# drec_sdram_arbiter

[src/rtl/drec_sdram_arbiter.sv]
// Recorder-to-SDRAM scheduler: one-deep write/read slots, round-robin
// grant, core req/ack handshake, read return over rdy/ack.
//
// Ports:
//   clk, rst            clock, synchronous active-high reset
//   wr_enable/addr/data write request pulse and its payload
//   rd_enable/addr      read request pulse and its address
//   rd_data/_rdy/_ack   returned sample, held until acknowledged
//   mem_req/we/addr/    request to the SDRAM core
//   mem_wdata/ack
//   mem_rdata/rvalid    read return from the core (one-cycle strobe)
//   busy                FSM active or any slot pending
//   err_overrun         sticky: pending request overwritten
//   err_timeout         sticky: transaction aborted on timeout
module drec_sdram_arbiter #(
  parameter int ADDR_W  = 24,
  parameter int DATA_W  = 16,
  parameter int TIMEOUT = 20
) (
  input  logic              clk,
  input  logic              rst,
  input  logic              wr_enable,
  input  logic [ADDR_W-1:0] wr_addr,
  input  logic [DATA_W-1:0] wr_data,
  input  logic              rd_enable,
  input  logic [ADDR_W-1:0] rd_addr,
  output logic [DATA_W-1:0] rd_data,
  output logic              rd_data_rdy,
  input  logic              rd_data_ack,
  output logic              mem_req,
  output logic              mem_we,
  output logic [ADDR_W-1:0] mem_addr,
  output logic [DATA_W-1:0] mem_wdata,
  input  logic              mem_ack,
  input  logic [DATA_W-1:0] mem_rdata,
  input  logic              mem_rvalid,
  output logic              busy,
  output logic              err_overrun,
  output logic              err_timeout
);

  localparam int CW = $clog2(TIMEOUT + 1);
  localparam logic [CW-1:0] CNT_LAST = CW'(TIMEOUT - 1);

  typedef enum logic [1:0] {
    IDLE,
    ISSUE,
    WAIT_RD,
    HOLD
  } state_t;

  state_t            state_q, state_d;
  logic              wr_pend_q, wr_pend_d;
  logic [ADDR_W-1:0] wr_addr_q, wr_addr_d;
  logic [DATA_W-1:0] wr_data_q, wr_data_d;
  logic              rd_pend_q, rd_pend_d;
  logic [ADDR_W-1:0] rd_addr_q, rd_addr_d;
  logic              last_w_q, last_w_d;
  logic [CW-1:0]     cnt_q, cnt_d;
  logic              mem_we_q, mem_we_d;
  logic [ADDR_W-1:0] mem_addr_q, mem_addr_d;
  logic [DATA_W-1:0] mem_wdata_q, mem_wdata_d;
  logic [DATA_W-1:0] rd_data_q, rd_data_d;
  logic              err_overrun_q, err_overrun_d;
  logic              err_timeout_q, err_timeout_d;
  logic              wr_retire, rd_retire;

  always_comb begin
    state_d       = state_q;
    wr_pend_d     = wr_pend_q;
    wr_addr_d     = wr_addr_q;
    wr_data_d     = wr_data_q;
    rd_pend_d     = rd_pend_q;
    rd_addr_d     = rd_addr_q;
    last_w_d      = last_w_q;
    cnt_d         = cnt_q;
    mem_we_d      = mem_we_q;
    mem_addr_d    = mem_addr_q;
    mem_wdata_d   = mem_wdata_q;
    rd_data_d     = rd_data_q;
    err_overrun_d = err_overrun_q;
    err_timeout_d = err_timeout_q;
    wr_retire     = 1'b0;
    rd_retire     = 1'b0;

    unique case (state_q)
      IDLE: begin
        // Write wins unless a read is also pending and write went last.
        if (wr_pend_q && (!rd_pend_q || !last_w_q)) begin
          mem_we_d    = 1'b1;
          mem_addr_d  = wr_addr_q;
          mem_wdata_d = wr_data_q;
          last_w_d    = 1'b1;
          cnt_d       = '0;
          state_d     = ISSUE;
        end else if (rd_pend_q) begin
          mem_we_d   = 1'b0;
          mem_addr_d = rd_addr_q;
          last_w_d   = 1'b0;
          cnt_d      = '0;
          state_d    = ISSUE;
        end
      end
      ISSUE: begin
        cnt_d = cnt_q + CW'(1);
        if (mem_ack) begin
          wr_retire = mem_we_q;
          rd_retire = !mem_we_q;
          cnt_d     = '0;
          state_d   = mem_we_q ? IDLE : WAIT_RD;
        end else if (cnt_q == CNT_LAST) begin
          wr_retire     = mem_we_q;
          rd_retire     = !mem_we_q;
          err_timeout_d = 1'b1;
          state_d       = IDLE;
        end
      end
      WAIT_RD: begin
        cnt_d = cnt_q + CW'(1);
        if (mem_rvalid) begin
          rd_data_d = mem_rdata;
          state_d   = HOLD;
        end else if (cnt_q == CNT_LAST) begin
          err_timeout_d = 1'b1;
          state_d       = IDLE;
        end
      end
      HOLD: begin
        if (rd_data_ack) state_d = IDLE;
      end
    endcase

    // A capture in the retire cycle survives as the next request.
    if (wr_retire) wr_pend_d = 1'b0;
    if (wr_enable) begin
      if (wr_pend_q && !wr_retire) err_overrun_d = 1'b1;
      wr_pend_d = 1'b1;
      wr_addr_d = wr_addr;
      wr_data_d = wr_data;
    end

    if (rd_retire) rd_pend_d = 1'b0;
    if (rd_enable) begin
      if (rd_pend_q && !rd_retire) err_overrun_d = 1'b1;
      rd_pend_d = 1'b1;
      rd_addr_d = rd_addr;
    end
  end

  always_ff @(posedge clk) begin
    if (rst) begin
      state_q       <= IDLE;
      wr_pend_q     <= 1'b0;
      wr_addr_q     <= '0;
      wr_data_q     <= '0;
      rd_pend_q     <= 1'b0;
      rd_addr_q     <= '0;
      last_w_q      <= 1'b0;
      cnt_q         <= '0;
      mem_we_q      <= 1'b0;
      mem_addr_q    <= '0;
      mem_wdata_q   <= '0;
      rd_data_q     <= '0;
      err_overrun_q <= 1'b0;
      err_timeout_q <= 1'b0;
    end else begin
      state_q       <= state_d;
      wr_pend_q     <= wr_pend_d;
      wr_addr_q     <= wr_addr_d;
      wr_data_q     <= wr_data_d;
      rd_pend_q     <= rd_pend_d;
      rd_addr_q     <= rd_addr_d;
      last_w_q      <= last_w_d;
      cnt_q         <= cnt_d;
      mem_we_q      <= mem_we_d;
      mem_addr_q    <= mem_addr_d;
      mem_wdata_q   <= mem_wdata_d;
      rd_data_q     <= rd_data_d;
      err_overrun_q <= err_overrun_d;
      err_timeout_q <= err_timeout_d;
    end
  end

  assign mem_req     = (state_q == ISSUE);
  assign rd_data_rdy = (state_q == HOLD);
  assign mem_we      = mem_we_q;
  assign mem_addr    = mem_addr_q;
  assign mem_wdata   = mem_wdata_q;
  assign rd_data     = rd_data_q;
  assign err_overrun = err_overrun_q;
  assign err_timeout = err_timeout_q;
  assign busy        = (state_q != IDLE) || wr_pend_q || rd_pend_q;

endmodule

[config.mk]
export PLATFORM = sky130hd
export DESIGN_NAME = drec_sdram_arbiter
export DESIGN_NICKNAME = d
export VERILOG_FILES = /design/src/rtl/drec_sdram_arbiter.sv
export SDC_FILE = /design/constraint.sdc
export NUM_CORES = 1
export LEC_CHECK = 0
export ABC_AREA = 0
export CORE_MARGIN = 2
export CORE_UTILIZATION = 54
export CTS_CLUSTER_SIZE = 14
export DETAILED_ROUTE_END_ITERATION = 8
export DONT_BUFFER_PORTS = 1
export GPL_TIMING_DRIVEN = 0
export PLACE_DENSITY_LB_ADDON = 0.3
export SLEW_MARGIN = 0
export SYNTH_ARGS = -nofsm -noshare
export SYNTH_HDL_FRONTEND = slang
export SYNTH_SLANG_ARGS = --single-unit
[constraint.sdc]
create_clock -name clk -period 2.3 [get_ports clk]
set_input_delay 0.575 -clock clk [delete_from_list [all_inputs] [get_ports clk]]
set_output_delay 0.575 -clock clk [all_outputs]
set_load 0.02 [all_outputs]
# reg_writeback_queue

File: src/rtl/cpu_pkg.sv
// Shared CPU datapath widths and the writeback queue entry layout.
package cpu_pkg;

  localparam int XLEN   = 32;
  localparam int REG_AW = 5;

  typedef struct packed {
    logic [REG_AW-1:0] rd;
    logic [XLEN-1:0]   data;
  } wb_entry_t;

endpackage

File: src/rtl/wb_fwd_match.sv
// Youngest-match search over the occupied part of the writeback queue.
module wb_fwd_match
  import cpu_pkg::*;
#(
  parameter  int DEPTH = 4,
  localparam int AW    = $clog2(DEPTH),
  localparam int CW    = AW + 1
) (
  input  wb_entry_t         entries [DEPTH],
  input  logic [AW-1:0]     head,
  input  logic [CW-1:0]     count,
  input  logic [REG_AW-1:0] lookup_reg,
  output logic              hit,
  output logic [XLEN-1:0]   data
);

  // Walk oldest to youngest so the last match seen wins; x0 never hits.
  always_comb begin
    hit  = 1'b0;
    data = '0;
    for (int i = 0; i < DEPTH; i++) begin
      if ((CW'(i) < count) && (lookup_reg != '0) &&
          (entries[AW'(head + AW'(i))].rd == lookup_reg)) begin
        hit  = 1'b1;
        data = entries[AW'(head + AW'(i))].data;
      end
    end
  end

endmodule

File: src/rtl/reg_writeback_queue.sv
// Merges ALU and load writebacks into one ordered queue feeding the reg_file write port.
module reg_writeback_queue
  import cpu_pkg::*;
#(
  parameter  int DEPTH = 4,
  localparam int AW    = $clog2(DEPTH),
  localparam int CW    = AW + 1
) (
  input  logic              clk,
  input  logic              rst_n,
  input  logic              alu_valid,
  output logic              alu_ready,
  input  logic [REG_AW-1:0] alu_rd,
  input  logic [XLEN-1:0]   alu_data,
  input  logic              mem_valid,
  output logic              mem_ready,
  input  logic [REG_AW-1:0] mem_rd,
  input  logic [XLEN-1:0]   mem_data,
  input  logic              wb_hold,
  output logic              write_enable,
  output logic [REG_AW-1:0] write_reg,
  output logic [XLEN-1:0]   write_data,
  input  logic [REG_AW-1:0] lookup1_reg,
  input  logic [REG_AW-1:0] lookup2_reg,
  output logic              fwd1_hit,
  output logic [XLEN-1:0]   fwd1_data,
  output logic              fwd2_hit,
  output logic [XLEN-1:0]   fwd2_data,
  output logic [CW-1:0]     pending_count
);

  wb_entry_t     entries_q [DEPTH];
  wb_entry_t     entries_d [DEPTH];
  logic [AW-1:0] head_q, head_d;
  logic [AW-1:0] tail_q, tail_d;
  logic [CW-1:0] count_q, count_d;
  logic [CW:0]   free_slots;
  logic          need_alu;
  logic          alu_store;
  logic          mem_store;
  logic [AW-1:0] slot;

  // Drain the head entry whenever something is queued and the port is not borrowed.
  always_comb begin
    write_enable = (count_q != '0) && !wb_hold;
    write_reg    = entries_q[head_q].rd;
    write_data   = entries_q[head_q].data;
  end

  // Free slots count the one vacated by this cycle's pop; ALU gets first claim on them.
  always_comb begin
    free_slots = (CW + 1)'(DEPTH) - {1'b0, count_q} + {{CW{1'b0}}, write_enable};
    alu_ready  = rst_n && (free_slots != '0);
    need_alu   = alu_valid && alu_ready && (alu_rd != '0);
    mem_ready  = rst_n && (free_slots > {{CW{1'b0}}, need_alu});
  end

  // Enqueue ALU before load so the ALU entry is older; x0 requests are dropped.
  always_comb begin
    entries_d = entries_q;
    head_d    = head_q;
    alu_store = alu_valid && alu_ready && (alu_rd != '0);
    mem_store = mem_valid && mem_ready && (mem_rd != '0);
    slot      = tail_q;
    if (alu_store) begin
      entries_d[slot] = {alu_rd, alu_data};
      slot            = slot + 1'b1;
    end
    if (mem_store) begin
      entries_d[slot] = {mem_rd, mem_data};
      slot            = slot + 1'b1;
    end
    tail_d = slot;
    if (write_enable) begin
      head_d = head_q + 1'b1;
    end
    count_d = count_q + CW'(alu_store) + CW'(mem_store) - CW'(write_enable);
  end

  // Pointer and occupancy state; reset empties the queue immediately.
  always_ff @(posedge clk or negedge rst_n) begin
    if (!rst_n) begin
      head_q  <= '0;
      tail_q  <= '0;
      count_q <= '0;
    end else begin
      head_q  <= head_d;
      tail_q  <= tail_d;
      count_q <= count_d;
    end
  end

  // Entry payloads need no reset; only occupied slots are ever observed.
  always_ff @(posedge clk) begin
    entries_q <= entries_d;
  end

  assign pending_count = count_q;

  wb_fwd_match #(.DEPTH(DEPTH)) u_fwd1 (
    .entries    (entries_q),
    .head       (head_q),
    .count      (count_q),
    .lookup_reg (lookup1_reg),
    .hit        (fwd1_hit),
    .data       (fwd1_data)
  );

  wb_fwd_match #(.DEPTH(DEPTH)) u_fwd2 (
    .entries    (entries_q),
    .head       (head_q),
    .count      (count_q),
    .lookup_reg (lookup2_reg),
    .hit        (fwd2_hit),
    .data       (fwd2_data)
  );

  a_count_bound: assert property (@(posedge clk) disable iff (!rst_n)
    count_q <= CW'(DEPTH));
  a_no_empty_pop: assert property (@(posedge clk) disable iff (!rst_n)
    write_enable |-> (count_q != '0));

endmodule

File: config.mk
export PLATFORM = sky130hd
export DESIGN_NAME = reg_writeback_queue
export DESIGN_NICKNAME = d
export VERILOG_FILES = /design/src/rtl/cpu_pkg.sv /design/src/rtl/wb_fwd_match.sv /design/src/rtl/reg_writeback_queue.sv
export SDC_FILE = /design/constraint.sdc
export NUM_CORES = 1
export LEC_CHECK = 0
export CORE_MARGIN = 2
export CORE_UTILIZATION = 35
export CTS_BUF_LIST = sky130_fd_sc_hd__clkbuf_4
export DETAILED_ROUTE_END_ITERATION = 7
export GPL_ROUTABILITY_DRIVEN = 0
export GPL_TIMING_DRIVEN = 1
export PLACE_DENSITY = 0.55
export SETUP_SLACK_MARGIN = 0.2
export SKIP_LAST_GASP = 1
export SLEW_MARGIN = 10
export SYNTH_ARGS = -nofsm -noshare
export SYNTH_HDL_FRONTEND = slang
export SYNTH_SLANG_ARGS = --single-unit
File: constraint.sdc
create_clock -name clk -period 5.25 [get_ports clk]
set_input_delay 0.525 -clock clk [delete_from_list [all_inputs] [get_ports clk]]
set_output_delay 0.525 -clock clk [all_outputs]
set_load 0.02 [all_outputs]
# trap_pulse_analyzer

==> src/rtl/trap_pulse_analyzer.sv <==
// trap_pulse_analyzer
//   Turns each pulse in the trapezoidal filter output stream into one event
//   record (flat-top amplitude, peak, trigger timestamp, pile-up flag) and
//   hands it to the readout over a valid/ready handshake.
//
//   Build option: define PILEUP_REJECT_EN to discard piled-up events instead
//   of emitting them (evt_pileup is then tied to 0).
//
// Ports
//   clk           in   sole clock, rising edge
//   reset         in   synchronous, active-low
//   enable        in   1 = detection active
//   threshold     in   signed trigger level, compared every cycle
//   filter_data   in   signed shaped sample, one per clk
//   evt_valid     out  event record present
//   evt_ready     in   consumer accepts the record
//   evt_amp       out  sample at trigger + SAMPLE_DLY
//   evt_peak      out  max sample over trigger .. trigger + SAMPLE_DLY
//   evt_ts        out  timestamp of the trigger cycle
//   evt_pileup    out  second crossing seen during holdoff
//   drop_count    out  events lost to a busy output (saturating)
//   pileup_count  out  pile-up events seen (saturating)
module trap_pulse_analyzer #(
  parameter int unsigned SIZE_ADC_DATA = 16,
  parameter int unsigned SAMPLE_DLY    = 10,
  parameter int unsigned HOLDOFF       = 20,
  parameter int unsigned TS_W          = 32,
  parameter int unsigned CNT_W         = 16
) (
  input  logic                     clk,
  input  logic                     reset,
  input  logic                     enable,
  input  logic [SIZE_ADC_DATA-1:0] threshold,
  input  logic [SIZE_ADC_DATA-1:0] filter_data,
  output logic                     evt_valid,
  input  logic                     evt_ready,
  output logic [SIZE_ADC_DATA-1:0] evt_amp,
  output logic [SIZE_ADC_DATA-1:0] evt_peak,
  output logic [TS_W-1:0]          evt_ts,
  output logic                     evt_pileup,
  output logic [CNT_W-1:0]         drop_count,
  output logic [CNT_W-1:0]         pileup_count
);

  localparam int unsigned DLY_W = 8;
  localparam logic [DLY_W-1:0] SAMPLE_DLY_C = DLY_W'(SAMPLE_DLY);
  localparam logic [DLY_W-1:0] HOLDOFF_C    = DLY_W'(HOLDOFF);

  localparam logic [1:0] ST_IDLE = 2'd0;
  localparam logic [1:0] ST_FLAT = 2'd1;
  localparam logic [1:0] ST_HOLD = 2'd2;
  localparam logic [1:0] ST_EMIT = 2'd3;

  // Registered state
  logic [1:0]                      state;
  logic [DLY_W-1:0]                cnt;
  logic signed [SIZE_ADC_DATA-1:0] d0;
  logic signed [SIZE_ADC_DATA-1:0] peak;
  logic signed [SIZE_ADC_DATA-1:0] amp;
  logic [TS_W-1:0]                 ts_cnt;
  logic [TS_W-1:0]                 ts_lat;
  logic                            pu;
  logic                            armed;
  logic                            prev_above;

  // Next-state values
  logic [1:0]                      state_nx;
  logic [DLY_W-1:0]                cnt_nx;
  logic signed [SIZE_ADC_DATA-1:0] peak_nx;
  logic signed [SIZE_ADC_DATA-1:0] amp_nx;
  logic [TS_W-1:0]                 ts_lat_nx;
  logic                            pu_nx;
  logic                            armed_nx;

  logic above_c;
  logic emit_c;
  logic load_c;
  logic drop_c;
  logic pileup_c;

  assign above_c = d0 > $signed(threshold);

  // Input sample register, crossing history and free-running timestamp
  always_ff @(posedge clk) begin
    if (!reset) begin
      d0         <= '0;
      prev_above <= 1'b0;
      ts_cnt     <= '0;
    end else begin
      d0         <= $signed(filter_data);
      prev_above <= above_c;
      ts_cnt     <= ts_cnt + TS_W'(1);
    end
  end

  // FSM and event working registers
  always_ff @(posedge clk) begin
    if (!reset) begin
      state  <= ST_IDLE;
      cnt    <= '0;
      peak   <= '0;
      amp    <= '0;
      ts_lat <= '0;
      pu     <= 1'b0;
      armed  <= 1'b0;
    end else begin
      state  <= state_nx;
      cnt    <= cnt_nx;
      peak   <= peak_nx;
      amp    <= amp_nx;
      ts_lat <= ts_lat_nx;
      pu     <= pu_nx;
      armed  <= armed_nx;
    end
  end

  // Next-state and event datapath
  always_comb begin
    state_nx  = state;
    cnt_nx    = cnt;
    peak_nx   = peak;
    amp_nx    = amp;
    ts_lat_nx = ts_lat;
    pu_nx     = pu;
    armed_nx  = 1'b0;
    emit_c    = 1'b0;

    case (state)
      ST_IDLE: begin
        // armed means the previous idle sample was already above threshold
        armed_nx = above_c;
        if (armed && above_c) begin
          armed_nx  = 1'b0;
          ts_lat_nx = ts_cnt;
          peak_nx   = d0;
          pu_nx     = 1'b0;
          cnt_nx    = DLY_W'(1);
          state_nx  = ST_FLAT;
        end
      end

      ST_FLAT: begin
        if (d0 > peak) begin
          peak_nx = d0;
        end
        cnt_nx = cnt + DLY_W'(1);
        if (cnt == SAMPLE_DLY_C) begin
          amp_nx   = d0;
          cnt_nx   = '0;
          state_nx = ST_HOLD;
        end
      end

      ST_HOLD: begin
        if (above_c && !prev_above) begin
          pu_nx = 1'b1;
        end
        // saturate so a long pile-up cannot wrap the holdoff count
        if (cnt != '1) begin
          cnt_nx = cnt + DLY_W'(1);
        end
        if ((cnt >= HOLDOFF_C) && !above_c) begin
          state_nx = ST_EMIT;
        end
      end

      ST_EMIT: begin
        emit_c   = 1'b1;
        cnt_nx   = '0;
        state_nx = ST_IDLE;
      end

      default: begin
        state_nx = ST_IDLE;
      end
    endcase

    // disabling abandons any in-flight event without counting it
    if (!enable) begin
      state_nx = ST_IDLE;
      cnt_nx   = '0;
      pu_nx    = 1'b0;
      armed_nx = 1'b0;
      emit_c   = 1'b0;
    end
  end

  assign pileup_c = emit_c && pu;

`ifdef PILEUP_REJECT_EN
  // piled-up events are rejected: neither loaded nor counted as drops
  assign load_c     = emit_c && !pu && (!evt_valid || evt_ready);
  assign drop_c     = emit_c && !pu && evt_valid && !evt_ready;
  assign evt_pileup = 1'b0;
`else
  assign load_c = emit_c && (!evt_valid || evt_ready);
  assign drop_c = emit_c && evt_valid && !evt_ready;

  always_ff @(posedge clk) begin
    if (!reset) begin
      evt_pileup <= 1'b0;
    end else if (load_c) begin
      evt_pileup <= pu;
    end
  end
`endif

  // Output record; a load on an accept cycle replaces the record with no bubble
  always_ff @(posedge clk) begin
    if (!reset) begin
      evt_valid <= 1'b0;
      evt_amp   <= '0;
      evt_peak  <= '0;
      evt_ts    <= '0;
    end else if (load_c) begin
      evt_valid <= 1'b1;
      evt_amp   <= amp;
      evt_peak  <= peak_nx;
      evt_ts    <= ts_lat;
    end else if (evt_ready) begin
      evt_valid <= 1'b0;
    end
  end

  // Saturating statistics counters
  always_ff @(posedge clk) begin
    if (!reset) begin
      drop_count   <= '0;
      pileup_count <= '0;
    end else begin
      if (drop_c && (drop_count != '1)) begin
        drop_count <= drop_count + CNT_W'(1);
      end
      if (pileup_c && (pileup_count != '1)) begin
        pileup_count <= pileup_count + CNT_W'(1);
      end
    end
  end

endmodule
==> config.mk <==
export PLATFORM = sky130hd
export DESIGN_NAME = trap_pulse_analyzer
export DESIGN_NICKNAME = d
export VERILOG_FILES = /design/src/rtl/trap_pulse_analyzer.sv
export SDC_FILE = /design/constraint.sdc
export NUM_CORES = 1
export LEC_CHECK = 0
export ABC_AREA = 1
export CORE_ASPECT_RATIO = 1.5
export CORE_UTILIZATION = 40
export CTS_CLUSTER_DIAMETER = 80
export CTS_CLUSTER_SIZE = 25
export DETAILED_ROUTE_END_ITERATION = 10
export HOLD_SLACK_MARGIN = 0.08
export SYNTH_ARGS = -nofsm -noshare
export SYNTH_HDL_FRONTEND = slang
export SYNTH_SLANG_ARGS = --single-unit
==> constraint.sdc <==
create_clock -name clk -period 2.35 [get_ports clk]
set_input_delay 0.5875 -clock clk [delete_from_list [all_inputs] [get_ports clk]]
set_output_delay 0.5875 -clock clk [all_outputs]
set_load 0.03 [all_outputs]
# dadda_multiplier

$ cat src/rtl/dadda_pkg.sv
// Shared widths and Dadda reduction plan for the 16x16 unsigned multiplier.
// The plan functions are evaluated at elaboration time to size every stage and column.
package dadda_pkg;

    localparam int OP_W   = 16;
    localparam int PROD_W = 32;
    localparam int NSTAGE = 6;
    localparam int MAXH   = 16;

    localparam int STAGE_D [NSTAGE] = '{13, 9, 6, 4, 3, 2};

    typedef enum int {
        PLAN_H,
        PLAN_FA,
        PLAN_HA
    } plan_sel_e;

    // Number of partial-product bits landing in a column of the initial matrix.
    function automatic int init_height(input int col);
        int res;
        res = 0;
        if (col < OP_W) begin
            res = col + 1;
        end else if (col < PROD_W - 1) begin
            res = PROD_W - 1 - col;
        end
        return res;
    endfunction

    // Column height entering a stage, or the full/half adder count used in it.
    // A column only gets as many adders as needed to reach the stage limit,
    // counting the carries arriving from the column below in the same stage.
    function automatic int dadda_plan(input int stage, input int col, input plan_sel_e sel);
        int h  [PROD_W];
        int nh [PROD_W];
        int cin;
        int excess;
        int fa;
        int ha;
        int res;
        res = 0;
        for (int c = 0; c < PROD_W; c++) begin
            h[c]  = init_height(c);
            nh[c] = 0;
        end
        for (int s = 0; s < NSTAGE; s++) begin
            if (s == stage && sel == PLAN_H) begin
                res = h[col];
            end
            cin = 0;
            for (int c = 0; c < PROD_W; c++) begin
                excess = h[c] + cin - STAGE_D[s];
                fa = (excess > 0) ? excess / 2 : 0;
                ha = (excess > 0) ? excess % 2 : 0;
                if (s == stage && c == col && sel == PLAN_FA) begin
                    res = fa;
                end
                if (s == stage && c == col && sel == PLAN_HA) begin
                    res = ha;
                end
                nh[c] = h[c] - 2 * fa - ha + cin;
                cin   = fa + ha;
            end
            for (int c = 0; c < PROD_W; c++) begin
                h[c] = nh[c];
            end
        end
        if (stage == NSTAGE && sel == PLAN_H) begin
            res = h[col];
        end
        return res;
    endfunction

endpackage

$ cat src/rtl/dadda_multiplier_full_adder.sv
// 3:2 counter used for every reduction cell; half adders tie cin low.
module full_adder (
    input  logic a,
    input  logic b,
    input  logic cin,
    output logic sum,
    output logic cout
);

    assign sum  = a ^ b ^ cin;
    assign cout = (a & b) | (a & cin) | (b & cin);

endmodule

$ cat src/rtl/dadda_multiplier.sv
// Unsigned 16x16 -> 32 multiplier: AND matrix, six-stage Dadda tree, final adder,
// and a single output register giving one cycle of latency.
module dadda_multiplier
    import dadda_pkg::*;
(
    input  logic                clk,
    input  logic                rst,
    input  logic [OP_W-1:0]     a,
    input  logic [OP_W-1:0]     b,
    input  logic                in_valid,
    output logic [PROD_W-1:0]   product,
    output logic                out_valid
);

    // Column bits per stage; layer[s][c][k] is bit k of column c entering stage s.
    logic [MAXH-1:0] layer [NSTAGE+1][PROD_W];
    logic [MAXH-1:0] cy    [NSTAGE][PROD_W];

    logic [PROD_W-1:0] row0;
    logic [PROD_W-1:0] row1;
    logic [PROD_W-1:0] tree_sum;

    logic [PROD_W-1:0] product_q;
    logic [PROD_W-1:0] product_d;
    logic              valid_q;
    logic              valid_d;

    for (genvar c = 0; c < PROD_W; c++) begin : g_pp
        localparam int H0   = init_height(c);
        localparam int I_LO = (c < OP_W) ? 0 : c - (OP_W - 1);
        for (genvar k = 0; k < MAXH; k++) begin : g_bit
            if (k < H0) begin : g_and
                assign layer[0][c][k] = a[c - I_LO - k] & b[I_LO + k];
            end else begin : g_zero
                assign layer[0][c][k] = 1'b0;
            end
        end
    end

    // Output order per column: FA sums, HA sums, untouched bits, carries from below.
    for (genvar s = 0; s < NSTAGE; s++) begin : g_stage
        for (genvar c = 0; c < PROD_W; c++) begin : g_col
            localparam int H     = dadda_plan(s, c, PLAN_H);
            localparam int NFA   = dadda_plan(s, c, PLAN_FA);
            localparam int NHA   = dadda_plan(s, c, PLAN_HA);
            localparam int PREV  = (c == 0) ? 0 : c - 1;
            localparam int CIN   = (c == 0) ? 0 :
                                   dadda_plan(s, PREV, PLAN_FA) + dadda_plan(s, PREV, PLAN_HA);
            localparam int NADD  = NFA + NHA;
            localparam int USED  = 3 * NFA + 2 * NHA;
            localparam int NPASS = H - USED;
            localparam int CYOFS = NADD + NPASS;
            localparam int HOUT  = CYOFS + CIN;

            for (genvar k = 0; k < NFA; k++) begin : g_fa
                full_adder u_fa (
                    .a    (layer[s][c][3*k]),
                    .b    (layer[s][c][3*k+1]),
                    .cin  (layer[s][c][3*k+2]),
                    .sum  (layer[s+1][c][k]),
                    .cout (cy[s][c][k])
                );
            end

            for (genvar k = 0; k < NHA; k++) begin : g_ha
                full_adder u_ha (
                    .a    (layer[s][c][3*NFA+2*k]),
                    .b    (layer[s][c][3*NFA+2*k+1]),
                    .cin  (1'b0),
                    .sum  (layer[s+1][c][NFA+k]),
                    .cout (cy[s][c][NFA+k])
                );
            end

            for (genvar k = 0; k < MAXH; k++) begin : g_route
                if (k >= NADD && k < CYOFS) begin : g_pass
                    assign layer[s+1][c][k] = layer[s][c][USED + k - NADD];
                end else if (k >= CYOFS && k < HOUT) begin : g_carry
                    assign layer[s+1][c][k] = cy[s][PREV][k - CYOFS];
                end else if (k >= HOUT) begin : g_zero
                    assign layer[s+1][c][k] = 1'b0;
                end
                if (k >= NADD) begin : g_cy_zero
                    assign cy[s][c][k] = 1'b0;
                end
            end
        end
    end

    // Two rows remain; carry out of bit 31 cannot occur for 16x16 operands.
    always_comb begin
        row0 = '0;
        row1 = '0;
        for (int c = 0; c < PROD_W; c++) begin
            row0[c] = layer[NSTAGE][c][0];
            row1[c] = layer[NSTAGE][c][1];
        end
        tree_sum = row0 + row1;
    end

    always_comb begin
        product_d = product_q;
        valid_d   = 1'b0;
        if (in_valid) begin
            product_d = tree_sum;
            valid_d   = 1'b1;
        end
    end

    always_ff @(posedge clk) begin
        if (rst) begin
            product_q <= '0;
            valid_q   <= 1'b0;
        end else begin
            product_q <= product_d;
            valid_q   <= valid_d;
        end
    end

    assign product   = product_q;
    assign out_valid = valid_q;

endmodule

$ cat config.mk
export PLATFORM = sky130hd
export DESIGN_NAME = dadda_multiplier
export DESIGN_NICKNAME = d
export VERILOG_FILES = /design/src/rtl/dadda_pkg.sv /design/src/rtl/dadda_multiplier_full_adder.sv /design/src/rtl/dadda_multiplier.sv
export SDC_FILE = /design/constraint.sdc
export NUM_CORES = 1
export LEC_CHECK = 0
export CORE_MARGIN = 2
export CORE_UTILIZATION = 40
export CTS_CLUSTER_SIZE = 10
export DETAILED_ROUTE_END_ITERATION = 12
export SYNTH_ARGS = -nofsm -noshare
export SYNTH_HDL_FRONTEND = slang
export SYNTH_HIERARCHICAL = 1
export SYNTH_SLANG_ARGS = --single-unit
$ cat constraint.sdc
create_clock -name clk -period 8 [get_ports clk]
set_input_delay 1.2 -clock clk [delete_from_list [all_inputs] [get_ports clk]]
set_output_delay 1.2 -clock clk [all_outputs]
set_load 0.005 [all_outputs]

==> gallery <==
M2 wires.
Plate I
(2 px per micron)
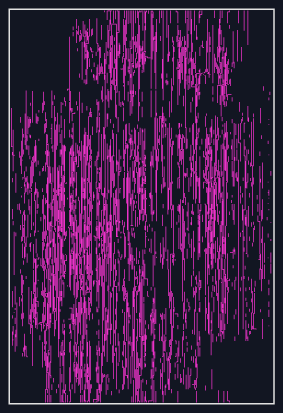
Plate II
(4 px per micron)
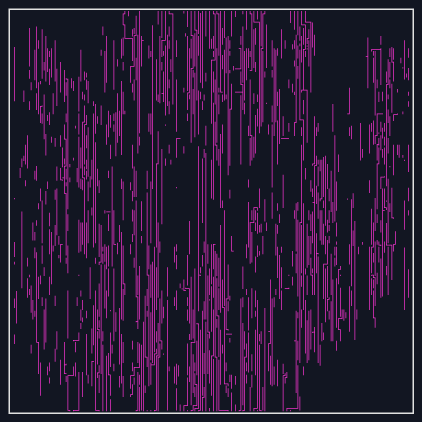
Plate III
(2 px per micron)
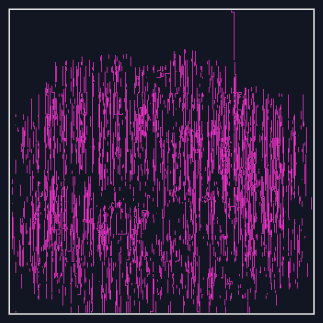
Plate IV
(2 px per micron)
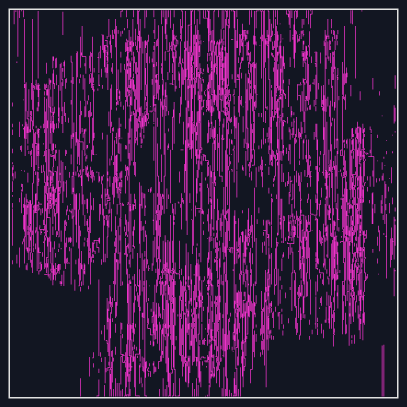
Plate IV is reg_writeback_queue.
Plate I is trap_pulse_analyzer.
Plate II is drec_sdram_arbiter.
Plate III is dadda_multiplier.
The one with the smallest die is Plate II.

**trap_pulse_analyzer: power grid**

(2 px per micron) Pins as bars on the die edge.
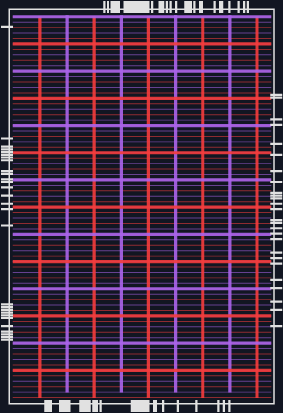
- purple: VDD
- red: VSS
- met5 straps: 14
- met1 rails: 71
- rows: 70
- signal pins: 134
- met4 straps: 9
Core ar.: 24600 sq um

==> impl_metrics.yaml, trap_pulse_analyzer <==
# implementation run metrics
global_route:
  grt_pass1_vias: 8992
  grt_overflow: 0
  track_usage: 0.210
final_layout:
  clock_buffers: 13
  fin_nets: 1633
  nFillCells: 2417
  signal_buffers: 207
  drive_above_1_share: 0.128
  n_antenna_cell: 0
floorplan:
  die_y_microns: 197
  die_width_microns: 132
  num_io_pins: 134
cts:
  cts_resized: 66
  cts.htree.levels: 1
  cts_setup_buffers: 10
synthesis:
  xor_share: 0.00955
  edf_count: 0
  adder_share: 0.0521
  top_cell_area_share: 0.443
  synth_warnings: 0
  ys_area_sq_um: 10100
  area_leaders: "dfxtp_1, nor2_1, nand2_1"
placed_design:
  numPortBuffers: 133
  place_ws_ps: -614
critical_path:
  endpoint: "drop_count[10]"
  crit_path_start: "drop_count[10]"
  critPathLaunchType: "flip-flop"
  worstPathCellList: "clkdlybuf4s50_1"
  cpMaxStageDelayCell: "clkdlybuf4s50_1"
  critPathKind: "flip-flop to primary output"
  slowest_delay_ps: 720
min_path:
  hold_path_class: "flip-flop to flip-flop"
  whs_path_depth: 2
run_status:
  outcome: "finished clean"
final_timing:
  relSlewSlack: 0.662
  rsz0062_at_grt: "true"
  worst_slack_ps: 79.2
  slew_violations: 0
## trap_pulse_analyzer: cells by family after synthesis
group | after synthesis
buffers and inverters | 248
AND-OR/OR-AND | 264
adder cells (fa/ha/maj) | 42
flip-flops | 223
XOR/XNOR | 11
AND/OR/NAND/NOR | 602
## trap_pulse_analyzer: per-layer routing
layer	global-route usage	wire length (microns)
met1	0.228	10900
met2	0.418	14800
met3	0.0206	764
met4	0.0702	757
met5	0	0
## trap_pulse_analyzer: registers in the layout (all words and copies together), names as in the netlist, 2 cells and up
name	cells
amp	16
cnt	8
d0	16
drop_count	16
evt_amp	16
evt_peak	16
evt_ts	32
peak	16
pileup_count	16
state	2
ts_cnt	32
ts_lat	32
## trap_pulse_analyzer: worst min-delay path, cell delays in order (launching register included)
cell     delay [ps]
dfxtp_1         340
inv_1            60
a21oi_1          50
## trap_pulse_analyzer: stage by stage
step                      std cells  hold WS (ps)  area, sq um
after floorplan                1390           437        10100
after global placement         1847           460        12100
after detailed placement       1847           469        12100
after CTS                      1876           488        12800
after global routing           1881           514        13100
final                          1881           488        13100
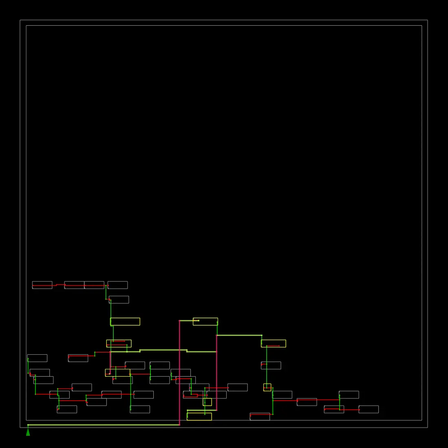
**Above:** dadda_multiplier (clock wiring as the flow saved it).
Num CTS Buffers: 5
registers: 33
Skew-Pair Late Insertion Delay: 290 ps
clock sinks: 33

**dadda_multiplier: cell area per tile**

(2 px per micron) 15 x 15 tiles, from black (low) to pale yellow (high), 0 to 100% covered.
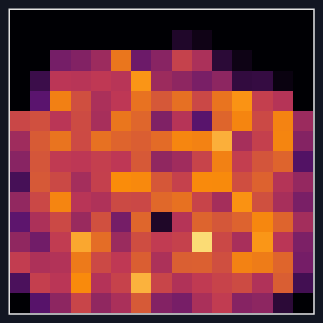
- fullest tile: 92%
- emptiest ninth of the die: top right
- mean over tiles: 42%
- tiles over 75% full: 4.0%
- nearly empty tiles: 17%
Initial Util: 0.403
Core ar.: 21600 sq um
final core utilization: 0.461

==> impl_metrics.yaml, dadda_multiplier <==
# implementation run metrics
run_status:
  outcome: "finished clean"
global_route:
  grt_max_degree: 18
  track_usage: 0.229
  grt_pass1_wl_microns: 39900
route:
  drcViolationCount: 0
  drtAntennaViolNets: 0
  totalWireLength_microns: 24300
  routed-wl-met2_microns: 11100
critical_path:
  critPathKind: "input pin to flip-flop"
  critPathLaunchType: "input pin"
  worstSetupEndpointType: "flip-flop"
placed_design:
  dpl-instance-area_sq_um: 9800
  dp.cells: 1191
floorplan:
  rows: 54
synthesis:
  area_leaders: "fa_1, and2_1, dfxtp_1"
-- dadda_multiplier: final cells by class --
class | instances | area (sq um) | area share
Sequential cell | 33 | 661 | 0.0663
Clock buffer | 5 | 125 | 0.0126
Clock inverter | 3 | 46.3 | 0.00464
Multi-Input combinational cell | 777 | 7900 | 0.792
Tap cell | 280 | 350 | 0.0351
Inverter | 9 | 33.8 | 0.00339
Timing Repair Buffer | 92 | 858 | 0.0861
-- dadda_multiplier: worst max-delay path, delay by kind of cell --
family	cells	cell delay (ps)
buffers and inverters	1	870
AND-OR/OR-AND	6	1080
AND/OR/NAND/NOR	2	710
adder cells (fa/ha/maj)	7	3470
-- dadda_multiplier: flip-flops by register name (all words and copies together), names as in the netlist --
signal     flops
out_valid      1
product       32
-- dadda_multiplier: logic make-up after synthesis --
group,after synthesis,synth area share
AND/OR/NAND/NOR,374,0.252
adder cells (fa/ha/maj),241,0.527
AND-OR/OR-AND,126,0.0976
buffers and inverters,54,0.0248
flip-flops,33,0.0758
XOR/XNOR,13,0.0131
multiplexers,8,0.00918
other,1,0.000430
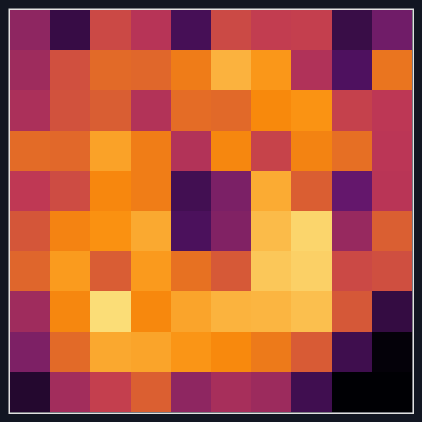
**Above:** drec_sdram_arbiter (cell area per tile).
(4 px per micron) 10 x 10 tiles, from black (low) to pale yellow (high), 0 to 100% covered.
- fullest tile: 93%
- emptiest ninth of the die: bottom right
- tiles over 75% full: 21%
- nearly empty tiles: 3.0%
- mean over tiles: 56%
Core ar.: 9150 sq um
Initial Util: 0.551
final core utilization: 0.636

**drec_sdram_arbiter: where the registers sit**

(4 px per micron) Other sequential cells in the stronger grey, the rest of the logic in the fainter grey.
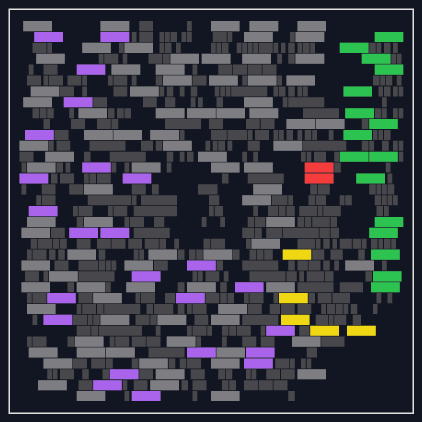
- yellow: cnt_q (sequential cells 5)
- purple: wr_addr_q (sequential cells 24)
- red: state_q (sequential cells 2)
- green: rd_data (sequential cells 16)
sequential share of cell area: 0.454
Register Area: 2640 sq um

==> impl_metrics.yaml, drec_sdram_arbiter <==
# implementation run metrics
final_layout:
  fin_nets: 641
  final_cell_mix: "dfxtp_1, mux2i_1, nand2_1"
  nFillCells: 748
global_route:
  grt_max_degree: 17
  grt_pass1_vias: 3800
cts:
  numCtsBuffers: 17
  clock_latency_ps: 510
  cts_setup_buffers: 0
synthesis:
  muxShareOfSynthArea: 0.175
  xor_share: 0
  synthFlopType: "dfxtp_1"
  topCombFamilyByArea: "multiplexers"
  top_cell: "dfxtp_1"
  postSynthSeqShare: 0.524
  common_cells: "dfxtp_1, mux2i_1, nand2_1, nor2_1, a21oi_1"
  area_leaders: "dfxtp_1, mux2i_1, a21oi_1"
  syn_avg_cell_area_sq_um: 9.52
floorplan:
  num_io_pins: 149
  die_y_microns: 101
final_timing:
  tightest_slew_ps: 535
  slew_violations: 0
  relSlewSlack: 0.643
  holdWs_ps: 194
critical_path:
  worstSetupEndpointType: "primary output"
  worstPathCellList: "inv_1, ha_4, or3b_4"
  worstPathRequired_ps: 1730
  slowest_delay_ps: 460
  path_delay_family: "simple AND/OR/NAND/NOR gates"
  cp_max_fo: 5
  cpMaxStageDelayCell: "or3b_4"
route:
  drtIter0Drc: 111
  via_per_inst: 5.62
  drtAntennaViolNets: 0
placed_design:
  place_ws_ps: 286
  dp_hpwl_microns: 8590
  numPortBuffers: 0
  gp_congestion: 0.822
run_status:
  outcome: "finished clean"
==> drec_sdram_arbiter: registers in the layout (all words and copies together) (netlist names) <==
| name | flops |
|---|---|
| state_q | 2 |
| mem_we | 1 |
| cnt_q | 5 |
| mem_addr | 24 |
| rd_addr_q | 24 |
| err_overrun | 1 |
| rd_pend_q | 1 |
| wr_addr_q | 24 |
| rd_data | 16 |
| mem_wdata | 16 |
| wr_pend_q | 1 |
| wr_data_q | 16 |
| err_timeout | 1 |
==> drec_sdram_arbiter: area by class of cell <==
cell class,instances,share of cell area
Buffer,36,0.0299
Clock buffer,21,0.0789
Clock inverter,11,0.0299
Inverter,4,0.00258
Multi-Input combinational cell,357,0.381
Sequential cell,132,0.454
Tap cell,111,0.0239
==> drec_sdram_arbiter: final timing paths <==
path	to	depth (start not counted)	slack [ps]	from
min reg2reg	mem_wdata[2]	2	450	wr_data_q[2]
max	busy	3	80	state_q[1]
max reg2reg	cnt_q[4]	6	250	state_q[1]
min	rd_data[10]	2	190	mem_rdata[10]
==> drec_sdram_arbiter: routing by layer <==
layer,track usage,vias up,wire [microns]
li1,-,1841,-
met1,0.257,1794,4950
met2,0.409,121,5880
met3,0.0832,20,843
met4,0.0959,0,231
met5,0,-,0
**reg_writeback_queue: where the registers sit**

(2 px per micron) Other sequential cells in the stronger grey, the rest of the logic in the fainter grey.
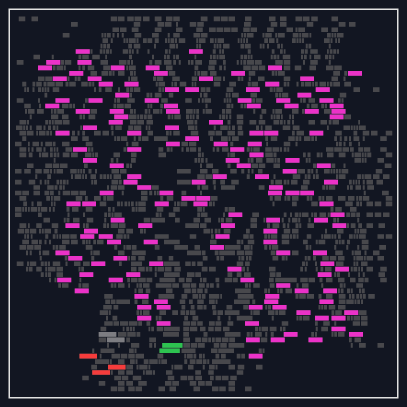
- magenta: entries_q (sequential cells 148)
- green: head_q (sequential cells 2)
- red: pending_count (sequential cells 3)
- not coloured: 2
Register Area: 3150 sq um
final core utilization: 0.428
sequential share of cell area: 0.207

==> impl_metrics.yaml, reg_writeback_queue <==
# implementation run metrics
final_layout:
  drive_above_1_share: 0.0948
  largest_reg_flops: 148
  clockNetworkAreaShare: 0.0194
  n_all_inverters: 41
final_timing:
  final.setup.tns_ps: 0
  worst_clock_skew_ps: 23.3
  final.min_clock_period_ps: 4820
  timing.fmax_mhz: 207
floorplan:
  rows: 69
synthesis:
  synth_cells: 1624
  area_leaders: "dfxtp_1, mux2i_1, nand2_1"
run_status:
  outcome: "finished clean"
route:
  dr.pass1.iters: 5
## reg_writeback_queue: metal layers
| metal | part of all wire | vias to the layer above |
|---|---|---|
| met2 | 0.47 | 376 |
| met5 | 0 | - |
| met1 | 0.45 | 5699 |
| met4 | 0.018 | 0 |
| met3 | 0.058 | 45 |
| li1 | - | 5942 |
## reg_writeback_queue: metrics by stage
| step | util | setup WS, ps | std cells | cell area (sq um) |
|---|---|---|---|---|
| 6_report | 0.428 | 426 | 2207 | 15200 |
| 2_1_floorplan | - | 703 | 1624 | 12600 |
| 5_1_grt | 0.428 | 233 | 2205 | 15200 |
| 4_1_cts | 0.427 | 256 | 2200 | 15200 |
| 3_3_place_gp | 0.419 | 799 | 2168 | 14900 |
| 3_5_place_dp | 0.419 | 671 | 2168 | 14900 |
## reg_writeback_queue: logic make-up after synthesis
kind of cell,Yosys count,synth area share
xor+xnor,44,0.0307
simple gates,494,0.158
buf+inv,184,0.0642
fa+ha+maj,17,0.0181
compound gates,388,0.184
flops,155,0.250
mux,342,0.296
## reg_writeback_queue: timing repair
item                                    in CTS  in global routing
hold buffers                                 0                  0
endpoints found under the setup margin       0                 65
buffers inserted                             0                  1
resized                                      0                  2

# xtea_arbiter_flat

**xtea_arbiter_flat: M2 wires**

(1 px per micron)
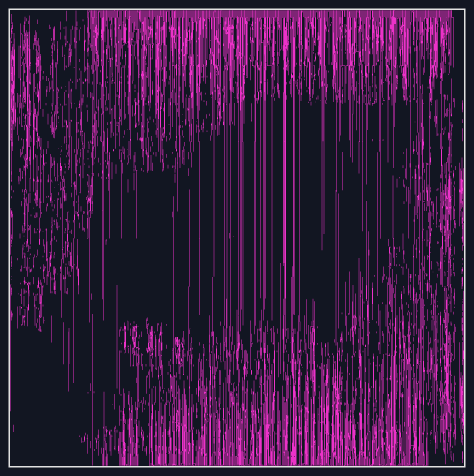

[src/rtl/xtea_arbiter_if.sv]
// Requester-side channel of the XTEA arbiter: job request handshake plus held response.
interface xtea_arbiter_if;
  logic         req_valid;
  logic         req_config;
  logic [127:0] req_data;
  logic [127:0] req_key;
  logic         req_ready;
  logic         resp_valid;
  logic [127:0] resp_data;
  logic         resp_err;
  logic         resp_ack;

  modport master (
    output req_valid, req_config, req_data, req_key, resp_ack,
    input  req_ready, resp_valid, resp_data, resp_err
  );

  modport slave (
    input  req_valid, req_config, req_data, req_key, resp_ack,
    output req_ready, resp_valid, resp_data, resp_err
  );
endinterface

[src/rtl/xtea_arbiter.sv]
// Round-robin arbiter sharing one XTEA core between two requesters, with a run timeout
// so a hung core returns an error response instead of locking out both clients.
module xtea_arbiter #(
  parameter int unsigned Timeout  = 4096,
  parameter int unsigned Cooldown = 2
) (
  input  logic          clk_i,
  input  logic          rst_ni,
  xtea_arbiter_if.slave ch0_if,
  xtea_arbiter_if.slave ch1_if,
  output logic          core_start_o,
  output logic          core_config_o,
  output logic [127:0]  core_data_o,
  output logic [127:0]  core_key_o,
  input  logic          core_ready_i,
  input  logic [127:0]  core_result_i
);

  localparam int unsigned TimerW = (Timeout > 2) ? $clog2(Timeout) : 1;
  localparam int unsigned CoolW  = (Cooldown > 0) ? $clog2(Cooldown + 1) : 1;

  typedef enum logic [2:0] {StIdle, StIssue, StRun, StResp, StCool} state_e;

  state_e              state_q, state_d;
  logic                owner_q, owner_d;
  logic                last_grant_q, last_grant_d;
  logic [TimerW-1:0]   timer_q, timer_d;
  logic [CoolW-1:0]    cool_q, cool_d;
  logic                err_q, err_d;
  logic [1:0][127:0]   resp_data_q, resp_data_d;
  logic                cfg_q, cfg_d;
  logic [127:0]        data_q, data_d;
  logic [127:0]        key_q, key_d;

  logic [1:0]          req_v;
  logic                grant;
  logic                own_ack;

  always_comb begin
    state_d      = state_q;
    owner_d      = owner_q;
    last_grant_d = last_grant_q;
    timer_d      = timer_q;
    cool_d       = cool_q;
    err_d        = err_q;
    resp_data_d  = resp_data_q;
    cfg_d        = cfg_q;
    data_d       = data_q;
    key_d        = key_q;

    req_v   = {ch1_if.req_valid, ch0_if.req_valid};
    grant   = (&req_v) ? ~last_grant_q : req_v[1];
    own_ack = owner_q ? ch1_if.resp_ack : ch0_if.resp_ack;

    unique case (state_q)
      StIdle: begin
        if (|req_v) begin
          owner_d      = grant;
          last_grant_d = grant;
          cfg_d        = grant ? ch1_if.req_config : ch0_if.req_config;
          data_d       = grant ? ch1_if.req_data   : ch0_if.req_data;
          key_d        = grant ? ch1_if.req_key    : ch0_if.req_key;
          state_d      = StIssue;
        end
      end
      StIssue: begin
        timer_d = '0;
        state_d = StRun;
      end
      StRun: begin
        timer_d = timer_q + TimerW'(1);
        if (core_ready_i) begin
          resp_data_d[owner_q] = core_result_i;
          err_d                = 1'b0;
          state_d              = StResp;
        end else if (timer_q == TimerW'(Timeout - 2)) begin
          // Counter would reach Timeout-1 this cycle: give up, keep stale data.
          err_d   = 1'b1;
          state_d = StResp;
        end
      end
      StResp: begin
        if (own_ack) begin
          if (Cooldown == 0) begin
            state_d = StIdle;
          end else begin
            cool_d  = CoolW'(Cooldown);
            state_d = StCool;
          end
        end
      end
      StCool: begin
        cool_d = cool_q - CoolW'(1);
        if (cool_q <= CoolW'(1)) begin
          state_d = StIdle;
        end
      end
      default: state_d = StIdle;
    endcase
  end

  always_ff @(posedge clk_i or negedge rst_ni) begin
    if (!rst_ni) begin
      state_q      <= StIdle;
      owner_q      <= 1'b0;
      last_grant_q <= 1'b1;
      timer_q      <= '0;
      cool_q       <= '0;
      err_q        <= 1'b0;
      resp_data_q  <= '0;
      cfg_q        <= 1'b0;
      data_q       <= '0;
      key_q        <= '0;
    end else begin
      state_q      <= state_d;
      owner_q      <= owner_d;
      last_grant_q <= last_grant_d;
      timer_q      <= timer_d;
      cool_q       <= cool_d;
      err_q        <= err_d;
      resp_data_q  <= resp_data_d;
      cfg_q        <= cfg_d;
      data_q       <= data_d;
      key_q        <= key_d;
    end
  end

  logic in_issue, in_resp;
  assign in_issue = (state_q == StIssue);
  assign in_resp  = (state_q == StResp);

  assign core_start_o  = in_issue;
  assign core_config_o = cfg_q;
  assign core_data_o   = data_q;
  assign core_key_o    = key_q;

  assign ch0_if.req_ready  = in_issue & ~owner_q;
  assign ch1_if.req_ready  = in_issue & owner_q;
  assign ch0_if.resp_valid = in_resp & ~owner_q;
  assign ch1_if.resp_valid = in_resp & owner_q;
  assign ch0_if.resp_err   = in_resp & ~owner_q & err_q;
  assign ch1_if.resp_err   = in_resp & owner_q & err_q;
  assign ch0_if.resp_data  = resp_data_q[0];
  assign ch1_if.resp_data  = resp_data_q[1];

endmodule

[src/flat_wrapper.sv]
// flat-port wrapper written by rule: the top's interface ports become plain ports
module xtea_arbiter_flat 
#(
  parameter int unsigned Timeout  = 4096,
  parameter int unsigned Cooldown = 2
)
  (clk_i, rst_ni, core_start_o, core_config_o, core_data_o, core_key_o, core_ready_i, core_result_i, ch0_if_req_valid, ch0_if_req_config, ch0_if_req_data, ch0_if_req_key, ch0_if_resp_ack, ch0_if_req_ready, ch0_if_resp_valid, ch0_if_resp_data, ch0_if_resp_err, ch1_if_req_valid, ch1_if_req_config, ch1_if_req_data, ch1_if_req_key, ch1_if_resp_ack, ch1_if_req_ready, ch1_if_resp_valid, ch1_if_resp_data, ch1_if_resp_err);
  xtea_arbiter_if ch0_if_i ();
  xtea_arbiter_if ch1_if_i ();
  input  logic clk_i;
  input  logic rst_ni;
  output logic core_start_o;
  output logic core_config_o;
  output logic [127:0] core_data_o;
  output logic [127:0] core_key_o;
  input  logic core_ready_i;
  input  logic [127:0] core_result_i;
  input wire logic [$bits(ch0_if_i.req_valid)-1:0] ch0_if_req_valid;
  input wire logic [$bits(ch0_if_i.req_config)-1:0] ch0_if_req_config;
  input wire logic [$bits(ch0_if_i.req_data)-1:0] ch0_if_req_data;
  input wire logic [$bits(ch0_if_i.req_key)-1:0] ch0_if_req_key;
  input wire logic [$bits(ch0_if_i.resp_ack)-1:0] ch0_if_resp_ack;
  output wire logic [$bits(ch0_if_i.req_ready)-1:0] ch0_if_req_ready;
  output wire logic [$bits(ch0_if_i.resp_valid)-1:0] ch0_if_resp_valid;
  output wire logic [$bits(ch0_if_i.resp_data)-1:0] ch0_if_resp_data;
  output wire logic [$bits(ch0_if_i.resp_err)-1:0] ch0_if_resp_err;
  input wire logic [$bits(ch1_if_i.req_valid)-1:0] ch1_if_req_valid;
  input wire logic [$bits(ch1_if_i.req_config)-1:0] ch1_if_req_config;
  input wire logic [$bits(ch1_if_i.req_data)-1:0] ch1_if_req_data;
  input wire logic [$bits(ch1_if_i.req_key)-1:0] ch1_if_req_key;
  input wire logic [$bits(ch1_if_i.resp_ack)-1:0] ch1_if_resp_ack;
  output wire logic [$bits(ch1_if_i.req_ready)-1:0] ch1_if_req_ready;
  output wire logic [$bits(ch1_if_i.resp_valid)-1:0] ch1_if_resp_valid;
  output wire logic [$bits(ch1_if_i.resp_data)-1:0] ch1_if_resp_data;
  output wire logic [$bits(ch1_if_i.resp_err)-1:0] ch1_if_resp_err;
  assign ch0_if_i.req_valid = ch0_if_req_valid;
  assign ch0_if_i.req_config = ch0_if_req_config;
  assign ch0_if_i.req_data = ch0_if_req_data;
  assign ch0_if_i.req_key = ch0_if_req_key;
  assign ch0_if_i.resp_ack = ch0_if_resp_ack;
  assign ch0_if_req_ready = ch0_if_i.req_ready;
  assign ch0_if_resp_valid = ch0_if_i.resp_valid;
  assign ch0_if_resp_data = ch0_if_i.resp_data;
  assign ch0_if_resp_err = ch0_if_i.resp_err;
  assign ch1_if_i.req_valid = ch1_if_req_valid;
  assign ch1_if_i.req_config = ch1_if_req_config;
  assign ch1_if_i.req_data = ch1_if_req_data;
  assign ch1_if_i.req_key = ch1_if_req_key;
  assign ch1_if_i.resp_ack = ch1_if_resp_ack;
  assign ch1_if_req_ready = ch1_if_i.req_ready;
  assign ch1_if_resp_valid = ch1_if_i.resp_valid;
  assign ch1_if_resp_data = ch1_if_i.resp_data;
  assign ch1_if_resp_err = ch1_if_i.resp_err;
  xtea_arbiter #(.Timeout(Timeout), .Cooldown(Cooldown)) u_core (.clk_i(clk_i), .rst_ni(rst_ni), .ch0_if(ch0_if_i), .ch1_if(ch1_if_i), .core_start_o(core_start_o), .core_config_o(core_config_o), .core_data_o(core_data_o), .core_key_o(core_key_o), .core_ready_i(core_ready_i), .core_result_i(core_result_i));
endmodule
[config.mk]
export PLATFORM = sky130hd
export DESIGN_NAME = xtea_arbiter_flat
export DESIGN_NICKNAME = d
export VERILOG_FILES = /design/src/rtl/xtea_arbiter_if.sv /design/src/rtl/xtea_arbiter.sv /design/src/flat_wrapper.sv
export SDC_FILE = /design/constraint.sdc
export NUM_CORES = 1
export LEC_CHECK = 0
export CAP_MARGIN = 20
export CORE_AREA = 8 8 446 448
export CTS_CLUSTER_SIZE = 12
export DETAILED_ROUTE_END_ITERATION = 7
export DIE_AREA = 0 0 454 456
export PLACE_DENSITY = 0.32
export SYNTH_ARGS = -nofsm -noshare
export SYNTH_HDL_FRONTEND = slang
export SYNTH_SLANG_ARGS = --single-unit
[constraint.sdc]
create_clock -name clk_i -period 1.9 [get_ports clk_i]
set_input_delay 0.38 -clock clk_i [delete_from_list [all_inputs] [get_ports clk_i]]
set_output_delay 0.38 -clock clk_i [all_outputs]
set_load 0.1 [all_outputs]
# mips_inst_feeder

**src/rtl/mips_inst_feeder.sv**
```systemverilog
// rtl/mips_inst_feeder.sv - FIFO-backed instruction source for the MIPS multicycle external-instruction port
// Issues one buffered word per CPU fetch entry; NOP when idle, empty or finished.
module mips_inst_feeder #(
    parameter int                 DEPTH       = 8,
    parameter int                 STATE_W     = 4,
    parameter logic [STATE_W-1:0] FETCH_STATE = '0,
    parameter logic [31:0]        NOP         = 32'h0000_0000
) (
    input  logic                       clk,
    input  logic                       rst,
    input  logic                       in_valid,
    input  logic [31:0]                in_data,
    input  logic                       in_last,
    output logic                       in_ready,
    input  logic                       start,
    input  logic                       flush,
    input  logic [STATE_W-1:0]         current_state,
    output logic [31:0]                extInst,
    output logic                       extInst_en,
    output logic                       done,
    output logic [$clog2(DEPTH):0]     level,
    output logic [31:0]                issued_cnt,
    output logic [15:0]                underrun_cnt
);
    localparam int AW = $clog2(DEPTH);
    localparam int LW = AW + 1;

    typedef enum logic [1:0] {IDLE, RUN, DONE} state_t;

    state_t            state_q, state_d;
    logic [AW-1:0]     wr_ptr_q, wr_ptr_d, rd_ptr_q, rd_ptr_d;
    logic [LW-1:0]     level_q, level_d;
    logic              last_seen_q, last_seen_d;
    logic              prev_fetch_q, prev_fetch_d;
    logic [31:0]       issued_cnt_q, issued_cnt_d;
    logic [15:0]       underrun_cnt_q, underrun_cnt_d;
    logic [31:0]       mem_q [DEPTH];
    logic [31:0]       mem_d [DEPTH];
    logic [DEPTH-1:0]  last_mem_q, last_mem_d;

    logic empty, full, is_fetch, fetch_hit, push, pop, underrun;

    assign empty     = (level_q == '0);
    assign full      = (level_q == LW'(DEPTH));
    assign is_fetch  = (current_state == FETCH_STATE);
    assign fetch_hit = is_fetch && !prev_fetch_q;
    assign push      = in_valid && !full;
    assign pop       = (state_q == RUN) && fetch_hit && !empty;
    assign underrun  = (state_q == RUN) && fetch_hit && empty && !last_seen_q;

    always_comb begin
        state_d        = state_q;
        wr_ptr_d       = wr_ptr_q;
        rd_ptr_d       = rd_ptr_q;
        level_d        = level_q;
        last_seen_d    = last_seen_q;
        prev_fetch_d   = is_fetch;
        issued_cnt_d   = issued_cnt_q;
        underrun_cnt_d = underrun_cnt_q;
        mem_d          = mem_q;
        last_mem_d     = last_mem_q;

        // Flush wins over everything else in the same cycle, counters excepted
        if (flush) begin
            state_d     = IDLE;
            wr_ptr_d    = '0;
            rd_ptr_d    = '0;
            level_d     = '0;
            last_seen_d = 1'b0;
        end else begin
            if (push) begin
                mem_d[wr_ptr_q]      = in_data;
                last_mem_d[wr_ptr_q] = in_last;
                wr_ptr_d             = wr_ptr_q + AW'(1);
                if (in_last) last_seen_d = 1'b1;
            end
            if (pop) begin
                rd_ptr_d     = rd_ptr_q + AW'(1);
                issued_cnt_d = issued_cnt_q + 32'd1;
            end
            if (underrun && underrun_cnt_q != 16'hFFFF)
                underrun_cnt_d = underrun_cnt_q + 16'd1;
            case ({push, pop})
                2'b10:   level_d = level_q + LW'(1);
                2'b01:   level_d = level_q - LW'(1);
                default: level_d = level_q;
            endcase
            case (state_q)
                IDLE:    if (start) state_d = RUN;
                RUN:     if (pop && last_mem_q[rd_ptr_q]) state_d = DONE;
                default: state_d = state_q;
            endcase
        end
    end

    always_ff @(posedge clk or posedge rst) begin
        if (rst) begin
            state_q        <= IDLE;
            wr_ptr_q       <= '0;
            rd_ptr_q       <= '0;
            level_q        <= '0;
            last_seen_q    <= 1'b0;
            prev_fetch_q   <= 1'b0;
            issued_cnt_q   <= '0;
            underrun_cnt_q <= '0;
            last_mem_q     <= '0;
            for (int i = 0; i < DEPTH; i++) mem_q[i] <= '0;
        end else begin
            state_q        <= state_d;
            wr_ptr_q       <= wr_ptr_d;
            rd_ptr_q       <= rd_ptr_d;
            level_q        <= level_d;
            last_seen_q    <= last_seen_d;
            prev_fetch_q   <= prev_fetch_d;
            issued_cnt_q   <= issued_cnt_d;
            underrun_cnt_q <= underrun_cnt_d;
            last_mem_q     <= last_mem_d;
            mem_q          <= mem_d;
        end
    end

    assign in_ready     = !full;
    assign extInst      = (state_q == RUN && !empty) ? mem_q[rd_ptr_q] : NOP;
    assign extInst_en   = (state_q != IDLE);
    assign done         = (state_q == DONE);
    assign level        = level_q;
    assign issued_cnt   = issued_cnt_q;
    assign underrun_cnt = underrun_cnt_q;
endmodule
```
**config.mk**
```make
export PLATFORM = sky130hd
export DESIGN_NAME = mips_inst_feeder
export DESIGN_NICKNAME = d
export VERILOG_FILES = /design/src/rtl/mips_inst_feeder.sv
export SDC_FILE = /design/constraint.sdc
export NUM_CORES = 1
export LEC_CHECK = 0
export ABC_AREA = 1
export CORE_ASPECT_RATIO = 1.75
export CORE_UTILIZATION = 30
export CTS_CLUSTER_DIAMETER = 100
export DETAILED_ROUTE_END_ITERATION = 12
export GPL_TIMING_DRIVEN = 1
export PLACE_DENSITY = 0.48
export SLEW_MARGIN = 20
export SYNTH_ARGS = -nofsm -noshare
export SYNTH_HDL_FRONTEND = slang
export SYNTH_SLANG_ARGS = --single-unit
```
**constraint.sdc**
```tcl
create_clock -name clk -period 11.03 [get_ports clk]
set_clock_uncertainty 0.05 [all_clocks]
set_input_delay 1.6545 -clock clk [delete_from_list [all_inputs] [get_ports clk]]
set_output_delay 1.6545 -clock clk [all_outputs]
set_load 0.01 [all_outputs]
```
# ab_seq_player

--- src/rtl/ab_seq_pkg.sv ---
// ab_seq_pkg: shared types and helpers for the a ##1 b stimulus player.
//   state_t  : playback FSM states (IDLE, PLAY, DRAIN)
//   entry_t  : one buffered stimulus pair {a, b}
//   sat_inc  : saturating increment of a counter that is w bits wide
package ab_seq_pkg;

    typedef enum logic [1:0] {
        IDLE  = 2'd0,
        PLAY  = 2'd1,
        DRAIN = 2'd2
    } state_t;

    typedef struct packed {
        logic a;
        logic b;
    } entry_t;

    // The value is carried in 32 bits so that one helper serves any counter
    // width up to 32. When w is 32, the shift wraps to 0, so max_v becomes
    // all-ones, which is still correct.
    function automatic logic [31:0] sat_inc(input logic [31:0] v, input int unsigned w);
        logic [31:0] max_v;
        max_v = (32'd1 << w) - 32'd1;
        return (v >= max_v) ? v : v + 32'd1;
    endfunction

endpackage

--- src/rtl/ab_pair_checker.sv ---
// ab_pair_checker: judges one a ##1 b attempt per valid cycle.
//   clk, rst      : clock, asynchronous active-high reset
//   a_i, b_i      : the stimulus currently being played
//   att_vld_i     : an attempt starts this cycle (entry att_idx_i on a_i/b_i)
//   att_idx_i     : buffer index of the attempt starting this cycle
//   fail_a_o      : attempt starting this cycle has a = 0 (index fail_a_idx_o)
//   pass_o        : attempt from last cycle saw b = 1 now (index res_idx_o)
//   fail_b_o      : attempt from last cycle saw b = 0 now (index res_idx_o)
// All strobes are combinational and valid in the cycle the decision is made.
module ab_pair_checker #(
    parameter int IDX_W = 4
) (
    input  logic             clk,
    input  logic             rst,
    input  logic             a_i,
    input  logic             b_i,
    input  logic             att_vld_i,
    input  logic [IDX_W-1:0] att_idx_i,
    output logic             pass_o,
    output logic             fail_a_o,
    output logic             fail_b_o,
    output logic [IDX_W-1:0] fail_a_idx_o,
    output logic [IDX_W-1:0] res_idx_o
);

    // The only attempt that can be waiting on b is the one started last cycle.
    logic             pend_vld_q;
    logic [IDX_W-1:0] pend_idx_q;

    always_ff @(posedge clk or posedge rst) begin
        if (rst) begin
            pend_vld_q <= 1'b0;
            pend_idx_q <= '0;
        end else begin
            pend_vld_q <= att_vld_i & a_i;
            pend_idx_q <= att_idx_i;
        end
    end

    assign fail_a_o     = att_vld_i & ~a_i;
    assign fail_a_idx_o = att_idx_i;
    assign pass_o       = pend_vld_q & b_i;
    assign fail_b_o     = pend_vld_q & ~b_i;
    assign res_idx_o    = pend_idx_q;

endmodule

--- src/rtl/ab_seq_player.sv ---
// ab_seq_player: buffers (a, b) pairs, plays them back one per clock, and
// counts the results of every a ##1 b attempt in the run.
//   clk, rst                  : clock, asynchronous active-high reset
//   load_valid/load_a/load_b  : write one entry; load_ready accepts it
//   clear                     : empty the buffer (IDLE only, beats a load)
//   start                     : begin a run (IDLE only)
//   busy, done                : run in progress / one-cycle end-of-run pulse
//   a, b                      : registered played stimulus
//   pass_cnt, fail_a_cnt,
//   fail_b_cnt                : saturating result counters
//   first_fail_vld/idx        : first failing attempt of the run
//   dbg_state                 : current FSM state, for observation only
//
// Load handshake: an entry is written exactly in a cycle where load_valid and
// load_ready are both high (and clear is low). load_ready does not depend on
// load_valid; it is high only in IDLE while the buffer is not full. A cycle in
// which load_valid is high and load_ready is low is simply dropped.
module ab_seq_player
    import ab_seq_pkg::*;
#(
    parameter int DEPTH = 16,
    parameter int CNT_W = 8
) (
    input  logic                     clk,
    input  logic                     rst,
    input  logic                     load_valid,
    input  logic                     load_a,
    input  logic                     load_b,
    output logic                     load_ready,
    input  logic                     clear,
    input  logic                     start,
    output logic                     busy,
    output logic                     done,
    output logic                     a,
    output logic                     b,
    output logic [CNT_W-1:0]         pass_cnt,
    output logic [CNT_W-1:0]         fail_a_cnt,
    output logic [CNT_W-1:0]         fail_b_cnt,
    output logic                     first_fail_vld,
    output logic [$clog2(DEPTH)-1:0] first_fail_idx,
    output state_t                   dbg_state
);

    localparam int IDX_W  = $clog2(DEPTH);
    localparam int CNT_BW = IDX_W + 1;   // count runs 0..DEPTH inclusive

    state_t             state_q;
    logic [CNT_BW-1:0]  count_q, count_d;
    logic [IDX_W-1:0]   cur_idx_q, nxt_idx;
    logic               a_q, b_q, done_q, empty_q;
    logic [CNT_W-1:0]   pass_q, fail_a_q, fail_b_q;
    logic [CNT_W-1:0]   pass_d, fail_a_d, fail_b_d;
    logic               ffv_q, ffv_d;
    logic [IDX_W-1:0]   ffi_q, ffi_d;
    entry_t             mem_q [DEPTH];
    entry_t             first_entry;
    logic               load_accept, last_entry;

    logic               chk_pass, chk_fail_a, chk_fail_b;
    logic [IDX_W-1:0]   chk_fail_a_idx, chk_res_idx;

    assign load_ready  = (state_q == IDLE) && (count_q < CNT_BW'(DEPTH));
    assign load_accept = load_valid && load_ready && !clear;

    always_comb begin
        count_d = count_q;
        if (state_q == IDLE) begin
            if (clear) begin
                count_d = '0;
            end else if (load_accept) begin
                count_d = count_q + CNT_BW'(1);
            end
        end
    end

    // A load that arrives together with start into an empty buffer is entry 0
    // and has not reached mem_q yet, so it is forwarded.
    assign first_entry = (count_q == '0) ? entry_t'({load_a, load_b}) : mem_q[0];
    assign nxt_idx     = cur_idx_q + IDX_W'(1);
    assign last_entry  = ({1'b0, cur_idx_q} == (count_q - CNT_BW'(1)));

    always_ff @(posedge clk) begin
        if (load_accept) begin
            mem_q[count_q[IDX_W-1:0]] <= {load_a, load_b};
        end
    end

    ab_pair_checker #(.IDX_W(IDX_W)) u_checker (
        .clk          (clk),
        .rst          (rst),
        .a_i          (a_q),
        .b_i          (b_q),
        .att_vld_i    (state_q == PLAY),
        .att_idx_i    (cur_idx_q),
        .pass_o       (chk_pass),
        .fail_a_o     (chk_fail_a),
        .fail_b_o     (chk_fail_b),
        .fail_a_idx_o (chk_fail_a_idx),
        .res_idx_o    (chk_res_idx)
    );

    always_comb begin
        pass_d   = pass_q;
        fail_a_d = fail_a_q;
        fail_b_d = fail_b_q;
        ffv_d    = ffv_q;
        ffi_d    = ffi_q;
        if (chk_pass)   pass_d   = CNT_W'(sat_inc(32'(pass_q),   CNT_W));
        if (chk_fail_a) fail_a_d = CNT_W'(sat_inc(32'(fail_a_q), CNT_W));
        if (chk_fail_b) fail_b_d = CNT_W'(sat_inc(32'(fail_b_q), CNT_W));
        // A b-failure in this cycle belongs to the previous entry, so it takes
        // precedence over an a-failure of the current entry.
        if (!ffv_q) begin
            if (chk_fail_b) begin
                ffv_d = 1'b1;
                ffi_d = chk_res_idx;
            end else if (chk_fail_a) begin
                ffv_d = 1'b1;
                ffi_d = chk_fail_a_idx;
            end
        end
    end

    always_ff @(posedge clk or posedge rst) begin
        if (rst) begin
            state_q   <= IDLE;
            count_q   <= '0;
            cur_idx_q <= '0;
            a_q       <= 1'b0;
            b_q       <= 1'b0;
            done_q    <= 1'b0;
            empty_q   <= 1'b0;
            pass_q    <= '0;
            fail_a_q  <= '0;
            fail_b_q  <= '0;
            ffv_q     <= 1'b0;
            ffi_q     <= '0;
        end else begin
            count_q  <= count_d;
            done_q   <= 1'b0;
            empty_q  <= 1'b0;
            pass_q   <= pass_d;
            fail_a_q <= fail_a_d;
            fail_b_q <= fail_b_d;
            ffv_q    <= ffv_d;
            ffi_q    <= ffi_d;
            case (state_q)
                IDLE: begin
                    a_q <= 1'b0;
                    b_q <= 1'b0;
                    // An empty run still takes one idle cycle before done.
                    if (empty_q) done_q <= 1'b1;
                    if (start) begin
                        pass_q   <= '0;
                        fail_a_q <= '0;
                        fail_b_q <= '0;
                        ffv_q    <= 1'b0;
                        ffi_q    <= '0;
                        if (count_d == '0) begin
                            empty_q <= 1'b1;
                        end else begin
                            state_q   <= PLAY;
                            cur_idx_q <= '0;
                            a_q       <= first_entry.a;
                            b_q       <= first_entry.b;
                        end
                    end
                end
                PLAY: begin
                    if (last_entry) begin
                        state_q <= DRAIN;
                        a_q     <= 1'b0;
                        b_q     <= 1'b0;
                    end else begin
                        cur_idx_q <= nxt_idx;
                        a_q       <= mem_q[nxt_idx].a;
                        b_q       <= mem_q[nxt_idx].b;
                    end
                end
                DRAIN: begin
                    state_q <= IDLE;
                    done_q  <= 1'b1;
                end
                default: state_q <= IDLE;
            endcase
        end
    end

    assign busy           = (state_q != IDLE);
    assign done           = done_q;
    assign a              = a_q;
    assign b              = b_q;
    assign pass_cnt       = pass_q;
    assign fail_a_cnt     = fail_a_q;
    assign fail_b_cnt     = fail_b_q;
    assign first_fail_vld = ffv_q;
    assign first_fail_idx = ffi_q;
    assign dbg_state      = state_q;

endmodule

--- config.mk ---
export PLATFORM = sky130hd
export DESIGN_NAME = ab_seq_player
export DESIGN_NICKNAME = d
export VERILOG_FILES = /design/src/rtl/ab_seq_pkg.sv /design/src/rtl/ab_pair_checker.sv /design/src/rtl/ab_seq_player.sv
export SDC_FILE = /design/constraint.sdc
export NUM_CORES = 1
export LEC_CHECK = 0
export ABC_AREA = 1
export CAP_MARGIN = 20
export CELL_PAD_IN_SITES_DETAIL_PLACEMENT = 0
export CELL_PAD_IN_SITES_GLOBAL_PLACEMENT = 1
export CORE_ASPECT_RATIO = 0.6
export CORE_MARGIN = 1.5
export CORE_UTILIZATION = 45
export DETAILED_ROUTE_END_ITERATION = 8
export PLACE_DENSITY = 0.9
export SYNTH_ARGS = -nofsm -noshare
export SYNTH_HDL_FRONTEND = slang
export SYNTH_SLANG_ARGS = --single-unit
--- constraint.sdc ---
create_clock -name clk -period 4.63 [get_ports clk]
set_clock_uncertainty 0.15 [all_clocks]
set_input_delay 0.926 -clock clk [delete_from_list [all_inputs] [get_ports clk]]
set_output_delay 0.926 -clock clk [all_outputs]
set_load 0.01 [all_outputs]
# afe_l2_wr_ctrl

==> config.mk <==
export PLATFORM = sky130hd
export DESIGN_NAME = afe_l2_wr_ctrl
export DESIGN_NICKNAME = d
export VERILOG_FILES = /design/src/rtl/afe_l2_pkg.sv /design/src/rtl/afe_l2_wr_fifo.sv /design/src/rtl/afe_l2_wr_ctrl.sv
export SDC_FILE = /design/constraint.sdc
export NUM_CORES = 1
export LEC_CHECK = 0
export CAP_MARGIN = 20
export CORE_MARGIN = 2
export CORE_UTILIZATION = 58
export CTS_BUF_LIST = sky130_fd_sc_hd__clkbuf_8
export DETAILED_ROUTE_END_ITERATION = 10
export PLACE_DENSITY = 0.94
export RECOVER_POWER = 50
export SLEW_MARGIN = 25
export SYNTH_ARGS = -nofsm -noshare
export SYNTH_HDL_FRONTEND = slang
export SYNTH_SLANG_ARGS = --single-unit
==> constraint.sdc <==
create_clock -name clk_i -period 4.1 [get_ports clk_i]
set_input_delay 1.23 -clock clk_i [delete_from_list [all_inputs] [get_ports clk_i]]
set_output_delay 1.23 -clock clk_i [all_outputs]
set_load 0.1 [all_outputs]
==> src/rtl/afe_l2_pkg.sv <==
// Shared types and lane-placement helpers for the AFE L2 write controller.
package afe_l2_pkg;

   localparam int L2_DW = 32;

   typedef enum logic [1:0] {
      DS_8B  = 2'b00,
      DS_16B = 2'b01,
      DS_32B = 2'b10
   } datasize_e;

   typedef enum logic {
      IDLE = 1'b0,
      REQ  = 1'b1
   } state_e;

   // Data size encoding 2'b11 behaves like 32b, hence the default arm.
   function automatic logic [3:0] calc_be(input logic [1:0] ds, input logic [1:0] a);
      logic [3:0] be;
      case (ds)
         DS_8B:   be = 4'b0001 << a;
         DS_16B:  be = 4'b0011 << {a[1], 1'b0};
         default: be = 4'hF;
      endcase
      return be;
   endfunction

   function automatic logic [L2_DW-1:0] calc_wdata(input logic [1:0] ds, input logic [L2_DW-1:0] d);
      logic [L2_DW-1:0] w;
      case (ds)
         DS_8B:   w = {4{d[7:0]}};
         DS_16B:  w = {2{d[15:0]}};
         default: w = d;
      endcase
      return w;
   endfunction

endpackage

==> src/rtl/afe_l2_wr_fifo.sv <==
// Sample buffer for the AFE L2 write controller: DEPTH x WIDTH ring buffer
// with synchronous flush and an occupancy count.
module afe_l2_wr_fifo #(
   parameter int DEPTH = 4,
   parameter int WIDTH = 32,
   localparam int PW   = $clog2(DEPTH)
) (
   input  logic             clk,
   input  logic             rst_n,
   input  logic             test_mode,
   input  logic             push,
   input  logic             pop,
   input  logic             flush,
   input  logic [WIDTH-1:0] wdata,
   output logic [WIDTH-1:0] rdata,
   output logic             full,
   output logic             empty,
   output logic [PW:0]      count
);

   logic [WIDTH-1:0] mem [DEPTH];
   logic [PW-1:0]    rd_ptr;
   logic [PW-1:0]    wr_ptr;
   logic             unused_test_mode;

   // No clock gating is implemented here, so the DFT input has no effect.
   assign unused_test_mode = test_mode;

   always_ff @(posedge clk or negedge rst_n) begin
      if (!rst_n) begin
         rd_ptr <= '0;
         wr_ptr <= '0;
         count  <= '0;
      end else if (flush) begin
         rd_ptr <= '0;
         wr_ptr <= '0;
         count  <= '0;
      end else begin
         if (push) wr_ptr <= wr_ptr + 1'b1;
         if (pop)  rd_ptr <= rd_ptr + 1'b1;
         case ({push, pop})
            2'b10:   count <= count + 1'b1;
            2'b01:   count <= count - 1'b1;
            default: count <= count;
         endcase
      end
   end

   always_ff @(posedge clk) begin
      if (push && !flush) mem[wr_ptr] <= wdata;
   end

   assign rdata = mem[rd_ptr];
   assign empty = (count == '0);
   assign full  = (count == (PW+1)'(DEPTH));

endmodule

==> src/rtl/afe_l2_wr_ctrl.sv <==
// AFE L2 write controller: buffers samples and issues one lane-placed L2 write
// per sample. Define AFE_L2_WR_DROP_EN to discard samples on overflow instead of backpressuring.
module afe_l2_wr_ctrl
   import afe_l2_pkg::*;
#(
   parameter int AWIDTH     = 18,
   parameter int DATA_WIDTH = 32,
   parameter int FIFO_DEPTH = 4
) (
   input  logic                  clk_i,
   input  logic                  rst_ni,
   input  logic                  test_mode_i,
   input  logic                  cfg_en_i,
   input  logic [1:0]            cfg_datasize_i,
   input  logic [AWIDTH-1:0]     cfg_curr_addr_i,
   input  logic                  data_valid_i,
   input  logic [DATA_WIDTH-1:0] data_i,
   output logic                  data_ready_o,
   output logic                  l2_req_o,
   input  logic                  l2_gnt_i,
   output logic [AWIDTH-1:0]     l2_addr_o,
   output logic                  l2_we_o,
   output logic [3:0]            l2_be_o,
   output logic [DATA_WIDTH-1:0] l2_wdata_o,
   output logic                  transfer_valid_o,
   output logic [7:0]            drop_cnt_o
);

   localparam int CW = $clog2(FIFO_DEPTH) + 1;

   state_e                state;
   state_e                next_state;
   logic                  push;
   logic                  pop;
   logic                  flush;
   logic                  full;
   logic                  empty;
   logic [CW-1:0]         count;
   logic [DATA_WIDTH-1:0] head;

   afe_l2_wr_fifo #(
      .DEPTH (FIFO_DEPTH),
      .WIDTH (DATA_WIDTH)
   ) u_fifo (
      .clk       (clk_i),
      .rst_n     (rst_ni),
      .test_mode (test_mode_i),
      .push      (push),
      .pop       (pop),
      .flush     (flush),
      .wdata     (data_i),
      .rdata     (head),
      .full      (full),
      .empty     (empty),
      .count     (count)
   );

   assign pop   = l2_req_o & l2_gnt_i;
   assign flush = (state == IDLE) & ~cfg_en_i;

`ifdef AFE_L2_WR_DROP_EN
   logic       cfg_en_q;
   logic       drop;
   logic [7:0] drop_cnt;

   assign data_ready_o = cfg_en_i;
   assign push         = data_valid_i & cfg_en_i & ~full;
   assign drop         = data_valid_i & cfg_en_i & full;
   assign drop_cnt_o   = drop_cnt;

   // A fresh enable starts a new drop-count window; the clear wins over a same-cycle drop.
   always_ff @(posedge clk_i or negedge rst_ni) begin
      if (!rst_ni) begin
         cfg_en_q <= 1'b0;
         drop_cnt <= '0;
      end else begin
         cfg_en_q <= cfg_en_i;
         if (cfg_en_i && !cfg_en_q)
            drop_cnt <= '0;
         else if (drop && drop_cnt != 8'hFF)
            drop_cnt <= drop_cnt + 8'd1;
      end
   end
`else
   assign data_ready_o = cfg_en_i & ~full;
   assign push         = data_valid_i & data_ready_o;
   assign drop_cnt_o   = '0;
`endif

   always_ff @(posedge clk_i or negedge rst_ni) begin
      if (!rst_ni) state <= IDLE;
      else         state <= next_state;
   end

   // Back-to-back writes continue only while more data is buffered or arriving.
   always_comb begin
      next_state = state;
      case (state)
         IDLE: if (!empty && cfg_en_i) next_state = REQ;
         REQ:  if (l2_gnt_i)
                  next_state = ((count > CW'(1) || push) && cfg_en_i) ? REQ : IDLE;
         default: next_state = IDLE;
      endcase
   end

   always_comb begin
      l2_req_o = 1'b0;
      case (state)
         REQ:     l2_req_o = 1'b1;
         default: l2_req_o = 1'b0;
      endcase
   end

   assign transfer_valid_o = l2_req_o & l2_gnt_i;
   assign l2_we_o          = 1'b1;
   assign l2_addr_o        = {cfg_curr_addr_i[AWIDTH-1:2], 2'b00};
   assign l2_be_o          = calc_be(cfg_datasize_i, cfg_curr_addr_i[1:0]);
   assign l2_wdata_o       = calc_wdata(cfg_datasize_i, head);

endmodule

**mips_inst_feeder: M2 wires**

(1.5 px per micron)
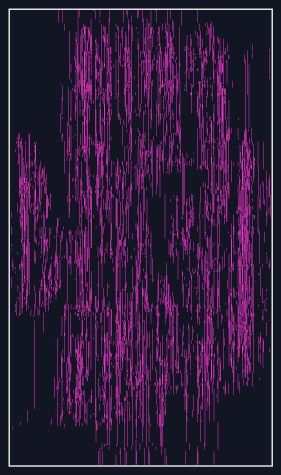
- longest straight run: 108 microns
- main direction: vertical

==> impl_metrics.yaml, mips_inst_feeder <==
# implementation run metrics
run_status:
  outcome: "finished clean"
floorplan:
  rows: 110
  num_io_pins: 129
  die_width_microns: 174
global_route:
  grt_pass1_wl_microns: 72000
  grt_pass1_vias: 13000
  grt.met2_usage: 0.325
  antenna_found_initial: 1
  met3_usage: 0.0276
final_layout:
  comb_area_share: 0.348
  signal_buffers: 144
  seq_cell_count: 326
  clock_buffers: 54
  drive_above_1_share: 0.0967
  n_all_inverters: 97
  mostFrequentLayoutCell: "nand2_1"
synthesis:
  synthAoiAreaFrac: 0.185
  ys_cells: 1803
  muxShareOfSynthArea: 0
  edf_count: 0
  top_cell: "nand2_1"
  ys_area_sq_um: 15600
  synth_area_sq_um: 15600
placed_design:
  dp_hpwl_microns: 27000
  place_ws_ps: 5600
final_timing:
  holdWs_ps: 424
  final.setup.tns_ps: 0
  finalCritPeriodShare: 0.536
route:
  wl_per_cell_microns: 17.3
  wirelength_met1_microns: 18300
  drcViolationCount: 0
  routed.top_layer: "met4"
cts:
  clock_latency_ps: 520
  cts.htree.levels: 2
critical_path:
  cp_num_buf_inv: 3
  critPathLaunchType: "flip-flop"
## mips_inst_feeder: flip-flops by register name (all words and copies together), names as in the netlist
signal	cells
last_mem_q	8
wr_ptr_q	3
mem_q	256
issued_cnt	32
underrun_cnt	16
rd_ptr_q	3
level	4
prev_fetch_q	1
last_seen_q	1
state_q	2
## mips_inst_feeder: per-stage QoR
step,cells,utilization
2_1_floorplan,1803,-
3_3_place_gp,2505,0.334
3_5_place_dp,2505,0.334
4_1_cts,2565,0.357
5_1_grt,2565,0.357
6_report,2565,0.357
## mips_inst_feeder: final timing paths
path | from | to | slack [ps] | depth (start not counted)
max | rd_ptr_q[0] | extInst[8] | 5120 | 7
min | mem_q[95] | mem_q[95] | 420 | 2
max reg2reg | rd_ptr_q[0] | state_q[1] | 7740 | 6
min reg2reg | mem_q[95] | mem_q[95] | 420 | 2
max in group asynchronous | rst | rd_ptr_q[0] | 7700 | 3
min in group asynchronous | rst | mem_q[242] | 1700 | 2
## mips_inst_feeder: worst reg2reg max path, cell delays in order, from the launching register on
cell and delay [ps]:
dfrtp_4 920, clkinv_2 920, buf_4 640, nor2_1 190
o221ai_1 150, nand3_1 200, a21oi_1 90
**xtea_arbiter_flat: cell area per tile**

23 x 23 tiles, from black (low) to pale yellow (high), 0 to 100% covered.
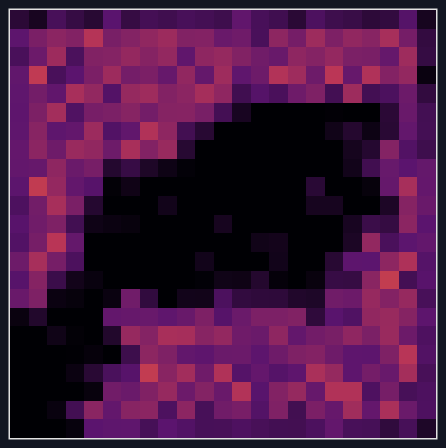
- mean over tiles: 20%
- fullest tile: 52%
- emptiest ninth of the die: middle

**xtea_arbiter_flat: clock wiring as the flow saved it**

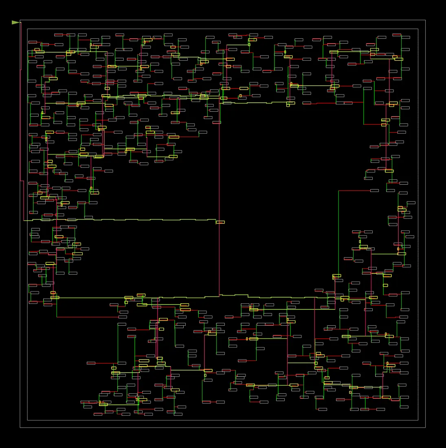
Num CTS Buffers: 78
clock sinks: 533
registers: 533
clk_skew: 27.8 ps

## Picture notes: 'M2 wires' of xtea_arbiter_flat
- main direction: vertical
- wire length on this layer: 84.0 mm
- longest straight run: 319 microns
- share of all routed wire: 56%
M2 GR Usage: 0.267
overall routed net length: 151000 microns
via count: 18.1k

==> impl_metrics.yaml, xtea_arbiter_flat <==
# implementation run metrics
run_status:
  violations: "setup timing"
  outcome: "finished with violations"
critical_path:
  cpMaxStageDelayCell: "or3b_4"
synthesis:
  synth_cells: 1497
  ys_types: 49
  synthFlopType: "dfrtp_1"
  muxShareOfSynthArea: 0.374
  ys_area_sq_um: 23300
final_layout:
  fin_nets: 3451
  regArea_sq_um: 13300
cts:
  cts_resized: 12
  root_buffer: "clkbuf_16"
global_route:
  met3_usage: 0.0456
  track_usage: 0.137
  grt_max_degree: 62
final_timing:
  setup_viol: 515
  worst_slack_ps: -489
  final.min_clock_period_ps: 2390
  holdWs_ps: 183
route:
  drcViolationCount: 0
  wl_met3_microns: 11200
flow_run:
  max_cap_violations: 0
-- xtea_arbiter_flat: final timing paths --
path                                          from                           to  slack, ps  cells past startpoint
worst max-delay path             u_core.state_q[2]             ch1_if_req_ready       -490                      4
worst min-delay path                        rst_ni  u_core.ch0_if.resp_data[56]        180                      2
min in group clk_i               core_result_i[11]  u_core.ch1_if.resp_data[11]        320                      2
max in group asynchronous                   rst_ni   u_core.ch0_if.resp_data[1]        880                      4
worst max register to register   u_core.state_q[2]   u_core.ch0_if.resp_data[1]       -250                      7
worst min register to register  u_core.timer_q[11]           u_core.timer_q[11]        480                      1
-- xtea_arbiter_flat: flip-flops by register name (all words and copies together), names as in the netlist --
| name | flops |
|---|---|
| u_core.last_grant_q | 1 |
| u_core.err_q | 1 |
| u_core.owner_q | 1 |
| u_core.core_key_o | 128 |
| u_core.core_config_o | 1 |
| u_core.core_data_o | 128 |
| u_core.ch1_if.resp_data | 128 |
| u_core.ch0_if.resp_data | 128 |
| u_core.timer_q | 12 |
| u_core.state_q | 3 |
| u_core.cool_q | 2 |
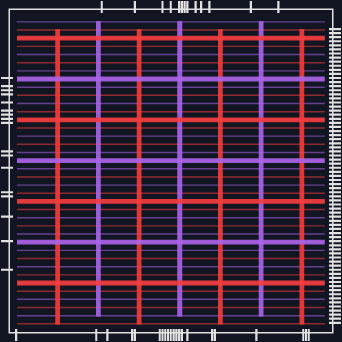
**Above:** afe_l2_wr_ctrl (power grid).
(3 px per micron) Pins as bars on the die edge.
- purple: VDD
- red: VSS
- met1 rails: 38
- signal pins: 124
- rows: 37
- met4 straps: 7

**afe_l2_wr_ctrl: clock wiring as the flow saved it**

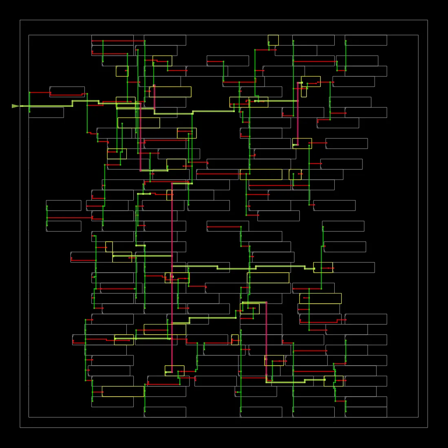
Num CTS Buffers: 17
Skew-Pair Late Insertion Delay: 440 ps
final-layout clock buffer total: 17
registers: 136

==> impl_metrics.yaml, afe_l2_wr_ctrl <==
# implementation run metrics
run_status:
  outcome: "finished clean"
min_path:
  min_from: "state"
  whs_path_depth: 1
  min_to: "state"
cts:
  cts.htree.levels: 4
  root_buffer: "clkbuf_8"
final_timing:
  finalCritPeriodShare: 0.963
  slew_violations: 0
  setup_viol: 0
  relSlewSlack: 0.353
final_layout:
  drive_above_1_share: 0.312
  mostFrequentLayoutCell: "edfxtp_1"
  largest_reg_flops: 128
  final_cell_mix: "edfxtp_1, dlygate4sd3_1, nand2_1"
critical_path:
  path_delay_family: "buffers and inverters"
  worstPathArrival_ps: 2720
  crit_path_start: "cfg_datasize_i[1]"
  critPathLaunchType: "input pin"
  worstPathCellList: "clkdlybuf4s50_1, nor2_1, buf_6, mux4_2, buf_12"
  cp_num_buf_inv: 3
synthesis:
  synthAoiAreaFrac: 0.0580
  edf_count: 128
  postSynthSeqShare: 0.653
floorplan:
  dieArea_sq_um: 11500
  num_io_pins: 124
route:
  totalWireLength_microns: 13300
  routed-wl-met2_microns: 7030
global_route:
  track_usage: 0.247
==> afe_l2_wr_ctrl: per-stage QoR <==
step | hold WS (ps) | TNS, ps | setup slack (ps)
after floorplan | 541 | -3310 | -276
after global placement | 520 | 0 | 97.2
after detailed placement | 525 | 0 | 47.7
after CTS | 541 | 0 | 8.92
after global routing | 565 | 0 | 73.4
final | 536 | 0 | 154
==> afe_l2_wr_ctrl: cell type report <==
class	count	area [sq um]
Sequential cell	136	4050
Antenna cell	2	5.00
Timing Repair Buffer	101	1250
Multi-Input combinational cell	190	1800
Tap cell	136	170
Fill cell	562	2470
Clock buffer	17	234
Clock inverter	15	256
Inverter	22	82.6
==> afe_l2_wr_ctrl: cell families after synthesis <==
| family | count (synthesis) |
|---|---|
| xor gates and xnor gates | 3 |
| other | 2 |
| adders and majority gates | 8 |
| DFF | 136 |
| buffers and inverters | 68 |
| AOI/OAI and AO/OA | 58 |
| muxes | 58 |
| and+or+nand+nor | 52 |
**ab_seq_player: cell area per tile**

(4 px per micron) 13 x 8 tiles, from black (low) to pale yellow (high), 0 to 100% covered.
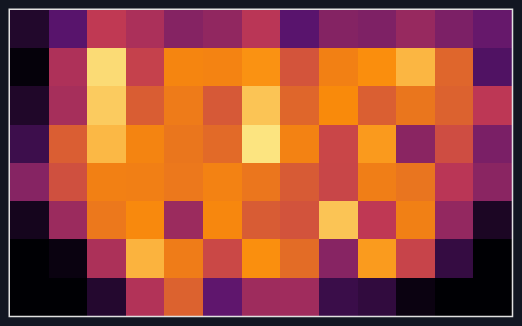
- mean over tiles: 50%
- densest ninth of the die: middle
- tiles over 75% full: 13%
- emptiest ninth of the die: bottom right
- nearly empty tiles: 6.7%
- fullest tile: 94%
Initial Util: 0.469
Core ar.: 8620 sq um
final core utilization: 0.566

==> impl_metrics.yaml, ab_seq_player <==
# implementation run metrics
run_status:
  outcome: "finished clean"
global_route:
  grt.met2_usage: 0.274
  use_met1: 0.333
  met3_usage: 0.0520
route:
  wl_per_cell_microns: 15.5
  vias: 3258
  routed.top_layer: "met4"
  routed-wl-met2_microns: 3810
final_layout:
  nFillCells: 733
  mostFrequentLayoutCell: "nand2_1"
final_timing:
  final.setup.tns_ps: 0
  final.min_clock_period_ps: 3240
  holdWs_ps: 346
synthesis:
  synthFlopType: "dfrtp_1"
  common_cells: "nand2_1, inv_1, nand3_1, dfrtp_1, nor2_1"
  ys_types: 39
  synthArstFlopShare: 0.605
cts:
  cts_resized: 0
  clock_latency_ps: 340
  numCtsBuffers: 9
floorplan:
  die_width_microns: 125
==> ab_seq_player: critical path, cell delays in order (launching register included) <==
cell	delay (ps)
dfrtp_1	500
nor2_8	270
inv_1	180
nor2_1	270
clkdlybuf4s50_1	600
==> ab_seq_player: registers in the layout, summed over array words and instances (netlist names) <==
register and flops:
mem_q 32, fail_a_cnt 8, fail_b_cnt 8, pass_cnt 8, count_q 5, cur_idx_q 4, first_fail_idx 4, u_checker.res_idx_o 4
dbg_state 2, a 1, b 1, done 1, empty_q 1, first_fail_vld 1, u_checker.pend_vld_q 1
==> ab_seq_player: cell type report <==
cell class	count	share of cell area
Tap cell	112	0.0287
Clock inverter	4	0.00538
Sequential cell	81	0.448
Inverter	62	0.0477
Multi-Input combinational cell	290	0.325
Clock buffer	12	0.0548
Timing Repair Buffer	43	0.0902

# subword_mem_port

<file path="config.mk">
export PLATFORM = sky130hd
export DESIGN_NAME = subword_mem_port
export DESIGN_NICKNAME = d
export VERILOG_FILES = /design/src/rtl/mem_pkg.sv /design/src/rtl/lane_merge_extract.sv /design/src/rtl/subword_mem_port.sv
export SDC_FILE = /design/constraint.sdc
export NUM_CORES = 1
export LEC_CHECK = 0
export CORE_UTILIZATION = 40
export CTS_BUF_LIST = sky130_fd_sc_hd__clkbuf_4 sky130_fd_sc_hd__clkbuf_8 sky130_fd_sc_hd__clkbuf_16
export DETAILED_ROUTE_END_ITERATION = 6
export DONT_BUFFER_PORTS = 1
export GPL_TIMING_DRIVEN = 0
export HOLD_SLACK_MARGIN = 0.02
export PLACE_DENSITY_LB_ADDON = 0.2
export SYNTH_ARGS = -nofsm -noshare
export SYNTH_HDL_FRONTEND = slang
export SYNTH_HIERARCHICAL = 1
export SYNTH_SLANG_ARGS = --single-unit
</file>
<file path="constraint.sdc">
create_clock -name clk -period 1.9 [get_ports clk]
set_input_delay 0.285 -clock clk [delete_from_list [all_inputs] [get_ports clk]]
set_output_delay 0.285 -clock clk [all_outputs]
set_load 0.02 [all_outputs]
</file>
<file path="src/rtl/mem_pkg.sv">
// Shared types for the sub-word load/store front-end.
package mem_pkg;

    // Access size as carried on req_size.
    typedef enum logic [1:0] {SZ_B, SZ_H, SZ_W, SZ_D} mem_size_e;

    // Controller states. The read-modify-write merge is done combinationally
    // on the WAIT sample edge, so a sub-word store goes WAIT -> WR directly.
    typedef enum logic [2:0] {
        ST_IDLE, ST_ERR, ST_RD, ST_WAIT, ST_WR, ST_RESP
    } mem_state_e;

    // Widest supported memory word, in byte lanes.
    localparam int LANE_BYTES = 8;

    // Number of bytes touched by an access of the given size.
    function automatic logic [$clog2(LANE_BYTES):0] size_bytes(input mem_size_e s);
        return ($clog2(LANE_BYTES)+1)'(1) << s;
    endfunction

endpackage

</file>
<file path="src/rtl/lane_merge_extract.sv">
// Byte-lane steering: merges store data into a read word and extracts/extends
// a load field. Purely combinational.
module lane_merge_extract
    import mem_pkg::*;
#(
    parameter int DATA_W = 32,
    parameter int OFF_W  = $clog2(DATA_W/8)
) (
    input  logic [DATA_W-1:0] word,
    input  logic [OFF_W-1:0]  offset,
    input  mem_size_e         size,
    input  logic              sgn,
    input  logic [DATA_W-1:0] wdata,
    output logic [DATA_W-1:0] merged,
    output logic [DATA_W-1:0] loaded
);
    localparam int WB = DATA_W/8;

    logic [DATA_W-1:0] mask;
    logic [DATA_W-1:0] field;
    logic [OFF_W+2:0]  sh;
    logic              sign;

    // Build the field mask, then shift lanes in/out by the byte offset.
    always_comb begin
        mask = '0;
        for (int b = 0; b < WB; b++) begin
            if (b < int'(size_bytes(size))) mask[8*b +: 8] = 8'hFF;
        end
        sh     = {offset, 3'b000};
        field  = (word >> sh) & mask;
        // top bit of the mask marks the field's MSB
        sign   = |(field & (mask ^ (mask >> 1)));
        loaded = field | ((sgn && sign) ? ~mask : '0);
        merged = (word & ~(mask << sh)) | ((wdata & mask) << sh);
    end

endmodule

</file>
<file path="src/rtl/subword_mem_port.sv">
// Sequential load/store front-end: aligns CPU accesses onto a word-wide memory,
// doing read-modify-write for sub-word stores and flagging misaligned requests.
module subword_mem_port
    import mem_pkg::*;
#(
    parameter int DATA_W     = 32,
    parameter int ADDR_W     = 32,
    parameter int MEM_RD_LAT = 1
) (
    input  logic              clk,
    input  logic              reset,
    input  logic              req_valid,
    output logic              req_ready,
    input  logic              req_we,
    input  logic [1:0]        req_size,
    input  logic              req_signed,
    input  logic [ADDR_W-1:0] req_addr,
    input  logic [DATA_W-1:0] req_wdata,
    output logic              rsp_valid,
    input  logic              rsp_ready,
    output logic [DATA_W-1:0] rsp_rdata,
    output logic              rsp_err,
    output logic [ADDR_W-1:0] mem_addr,
    output logic              mem_rd,
    output logic              mem_wr,
    output logic [DATA_W-1:0] mem_wdata,
    input  logic [DATA_W-1:0] mem_rdata
);
    localparam int WB    = DATA_W/8;
    localparam int OFF_W = $clog2(WB);
    localparam int CNT_W = $clog2(MEM_RD_LAT+1);

    mem_state_e        state, state_nxt;
    logic              we_q, sgn_q;
    mem_size_e         size_q;
    logic [OFF_W-1:0]  off_q;
    logic [DATA_W-1:0] wdata_q;
    logic [CNT_W-1:0]  cnt;

    logic [3:0]        nbytes;
    logic              misal, too_big, full_w, req_err, accept, sample;
    logic [DATA_W-1:0] merged, loaded;

    // Classify the incoming request and find the read-data sample cycle.
    always_comb begin
        nbytes  = size_bytes(mem_size_e'(req_size));
        misal   = |(req_addr[2:0] & 3'(nbytes - 4'd1));
        too_big = nbytes > 4'(WB);
        full_w  = nbytes == 4'(WB);
        req_err = misal | too_big;
        accept  = req_valid && (state == ST_IDLE);
        sample  = (state == ST_WAIT) && (cnt == CNT_W'(MEM_RD_LAT-1));
    end

    lane_merge_extract #(.DATA_W(DATA_W), .OFF_W(OFF_W)) u_lane (
        .word   (mem_rdata),
        .offset (off_q),
        .size   (size_q),
        .sgn    (sgn_q),
        .wdata  (wdata_q),
        .merged (merged),
        .loaded (loaded)
    );

    // Next-state logic.
    always_comb begin
        state_nxt = state;
        case (state)
            ST_IDLE: if (req_valid) begin
                if (req_err)                state_nxt = ST_ERR;
                else if (req_we && full_w)  state_nxt = ST_WR;
                else                        state_nxt = ST_RD;
            end
            ST_ERR:  state_nxt = rsp_ready ? ST_IDLE : ST_RESP;
            ST_RD:   state_nxt = ST_WAIT;
            ST_WAIT: if (sample) state_nxt = we_q ? ST_WR : ST_RESP;
            ST_WR:   state_nxt = ST_RESP;
            ST_RESP: if (rsp_ready) state_nxt = ST_IDLE;
            default: state_nxt = ST_IDLE;
        endcase
    end

    // State, latched request and registered outputs (strobes decoded from next state).
    always_ff @(posedge clk) begin
        if (reset) begin
            state     <= ST_IDLE;
            req_ready <= 1'b1;
            rsp_valid <= 1'b0;
            rsp_rdata <= '0;
            rsp_err   <= 1'b0;
            mem_addr  <= '0;
            mem_rd    <= 1'b0;
            mem_wr    <= 1'b0;
            mem_wdata <= '0;
            we_q      <= 1'b0;
            sgn_q     <= 1'b0;
            size_q    <= SZ_B;
            off_q     <= '0;
            wdata_q   <= '0;
            cnt       <= '0;
        end else begin
            state     <= state_nxt;
            req_ready <= state_nxt == ST_IDLE;
            mem_rd    <= state_nxt == ST_RD;
            mem_wr    <= state_nxt == ST_WR;
            rsp_valid <= (state_nxt == ST_ERR) || (state_nxt == ST_RESP);

            if (accept) begin
                we_q      <= req_we;
                sgn_q     <= req_signed;
                size_q    <= mem_size_e'(req_size);
                off_q     <= req_addr[OFF_W-1:0];
                wdata_q   <= req_wdata;
                mem_addr  <= {req_addr[ADDR_W-1:OFF_W], {OFF_W{1'b0}}};
                rsp_err   <= req_err;
                rsp_rdata <= '0;
                if (req_we && full_w) mem_wdata <= req_wdata;
            end

            if (state == ST_RD)        cnt <= '0;
            else if (state == ST_WAIT) cnt <= cnt + 1'b1;

            if (state == ST_WR) mem_wdata <= '0;
            if (sample) begin
                if (we_q) mem_wdata <= merged;
                else      rsp_rdata <= loaded;
            end

            if (rsp_valid && rsp_ready) begin
                rsp_rdata <= '0;
                rsp_err   <= 1'b0;
            end
        end
    end

endmodule

</file>
# hex_scroller

===== config.mk =====
export PLATFORM = sky130hd
export DESIGN_NAME = hex_scroller
export DESIGN_NICKNAME = d
export VERILOG_FILES = /design/src/rtl/hex_scroller.sv
export SDC_FILE = /design/constraint.sdc
export NUM_CORES = 1
export LEC_CHECK = 0
export CAP_MARGIN = 0
export CORE_UTILIZATION = 55
export CTS_CLUSTER_SIZE = 30
export DETAILED_ROUTE_END_ITERATION = 8
export DONT_BUFFER_PORTS = 1
export HOLD_SLACK_MARGIN = 0.03
export PLACE_DENSITY = 0.71
export SYNTH_ARGS = -nofsm -noshare
export SYNTH_HDL_FRONTEND = slang
export SYNTH_SLANG_ARGS = --single-unit

===== constraint.sdc =====
create_clock -name CLOCK_50 -period 4.05 [get_ports CLOCK_50]
set_input_delay 1.0125 -clock CLOCK_50 [delete_from_list [all_inputs] [get_ports CLOCK_50]]
set_output_delay 1.0125 -clock CLOCK_50 [all_outputs]
set_load 0.05 [all_outputs]

===== src/rtl/hex_scroller.sv =====
// hex_scroller: scrolls MSG right-to-left across HEX5..HEX0, KEY[0] pause, KEY[1] restart.
// Define HEX_SCROLL_GAP_EN to append six blank characters before the message repeats.
module hex_scroller #(
   parameter int TICK_DIV        = 25000000,
   parameter int MSG_LEN         = 16,
   parameter int DEBOUNCE_CYCLES = 500000
) (
   input  logic                   CLOCK_50,
   input  logic                   RESET,
   input  logic [1:0]             KEY,
   input  logic [8*MSG_LEN-1:0]   MSG,
   output logic [7:0]             HEX0,
   output logic [7:0]             HEX1,
   output logic [7:0]             HEX2,
   output logic [7:0]             HEX3,
   output logic [7:0]             HEX4,
   output logic [7:0]             HEX5
);
`ifdef HEX_SCROLL_GAP_EN
   localparam int L = MSG_LEN + 6;
`else
   localparam int L = MSG_LEN;
`endif
   localparam int IW = $clog2(L + 6);
   localparam int PW = $clog2(TICK_DIV);
   localparam int DW = $clog2(DEBOUNCE_CYCLES + 1);
   logic [1:0]    s1, s2, lvl, press;
   logic [DW-1:0] cnt [2];
   logic [IW-1:0] pos, idx;
   logic [PW-1:0] pre;
   logic          paused, tick;
   logic [8*L-1:0] seq;
   logic [7:0]    win [6];
`ifdef HEX_SCROLL_GAP_EN
   assign seq = {{6{8'hFF}}, MSG};
`else
   assign seq = MSG;
`endif
   always_ff @(posedge CLOCK_50)
      if (RESET) begin
         s1 <= 2'b11;
         s2 <= 2'b11;
         lvl <= 2'b11;
         press <= 2'b00;
         for (int k = 0; k < 2; k++) cnt[k] <= '0;
      end else begin
         s1 <= KEY;
         s2 <= s1;
         for (int k = 0; k < 2; k++) begin
            press[k] <= 1'b0;
            if (s2[k] == lvl[k]) cnt[k] <= '0;
            else if (cnt[k] == DW'(DEBOUNCE_CYCLES - 1)) begin
               cnt[k] <= '0;
               lvl[k] <= s2[k];
               press[k] <= ~s2[k];
            end else cnt[k] <= cnt[k] + DW'(1);
         end
      end
   assign tick = !paused && pre == PW'(TICK_DIV - 1);
   // restart overrides a coincident tick; pause toggles independently of both
   always_ff @(posedge CLOCK_50)
      if (RESET) begin
         pos <= '0;
         pre <= '0;
         paused <= 1'b0;
      end else begin
         paused <= paused ^ press[0];
         if (press[1]) begin
            pos <= '0;
            pre <= '0;
         end else if (tick) begin
            pre <= '0;
            pos <= (pos == IW'(L - 1)) ? '0 : pos + IW'(1);
         end else if (!paused) pre <= pre + PW'(1);
      end
   always_comb begin
      idx = '0;
      for (int j = 0; j < 6; j++) begin
         idx = pos + IW'(j);
         idx = (idx >= IW'(L)) ? idx - IW'(L) : idx;
         win[j] = seq[8*int'(idx) +: 8];
      end
   end
   always_ff @(posedge CLOCK_50)
      if (RESET) {HEX5, HEX4, HEX3, HEX2, HEX1, HEX0} <= '1;
      else {HEX5, HEX4, HEX3, HEX2, HEX1, HEX0} <= {win[0], win[1], win[2], win[3], win[4], win[5]};
endmodule


## Gallery

Cell area per tile.
image #1
(3 px per micron) 14 x 14 tiles, from black (low) to pale yellow (high), 0 to 100% covered.
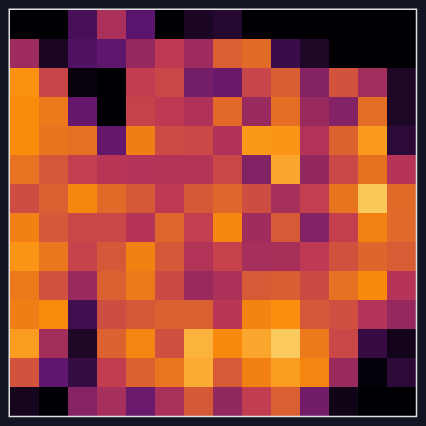
image #2
(3 px per micron) 13 x 13 tiles, from black (low) to pale yellow (high), 0 to 100% covered.
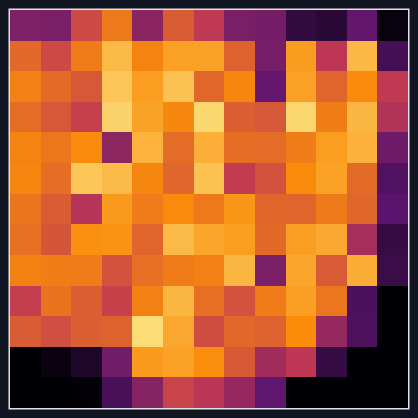
hex_scroller -> image #2
subword_mem_port -> image #1

**subword_mem_port: M2 wires**

(3 px per micron)
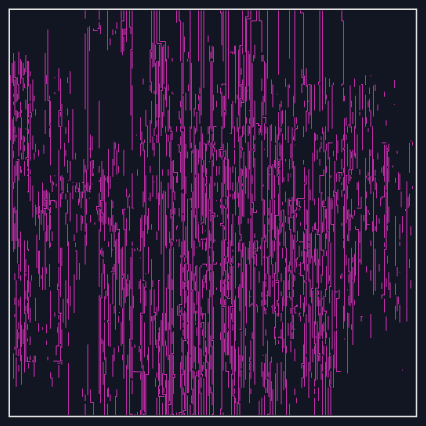
- nets with wire on the layer: 861
- longest straight run: 64.8 microns
overall routed net length: 24000 microns
M2 GR Usage: 0.428
via count: 6598

==> impl_metrics.yaml, subword_mem_port <==
# implementation run metrics
route:
  wl_met3_microns: 2470
  wirelength_met1_microns: 9770
  dr.pass1.iters: 5
cts:
  cts_tree: "done"
  cts.sinks: 141
  clock_path_buffers: 2
final_layout:
  mostFrequentLayoutCell: "nand2_1"
  regArea_sq_um: 2830
  area_growth_pct: 25.6
  instances_no_fill: 1165
  top_area_cell_class: "logic gates"
  comb_cells: 610
  clockNetworkAreaShare: 0.0731
  n_antenna_cell: 0
placed_design:
  dp.cells: 1062
  numPortBuffers: 0
flow_run:
  max_cap_violations: 0
critical_path:
  worstReg2RegStart: "state[0]"
  worstPathRequired_ps: 2210
final_timing:
  setup_viol: 0
  rsz0062_at_grt: "true"
power:
  p_int_uw: 6670
  vdd_ir_drop_max_mv: 0.771
  switching_power_uw: 3410
  power.share.switching: 0.338
synthesis:
  top_cell: "nand2_1"
  synth_cells: 836
  adder_share: 0
  synth_area_sq_um: 7100
  synthAoiAreaFrac: 0.262
  edf_count: 0
global_route:
  antenna_found_initial: 0
  met3_usage: 0.0872
run_status:
  outcome: "finished clean"
floorplan:
  rows: 48
  nWellTaps: 225
min_path:
  min_from: "req_wdata[19]"
subword_mem_port: critical path: stages (launching register included):
cell and delay [ps]:
dfxtp_1 300, buf_6 120, or4b_4 560, nor2_8 270, buf_12 190, mux2i_2 240
o2bb2ai_2 70
subword_mem_port: power groups by stage:
stage	clock, uW	sequential, uW	combinational (uW)
final	3690	3750	2630
after global routing	3880	3790	2860
after CTS	3750	3720	2570
after detailed placement	0	3780	2430
after global placement	0	3780	2410
after floorplan	0	3670	1860
subword_mem_port: through the flow:
step / worst slack [ps] / hold WS, ps / util / area, sq um
4_1_cts: 4.88 / 24.7 / 0.506 / 8750
5_1_grt: -56.6 / 20.4 / 0.516 / 8920
3_5_place_dp: -347 / 428 / 0.427 / 7390
3_3_place_gp: -372 / 423 / 0.427 / 7390
6_report: 10.3 / 28.1 / 0.516 / 8920
2_1_floorplan: 162 / 400 / - / 7100
subword_mem_port: what timing repair did:
| item | 4_1_cts | 5_1_grt |
|---|---|---|
| endpoints found under the hold margin | 69 | 1 |
| hold buffers | 69 | 1 |
| pin swaps | 3 | 1 |
| endpoints found under the setup margin | 120 | 89 |
| setup buffers | 1 | 4 |
| resized | 11 | 38 |
| cloned | 0 | 1 |
**hex_scroller: power grid**

(3 px per micron) Pins as bars on the die edge.
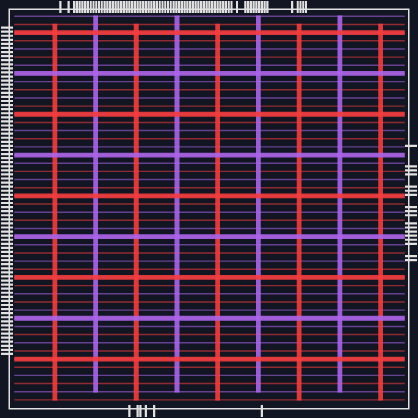
- purple: VDD
- red: VSS
- rows: 47
- signal pins: 180
Core ar.: 16600 sq um
VDD IR-drop max: 0.292 mV
Die Wd: 133 microns
Die Height: 133 microns

==> impl_metrics.yaml, hex_scroller <==
# implementation run metrics
global_route:
  grt_max_degree: 72
  track_usage: 0.320
  met3_usage: 0.146
  antenna_found_initial: 0
synthesis:
  synth_area_sq_um: 9390
  edf_count: 38
  synthAoiAreaFrac: 0.0855
  synth_warnings: 0
  synthArstFlopShare: 0
final_timing:
  finalCritPeriodShare: 0.703
  setup_viol: 0
  final.setup.tns_ps: 0
  finalHoldViolCount: 0
  rsz0062_at_grt: "false"
route:
  wl_met3_microns: 3940
  drcViolationCount: 0
  wirelength_met1_microns: 9720
  drtIter0Drc: 796
critical_path:
  slowest_delay_ps: 840
  critPathKind: "flip-flop to flip-flop"
final_layout:
  drive_above_1_share: 0.229
  nFillCells: 1270
  comb_area_sq_um: 6340
  utilization: 0.615
  area_growth_pct: 9.05
run_status:
  outcome: "finished clean"
cts:
  clock_latency_ps: 430
  clock_path_buffers: 2
  clk_pin_slew_worst_paths_ps: 60
min_path:
  whs_path_depth: 1
power:
  switching_power_uw: 844
  clockPowerShare: 0.472
  combPwrFrac: 0.073
  seq-power_uw: 1470
[hex_scroller: Yosys cell counts (all sizes together) (28+ instances only)]
cell type / count / area [sq um]
buf: 33 / 170
clkbuf: 28 / 105
a22oi: 34 / 255
edfxtp: 38 / 1140
nor2: 65 / 244
nand3: 33 / 165
mux4: 128 / 2880
a21oi: 28 / 140
dfxtp: 87 / 1740
mux2i: 41 / 410
nand2: 71 / 267
xnor2: 35 / 307
[hex_scroller: per-stage QoR]
step                std cells  hold WS, ps  cell area, sq um
detailed placement       1041          404              9660
global route             1073          443             10200
global placement         1041          399              9660
floorplan                 871          389              9530
finish                   1073          423             10200
CTS                      1073          428             10200
[hex_scroller: final timing paths]
path | startpoint | endpoint | slack, ps
max | pos[1] | HEX4[7] | 1200
min | s1[0] | s2[0] | 420
max reg2reg | pos[1] | HEX4[7] | 1200
min reg2reg | s1[0] | s2[0] | 420
[hex_scroller: sequential cells by signal, summed over array words and instances (netlist names), 8 cells and up]
name,cells
HEX1,8
HEX3,8
HEX0,8
cnt,38
pre,25
HEX2,8
HEX4,8
HEX5,8

# i2c_reg_seq

[src/rtl/i2c_pkg.sv]
// Shared definitions for the I2C register sequencer: FSM state encodings,
// default timing parameters and a small state classification helper.
package i2c_pkg;

    // Engine-phase watchdog, in CLK_100MHz cycles.
    localparam int unsigned TIMEOUT_CYCLES_DEFAULT = 200000;
    // Depth of the i2c_ready synchronizer.
    localparam int unsigned SYNC_STAGES_DEFAULT = 2;

    typedef enum logic [2:0] {
        IDLE      = 3'd0,
        REQ_PTR   = 3'd1,
        WAIT_PTR  = 3'd2,
        REQ_DATA  = 3'd3,
        WAIT_DATA = 3'd4,
        RESP      = 3'd5
    } state_t;

    // States in which the watchdog runs.
    function automatic logic in_engine_phase(input state_t s);
        return (s == REQ_PTR) || (s == WAIT_PTR) ||
               (s == REQ_DATA) || (s == WAIT_DATA);
    endfunction

endpackage

[src/rtl/sync_ff.sv]
// Multi-flop synchronizer for a single slow-domain level.
// Ports: clk, rst_n (sync, active-low), d (async in), q (synced out).
module sync_ff #(
    parameter int unsigned DEPTH   = 2,
    parameter logic        RST_VAL = 1'b1
) (
    input  logic clk,
    input  logic rst_n,
    input  logic d,
    output logic q
);

    logic [DEPTH-1:0] sync_q;
    logic [DEPTH-1:0] sync_d;

    // Shift toward the MSB; the MSB is the synchronized output.
    always_comb begin
        sync_d = (sync_q << 1) | DEPTH'(d);
    end

    always_ff @(posedge clk) begin
        if (!rst_n) begin
            sync_q <= {DEPTH{RST_VAL}};
        end else begin
            sync_q <= sync_d;
        end
    end

    assign q = sync_q[DEPTH-1];

endmodule

[src/rtl/i2c_reg_seq.sv]
// Register read/write sequencer driving a byte-level I2C engine: a pointer
// byte then a data byte, with a per-phase watchdog that aborts stuck
// handshakes.
// Ports: host cmd_* request / rsp_* completion, i2c_* engine handshake
// (i2c_ready arrives from a slower clock domain and is synchronized).
module i2c_reg_seq
    import i2c_pkg::*;
#(
    parameter int unsigned TIMEOUT_CYCLES = TIMEOUT_CYCLES_DEFAULT,
    parameter int unsigned SYNC_STAGES    = SYNC_STAGES_DEFAULT
) (
    input  logic       CLK_100MHz,
    input  logic       rst_n,
    input  logic       cmd_valid,
    output logic       cmd_ready,
    input  logic       cmd_rw,
    input  logic [6:0] cmd_dev,
    input  logic [7:0] cmd_reg,
    input  logic [7:0] cmd_wdata,
    output logic       rsp_valid,
    output logic [7:0] rsp_rdata,
    output logic       rsp_err,
    output logic [6:0] i2c_addr,
    output logic [7:0] i2c_data,
    output logic       i2c_rw,
    output logic       i2c_enable,
    input  logic       i2c_ready,
    input  logic [7:0] i2c_rdata
);

    localparam int unsigned CNT_W = $clog2(TIMEOUT_CYCLES + 1);
    localparam logic [CNT_W-1:0] CNT_LAST =
        CNT_W'(TIMEOUT_CYCLES - 1);

    logic rdy_s;

    state_t     state_q, state_d;
    logic [CNT_W-1:0] cnt_q, cnt_d;

    logic       rw_q, rw_d;
    logic [6:0] dev_q, dev_d;
    logic [7:0] ptr_q, ptr_d;
    logic [7:0] wdata_q, wdata_d;

    logic [6:0] addr_q, addr_d;
    logic [7:0] data_q, data_d;
    logic       irw_q, irw_d;
    logic       en_q, en_d;
    logic       rsp_valid_q, rsp_valid_d;
    logic [7:0] rsp_rdata_q, rsp_rdata_d;
    logic       rsp_err_q, rsp_err_d;

    logic       timeout;

    sync_ff #(
        .DEPTH   (SYNC_STAGES),
        .RST_VAL (1'b1)
    ) u_rdy_sync (
        .clk   (CLK_100MHz),
        .rst_n (rst_n),
        .d     (i2c_ready),
        .q     (rdy_s)
    );

    assign cmd_ready = (state_q == IDLE) && rdy_s;
    assign timeout   = (cnt_q == CNT_LAST);

    always_comb begin
        state_d     = state_q;
        rw_d        = rw_q;
        dev_d       = dev_q;
        ptr_d       = ptr_q;
        wdata_d     = wdata_q;
        addr_d      = addr_q;
        data_d      = data_q;
        irw_d       = irw_q;
        en_d        = en_q;
        rsp_valid_d = 1'b0;
        rsp_rdata_d = rsp_rdata_q;
        rsp_err_d   = rsp_err_q;

        unique case (state_q)
            IDLE: begin
                en_d = 1'b0;
                if (cmd_valid && cmd_ready) begin
                    rw_d    = cmd_rw;
                    dev_d   = cmd_dev;
                    ptr_d   = cmd_reg;
                    wdata_d = cmd_wdata;
                    addr_d  = cmd_dev;
                    data_d  = cmd_reg;
                    irw_d   = 1'b0;
                    en_d    = 1'b1;
                    state_d = REQ_PTR;
                end
            end
            // Ready dropping means the engine took the byte; it takes
            // priority over a watchdog expiry in the same cycle.
            REQ_PTR: begin
                if (!rdy_s) begin
                    en_d    = 1'b0;
                    state_d = WAIT_PTR;
                end else if (timeout) begin
                    en_d        = 1'b0;
                    rsp_err_d   = 1'b1;
                    rsp_valid_d = 1'b1;
                    state_d     = RESP;
                end
            end
            WAIT_PTR: begin
                if (rdy_s) begin
                    addr_d  = dev_q;
                    irw_d   = rw_q;
                    data_d  = rw_q ? 8'h00 : wdata_q;
                    en_d    = 1'b1;
                    state_d = REQ_DATA;
                end else if (timeout) begin
                    rsp_err_d   = 1'b1;
                    rsp_valid_d = 1'b1;
                    state_d     = RESP;
                end
            end
            REQ_DATA: begin
                if (!rdy_s) begin
                    en_d    = 1'b0;
                    state_d = WAIT_DATA;
                end else if (timeout) begin
                    en_d        = 1'b0;
                    rsp_err_d   = 1'b1;
                    rsp_valid_d = 1'b1;
                    state_d     = RESP;
                end
            end
            WAIT_DATA: begin
                if (rdy_s) begin
                    if (rw_q) begin
                        rsp_rdata_d = i2c_rdata;
                    end
                    rsp_err_d   = 1'b0;
                    rsp_valid_d = 1'b1;
                    state_d     = RESP;
                end else if (timeout) begin
                    rsp_err_d   = 1'b1;
                    rsp_valid_d = 1'b1;
                    state_d     = RESP;
                end
            end
            RESP: begin
                en_d    = 1'b0;
                state_d = IDLE;
            end
            default: begin
                en_d    = 1'b0;
                state_d = IDLE;
            end
        endcase

        // Watchdog restarts on every state change.
        if (state_d != state_q) begin
            cnt_d = '0;
        end else if (in_engine_phase(state_q)) begin
            cnt_d = cnt_q + CNT_W'(1);
        end else begin
            cnt_d = '0;
        end
    end

    always_ff @(posedge CLK_100MHz) begin
        if (!rst_n) begin
            state_q     <= IDLE;
            cnt_q       <= '0;
            rw_q        <= 1'b0;
            dev_q       <= '0;
            ptr_q       <= '0;
            wdata_q     <= '0;
            addr_q      <= '0;
            data_q      <= '0;
            irw_q       <= 1'b0;
            en_q        <= 1'b0;
            rsp_valid_q <= 1'b0;
            rsp_rdata_q <= '0;
            rsp_err_q   <= 1'b0;
        end else begin
            state_q     <= state_d;
            cnt_q       <= cnt_d;
            rw_q        <= rw_d;
            dev_q       <= dev_d;
            ptr_q       <= ptr_d;
            wdata_q     <= wdata_d;
            addr_q      <= addr_d;
            data_q      <= data_d;
            irw_q       <= irw_d;
            en_q        <= en_d;
            rsp_valid_q <= rsp_valid_d;
            rsp_rdata_q <= rsp_rdata_d;
            rsp_err_q   <= rsp_err_d;
        end
    end

    assign i2c_addr   = addr_q;
    assign i2c_data   = data_q;
    assign i2c_rw     = irw_q;
    assign i2c_enable = en_q;
    assign rsp_valid  = rsp_valid_q;
    assign rsp_rdata  = rsp_rdata_q;
    assign rsp_err    = rsp_err_q;

    // Pointer is kept for the whole transaction alongside the other
    // latched fields even though only the first byte consumes it.
    logic unused_ptr;
    assign unused_ptr = ^ptr_q;

endmodule

[config.mk]
export PLATFORM = sky130hd
export DESIGN_NAME = i2c_reg_seq
export DESIGN_NICKNAME = d
export VERILOG_FILES = /design/src/rtl/i2c_pkg.sv /design/src/rtl/sync_ff.sv /design/src/rtl/i2c_reg_seq.sv
export SDC_FILE = /design/constraint.sdc
export NUM_CORES = 1
export LEC_CHECK = 0
export ABC_AREA = 0
export CAP_MARGIN = 5
export CELL_PAD_IN_SITES_DETAIL_PLACEMENT = 1
export CELL_PAD_IN_SITES_GLOBAL_PLACEMENT = 1
export CORE_ASPECT_RATIO = 0.7
export CORE_MARGIN = 2
export CORE_UTILIZATION = 38
export DETAILED_ROUTE_END_ITERATION = 16
export GPL_TIMING_DRIVEN = 0
export MAX_ROUTING_LAYER = met4
export PLACE_DENSITY_LB_ADDON = 0.1
export RECOVER_POWER = 25
export SETUP_SLACK_MARGIN = 0.15
export SYNTH_ARGS = -nofsm -noshare
export SYNTH_HDL_FRONTEND = slang
export SYNTH_SLANG_ARGS = --single-unit
[constraint.sdc]
create_clock -name CLK_100MHz -period 2.8 [get_ports CLK_100MHz]
set_clock_uncertainty 0.05 [all_clocks]
set_input_delay 0.56 -clock CLK_100MHz [delete_from_list [all_inputs] [get_ports CLK_100MHz]]
set_output_delay 0.56 -clock CLK_100MHz [all_outputs]
set_load 0.005 [all_outputs]
**i2c_reg_seq: M2 wires**

(3 px per micron)
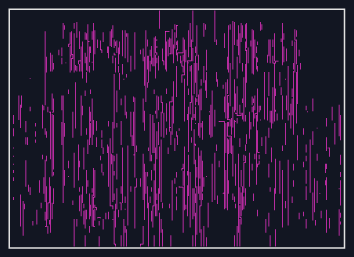
- wire length on this layer: 3680 microns
- main direction: vertical

**i2c_reg_seq: clock wiring as the flow saved it**

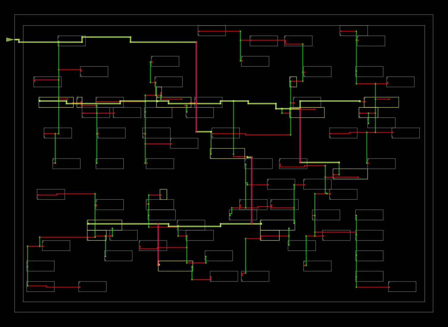
final-layout clock buffer total: 14
clock-net power: 1070 uW
clock sinks: 66
Skew-Pair Late Insertion Delay: 330 ps

**i2c_reg_seq: where the registers sit**

(3 px per micron) Other sequential cells in the stronger grey, the rest of the logic in the fainter grey.
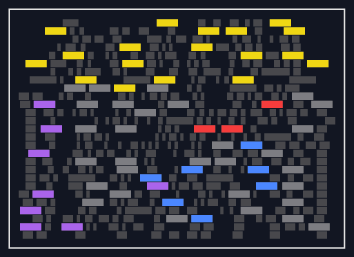
- purple: i2c_data (sequential cells 8)
- red: state_q (sequential cells 3)
- blue: i2c_addr (sequential cells 7)
- yellow: cnt_q (sequential cells 18)
- not coloured: 30

==> impl_metrics.yaml <==
# implementation run metrics
critical_path:
  worstSetupEndpointType: "primary output"
  worstPathRequired_ps: 2190
final_layout:
  nonClkBufAreaFrac: 0.181
  comb_area_share: 0.394
  clockNetworkAreaShare: 0.0687
  fin_area_sq_um: 4130
final_timing:
  finalHoldViolCount: 0
  tightest_slew_ps: 684
global_route:
  grt_pass1_vias: 2775
  grt_pass1_wl_microns: 14600
min_path:
  min_from: "u_rdy_sync.sync_q[0]"
  whs_path_depth: 1
synthesis:
  synthFlopType: "dfxtp_1"
  synth_cells: 329
  synthArstFlopShare: 0
  synthAoiAreaFrac: 0.209
  common_cells: "dfxtp_1, nand2_1, clkbuf_1, a21boi_0"
cts:
  clock_path_buffers: 2
run_status:
  outcome: "finished clean"
-- routing by layer --
| layer | track usage | vias up | wire length (microns) |
|---|---|---|---|
| li1 | - | 1347 | - |
| met1 | 0.297 | 1325 | 4460 |
| met2 | 0.316 | 79 | 3680 |
| met3 | 0.0763 | 8 | 576 |
| met4 | 0.0444 | 0 | 66 |
| met5 | - | - | 0 |
-- cell usage in the layout, fill, tap and decap left out, types with 2 or more instances in the layout --
master,synthesis,final
a21boi_0,17,17
nor3_1,4,4
or3_1,4,4
mux2i_1,16,16
dlygate4sd3_1,0,22
clkdlybuf4s50_1,0,41
nand4_1,4,4
a21oi_1,4,4
nor2b_1,9,9
and3_1,5,5
a211oi_1,15,15
clkinv_2,0,2
o21a_1,2,2
buf_4,1,4
nand2_1,45,45
a221oi_2,3,3
clkbuf_8,0,3
clkbuf_16,0,9
nor4b_1,2,2
inv_1,6,6
xnor2_1,8,8
dfxtp_1,66,66
xor2_1,4,4
nand3b_1,9,9
nand3_1,16,16
buf_2,4,4
nor2_1,5,5
nand2b_1,13,13
nand4b_1,2,2
clkbuf_1,18,19
o211a_1,16,16
a221oi_1,2,2
o21ai_0,7,7


==> gallery <==
M2 wires.
shot_01.png
(4 px per micron)
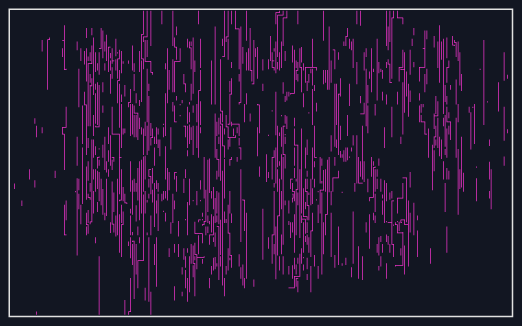
shot_02.png
(3 px per micron)
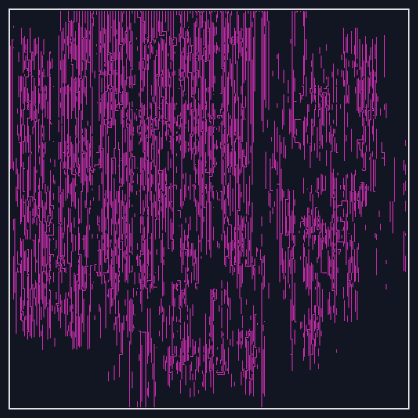
shot_03.png
(3 px per micron)
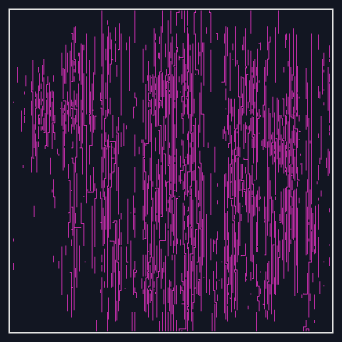
| picture | from |
|---|---|
| shot_03.png | afe_l2_wr_ctrl |
| shot_02.png | hex_scroller |
| shot_01.png | ab_seq_player |


==> screenshots <==
Clock wiring as the flow saved it.
panel A
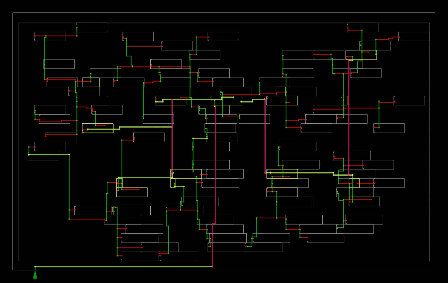
panel B
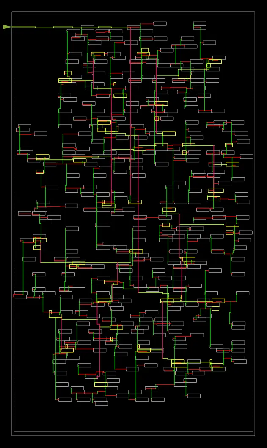
panel C
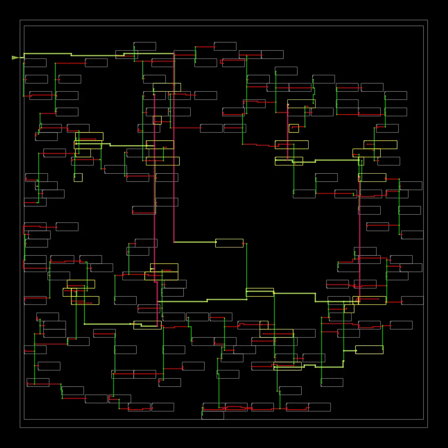
panel D
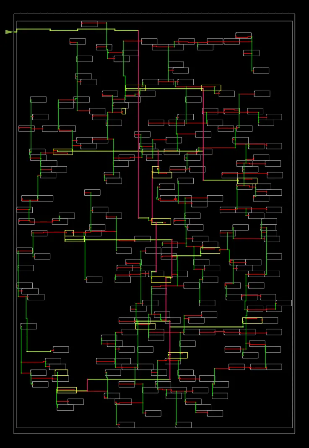
panel E
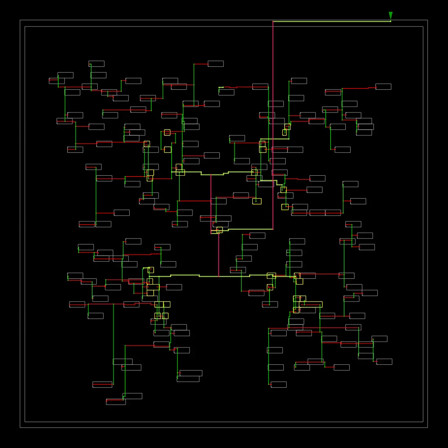
panel F
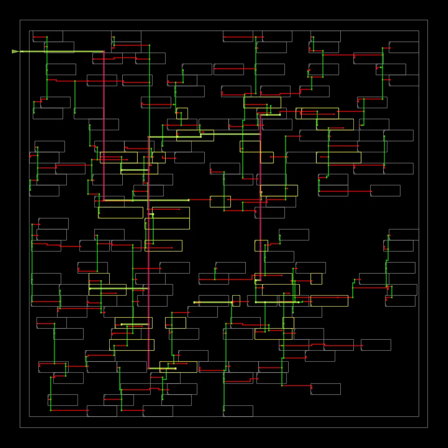
The one with the fewest sequential cells is panel A.
The one with the most clock buffers is panel B.
- panel B = mips_inst_feeder
- panel F = drec_sdram_arbiter
- panel D = trap_pulse_analyzer
- panel C = subword_mem_port
- panel A = ab_seq_player
- panel E = reg_writeback_queue

Power figures rest on the tool's default switching activity, not on a simulated workload.
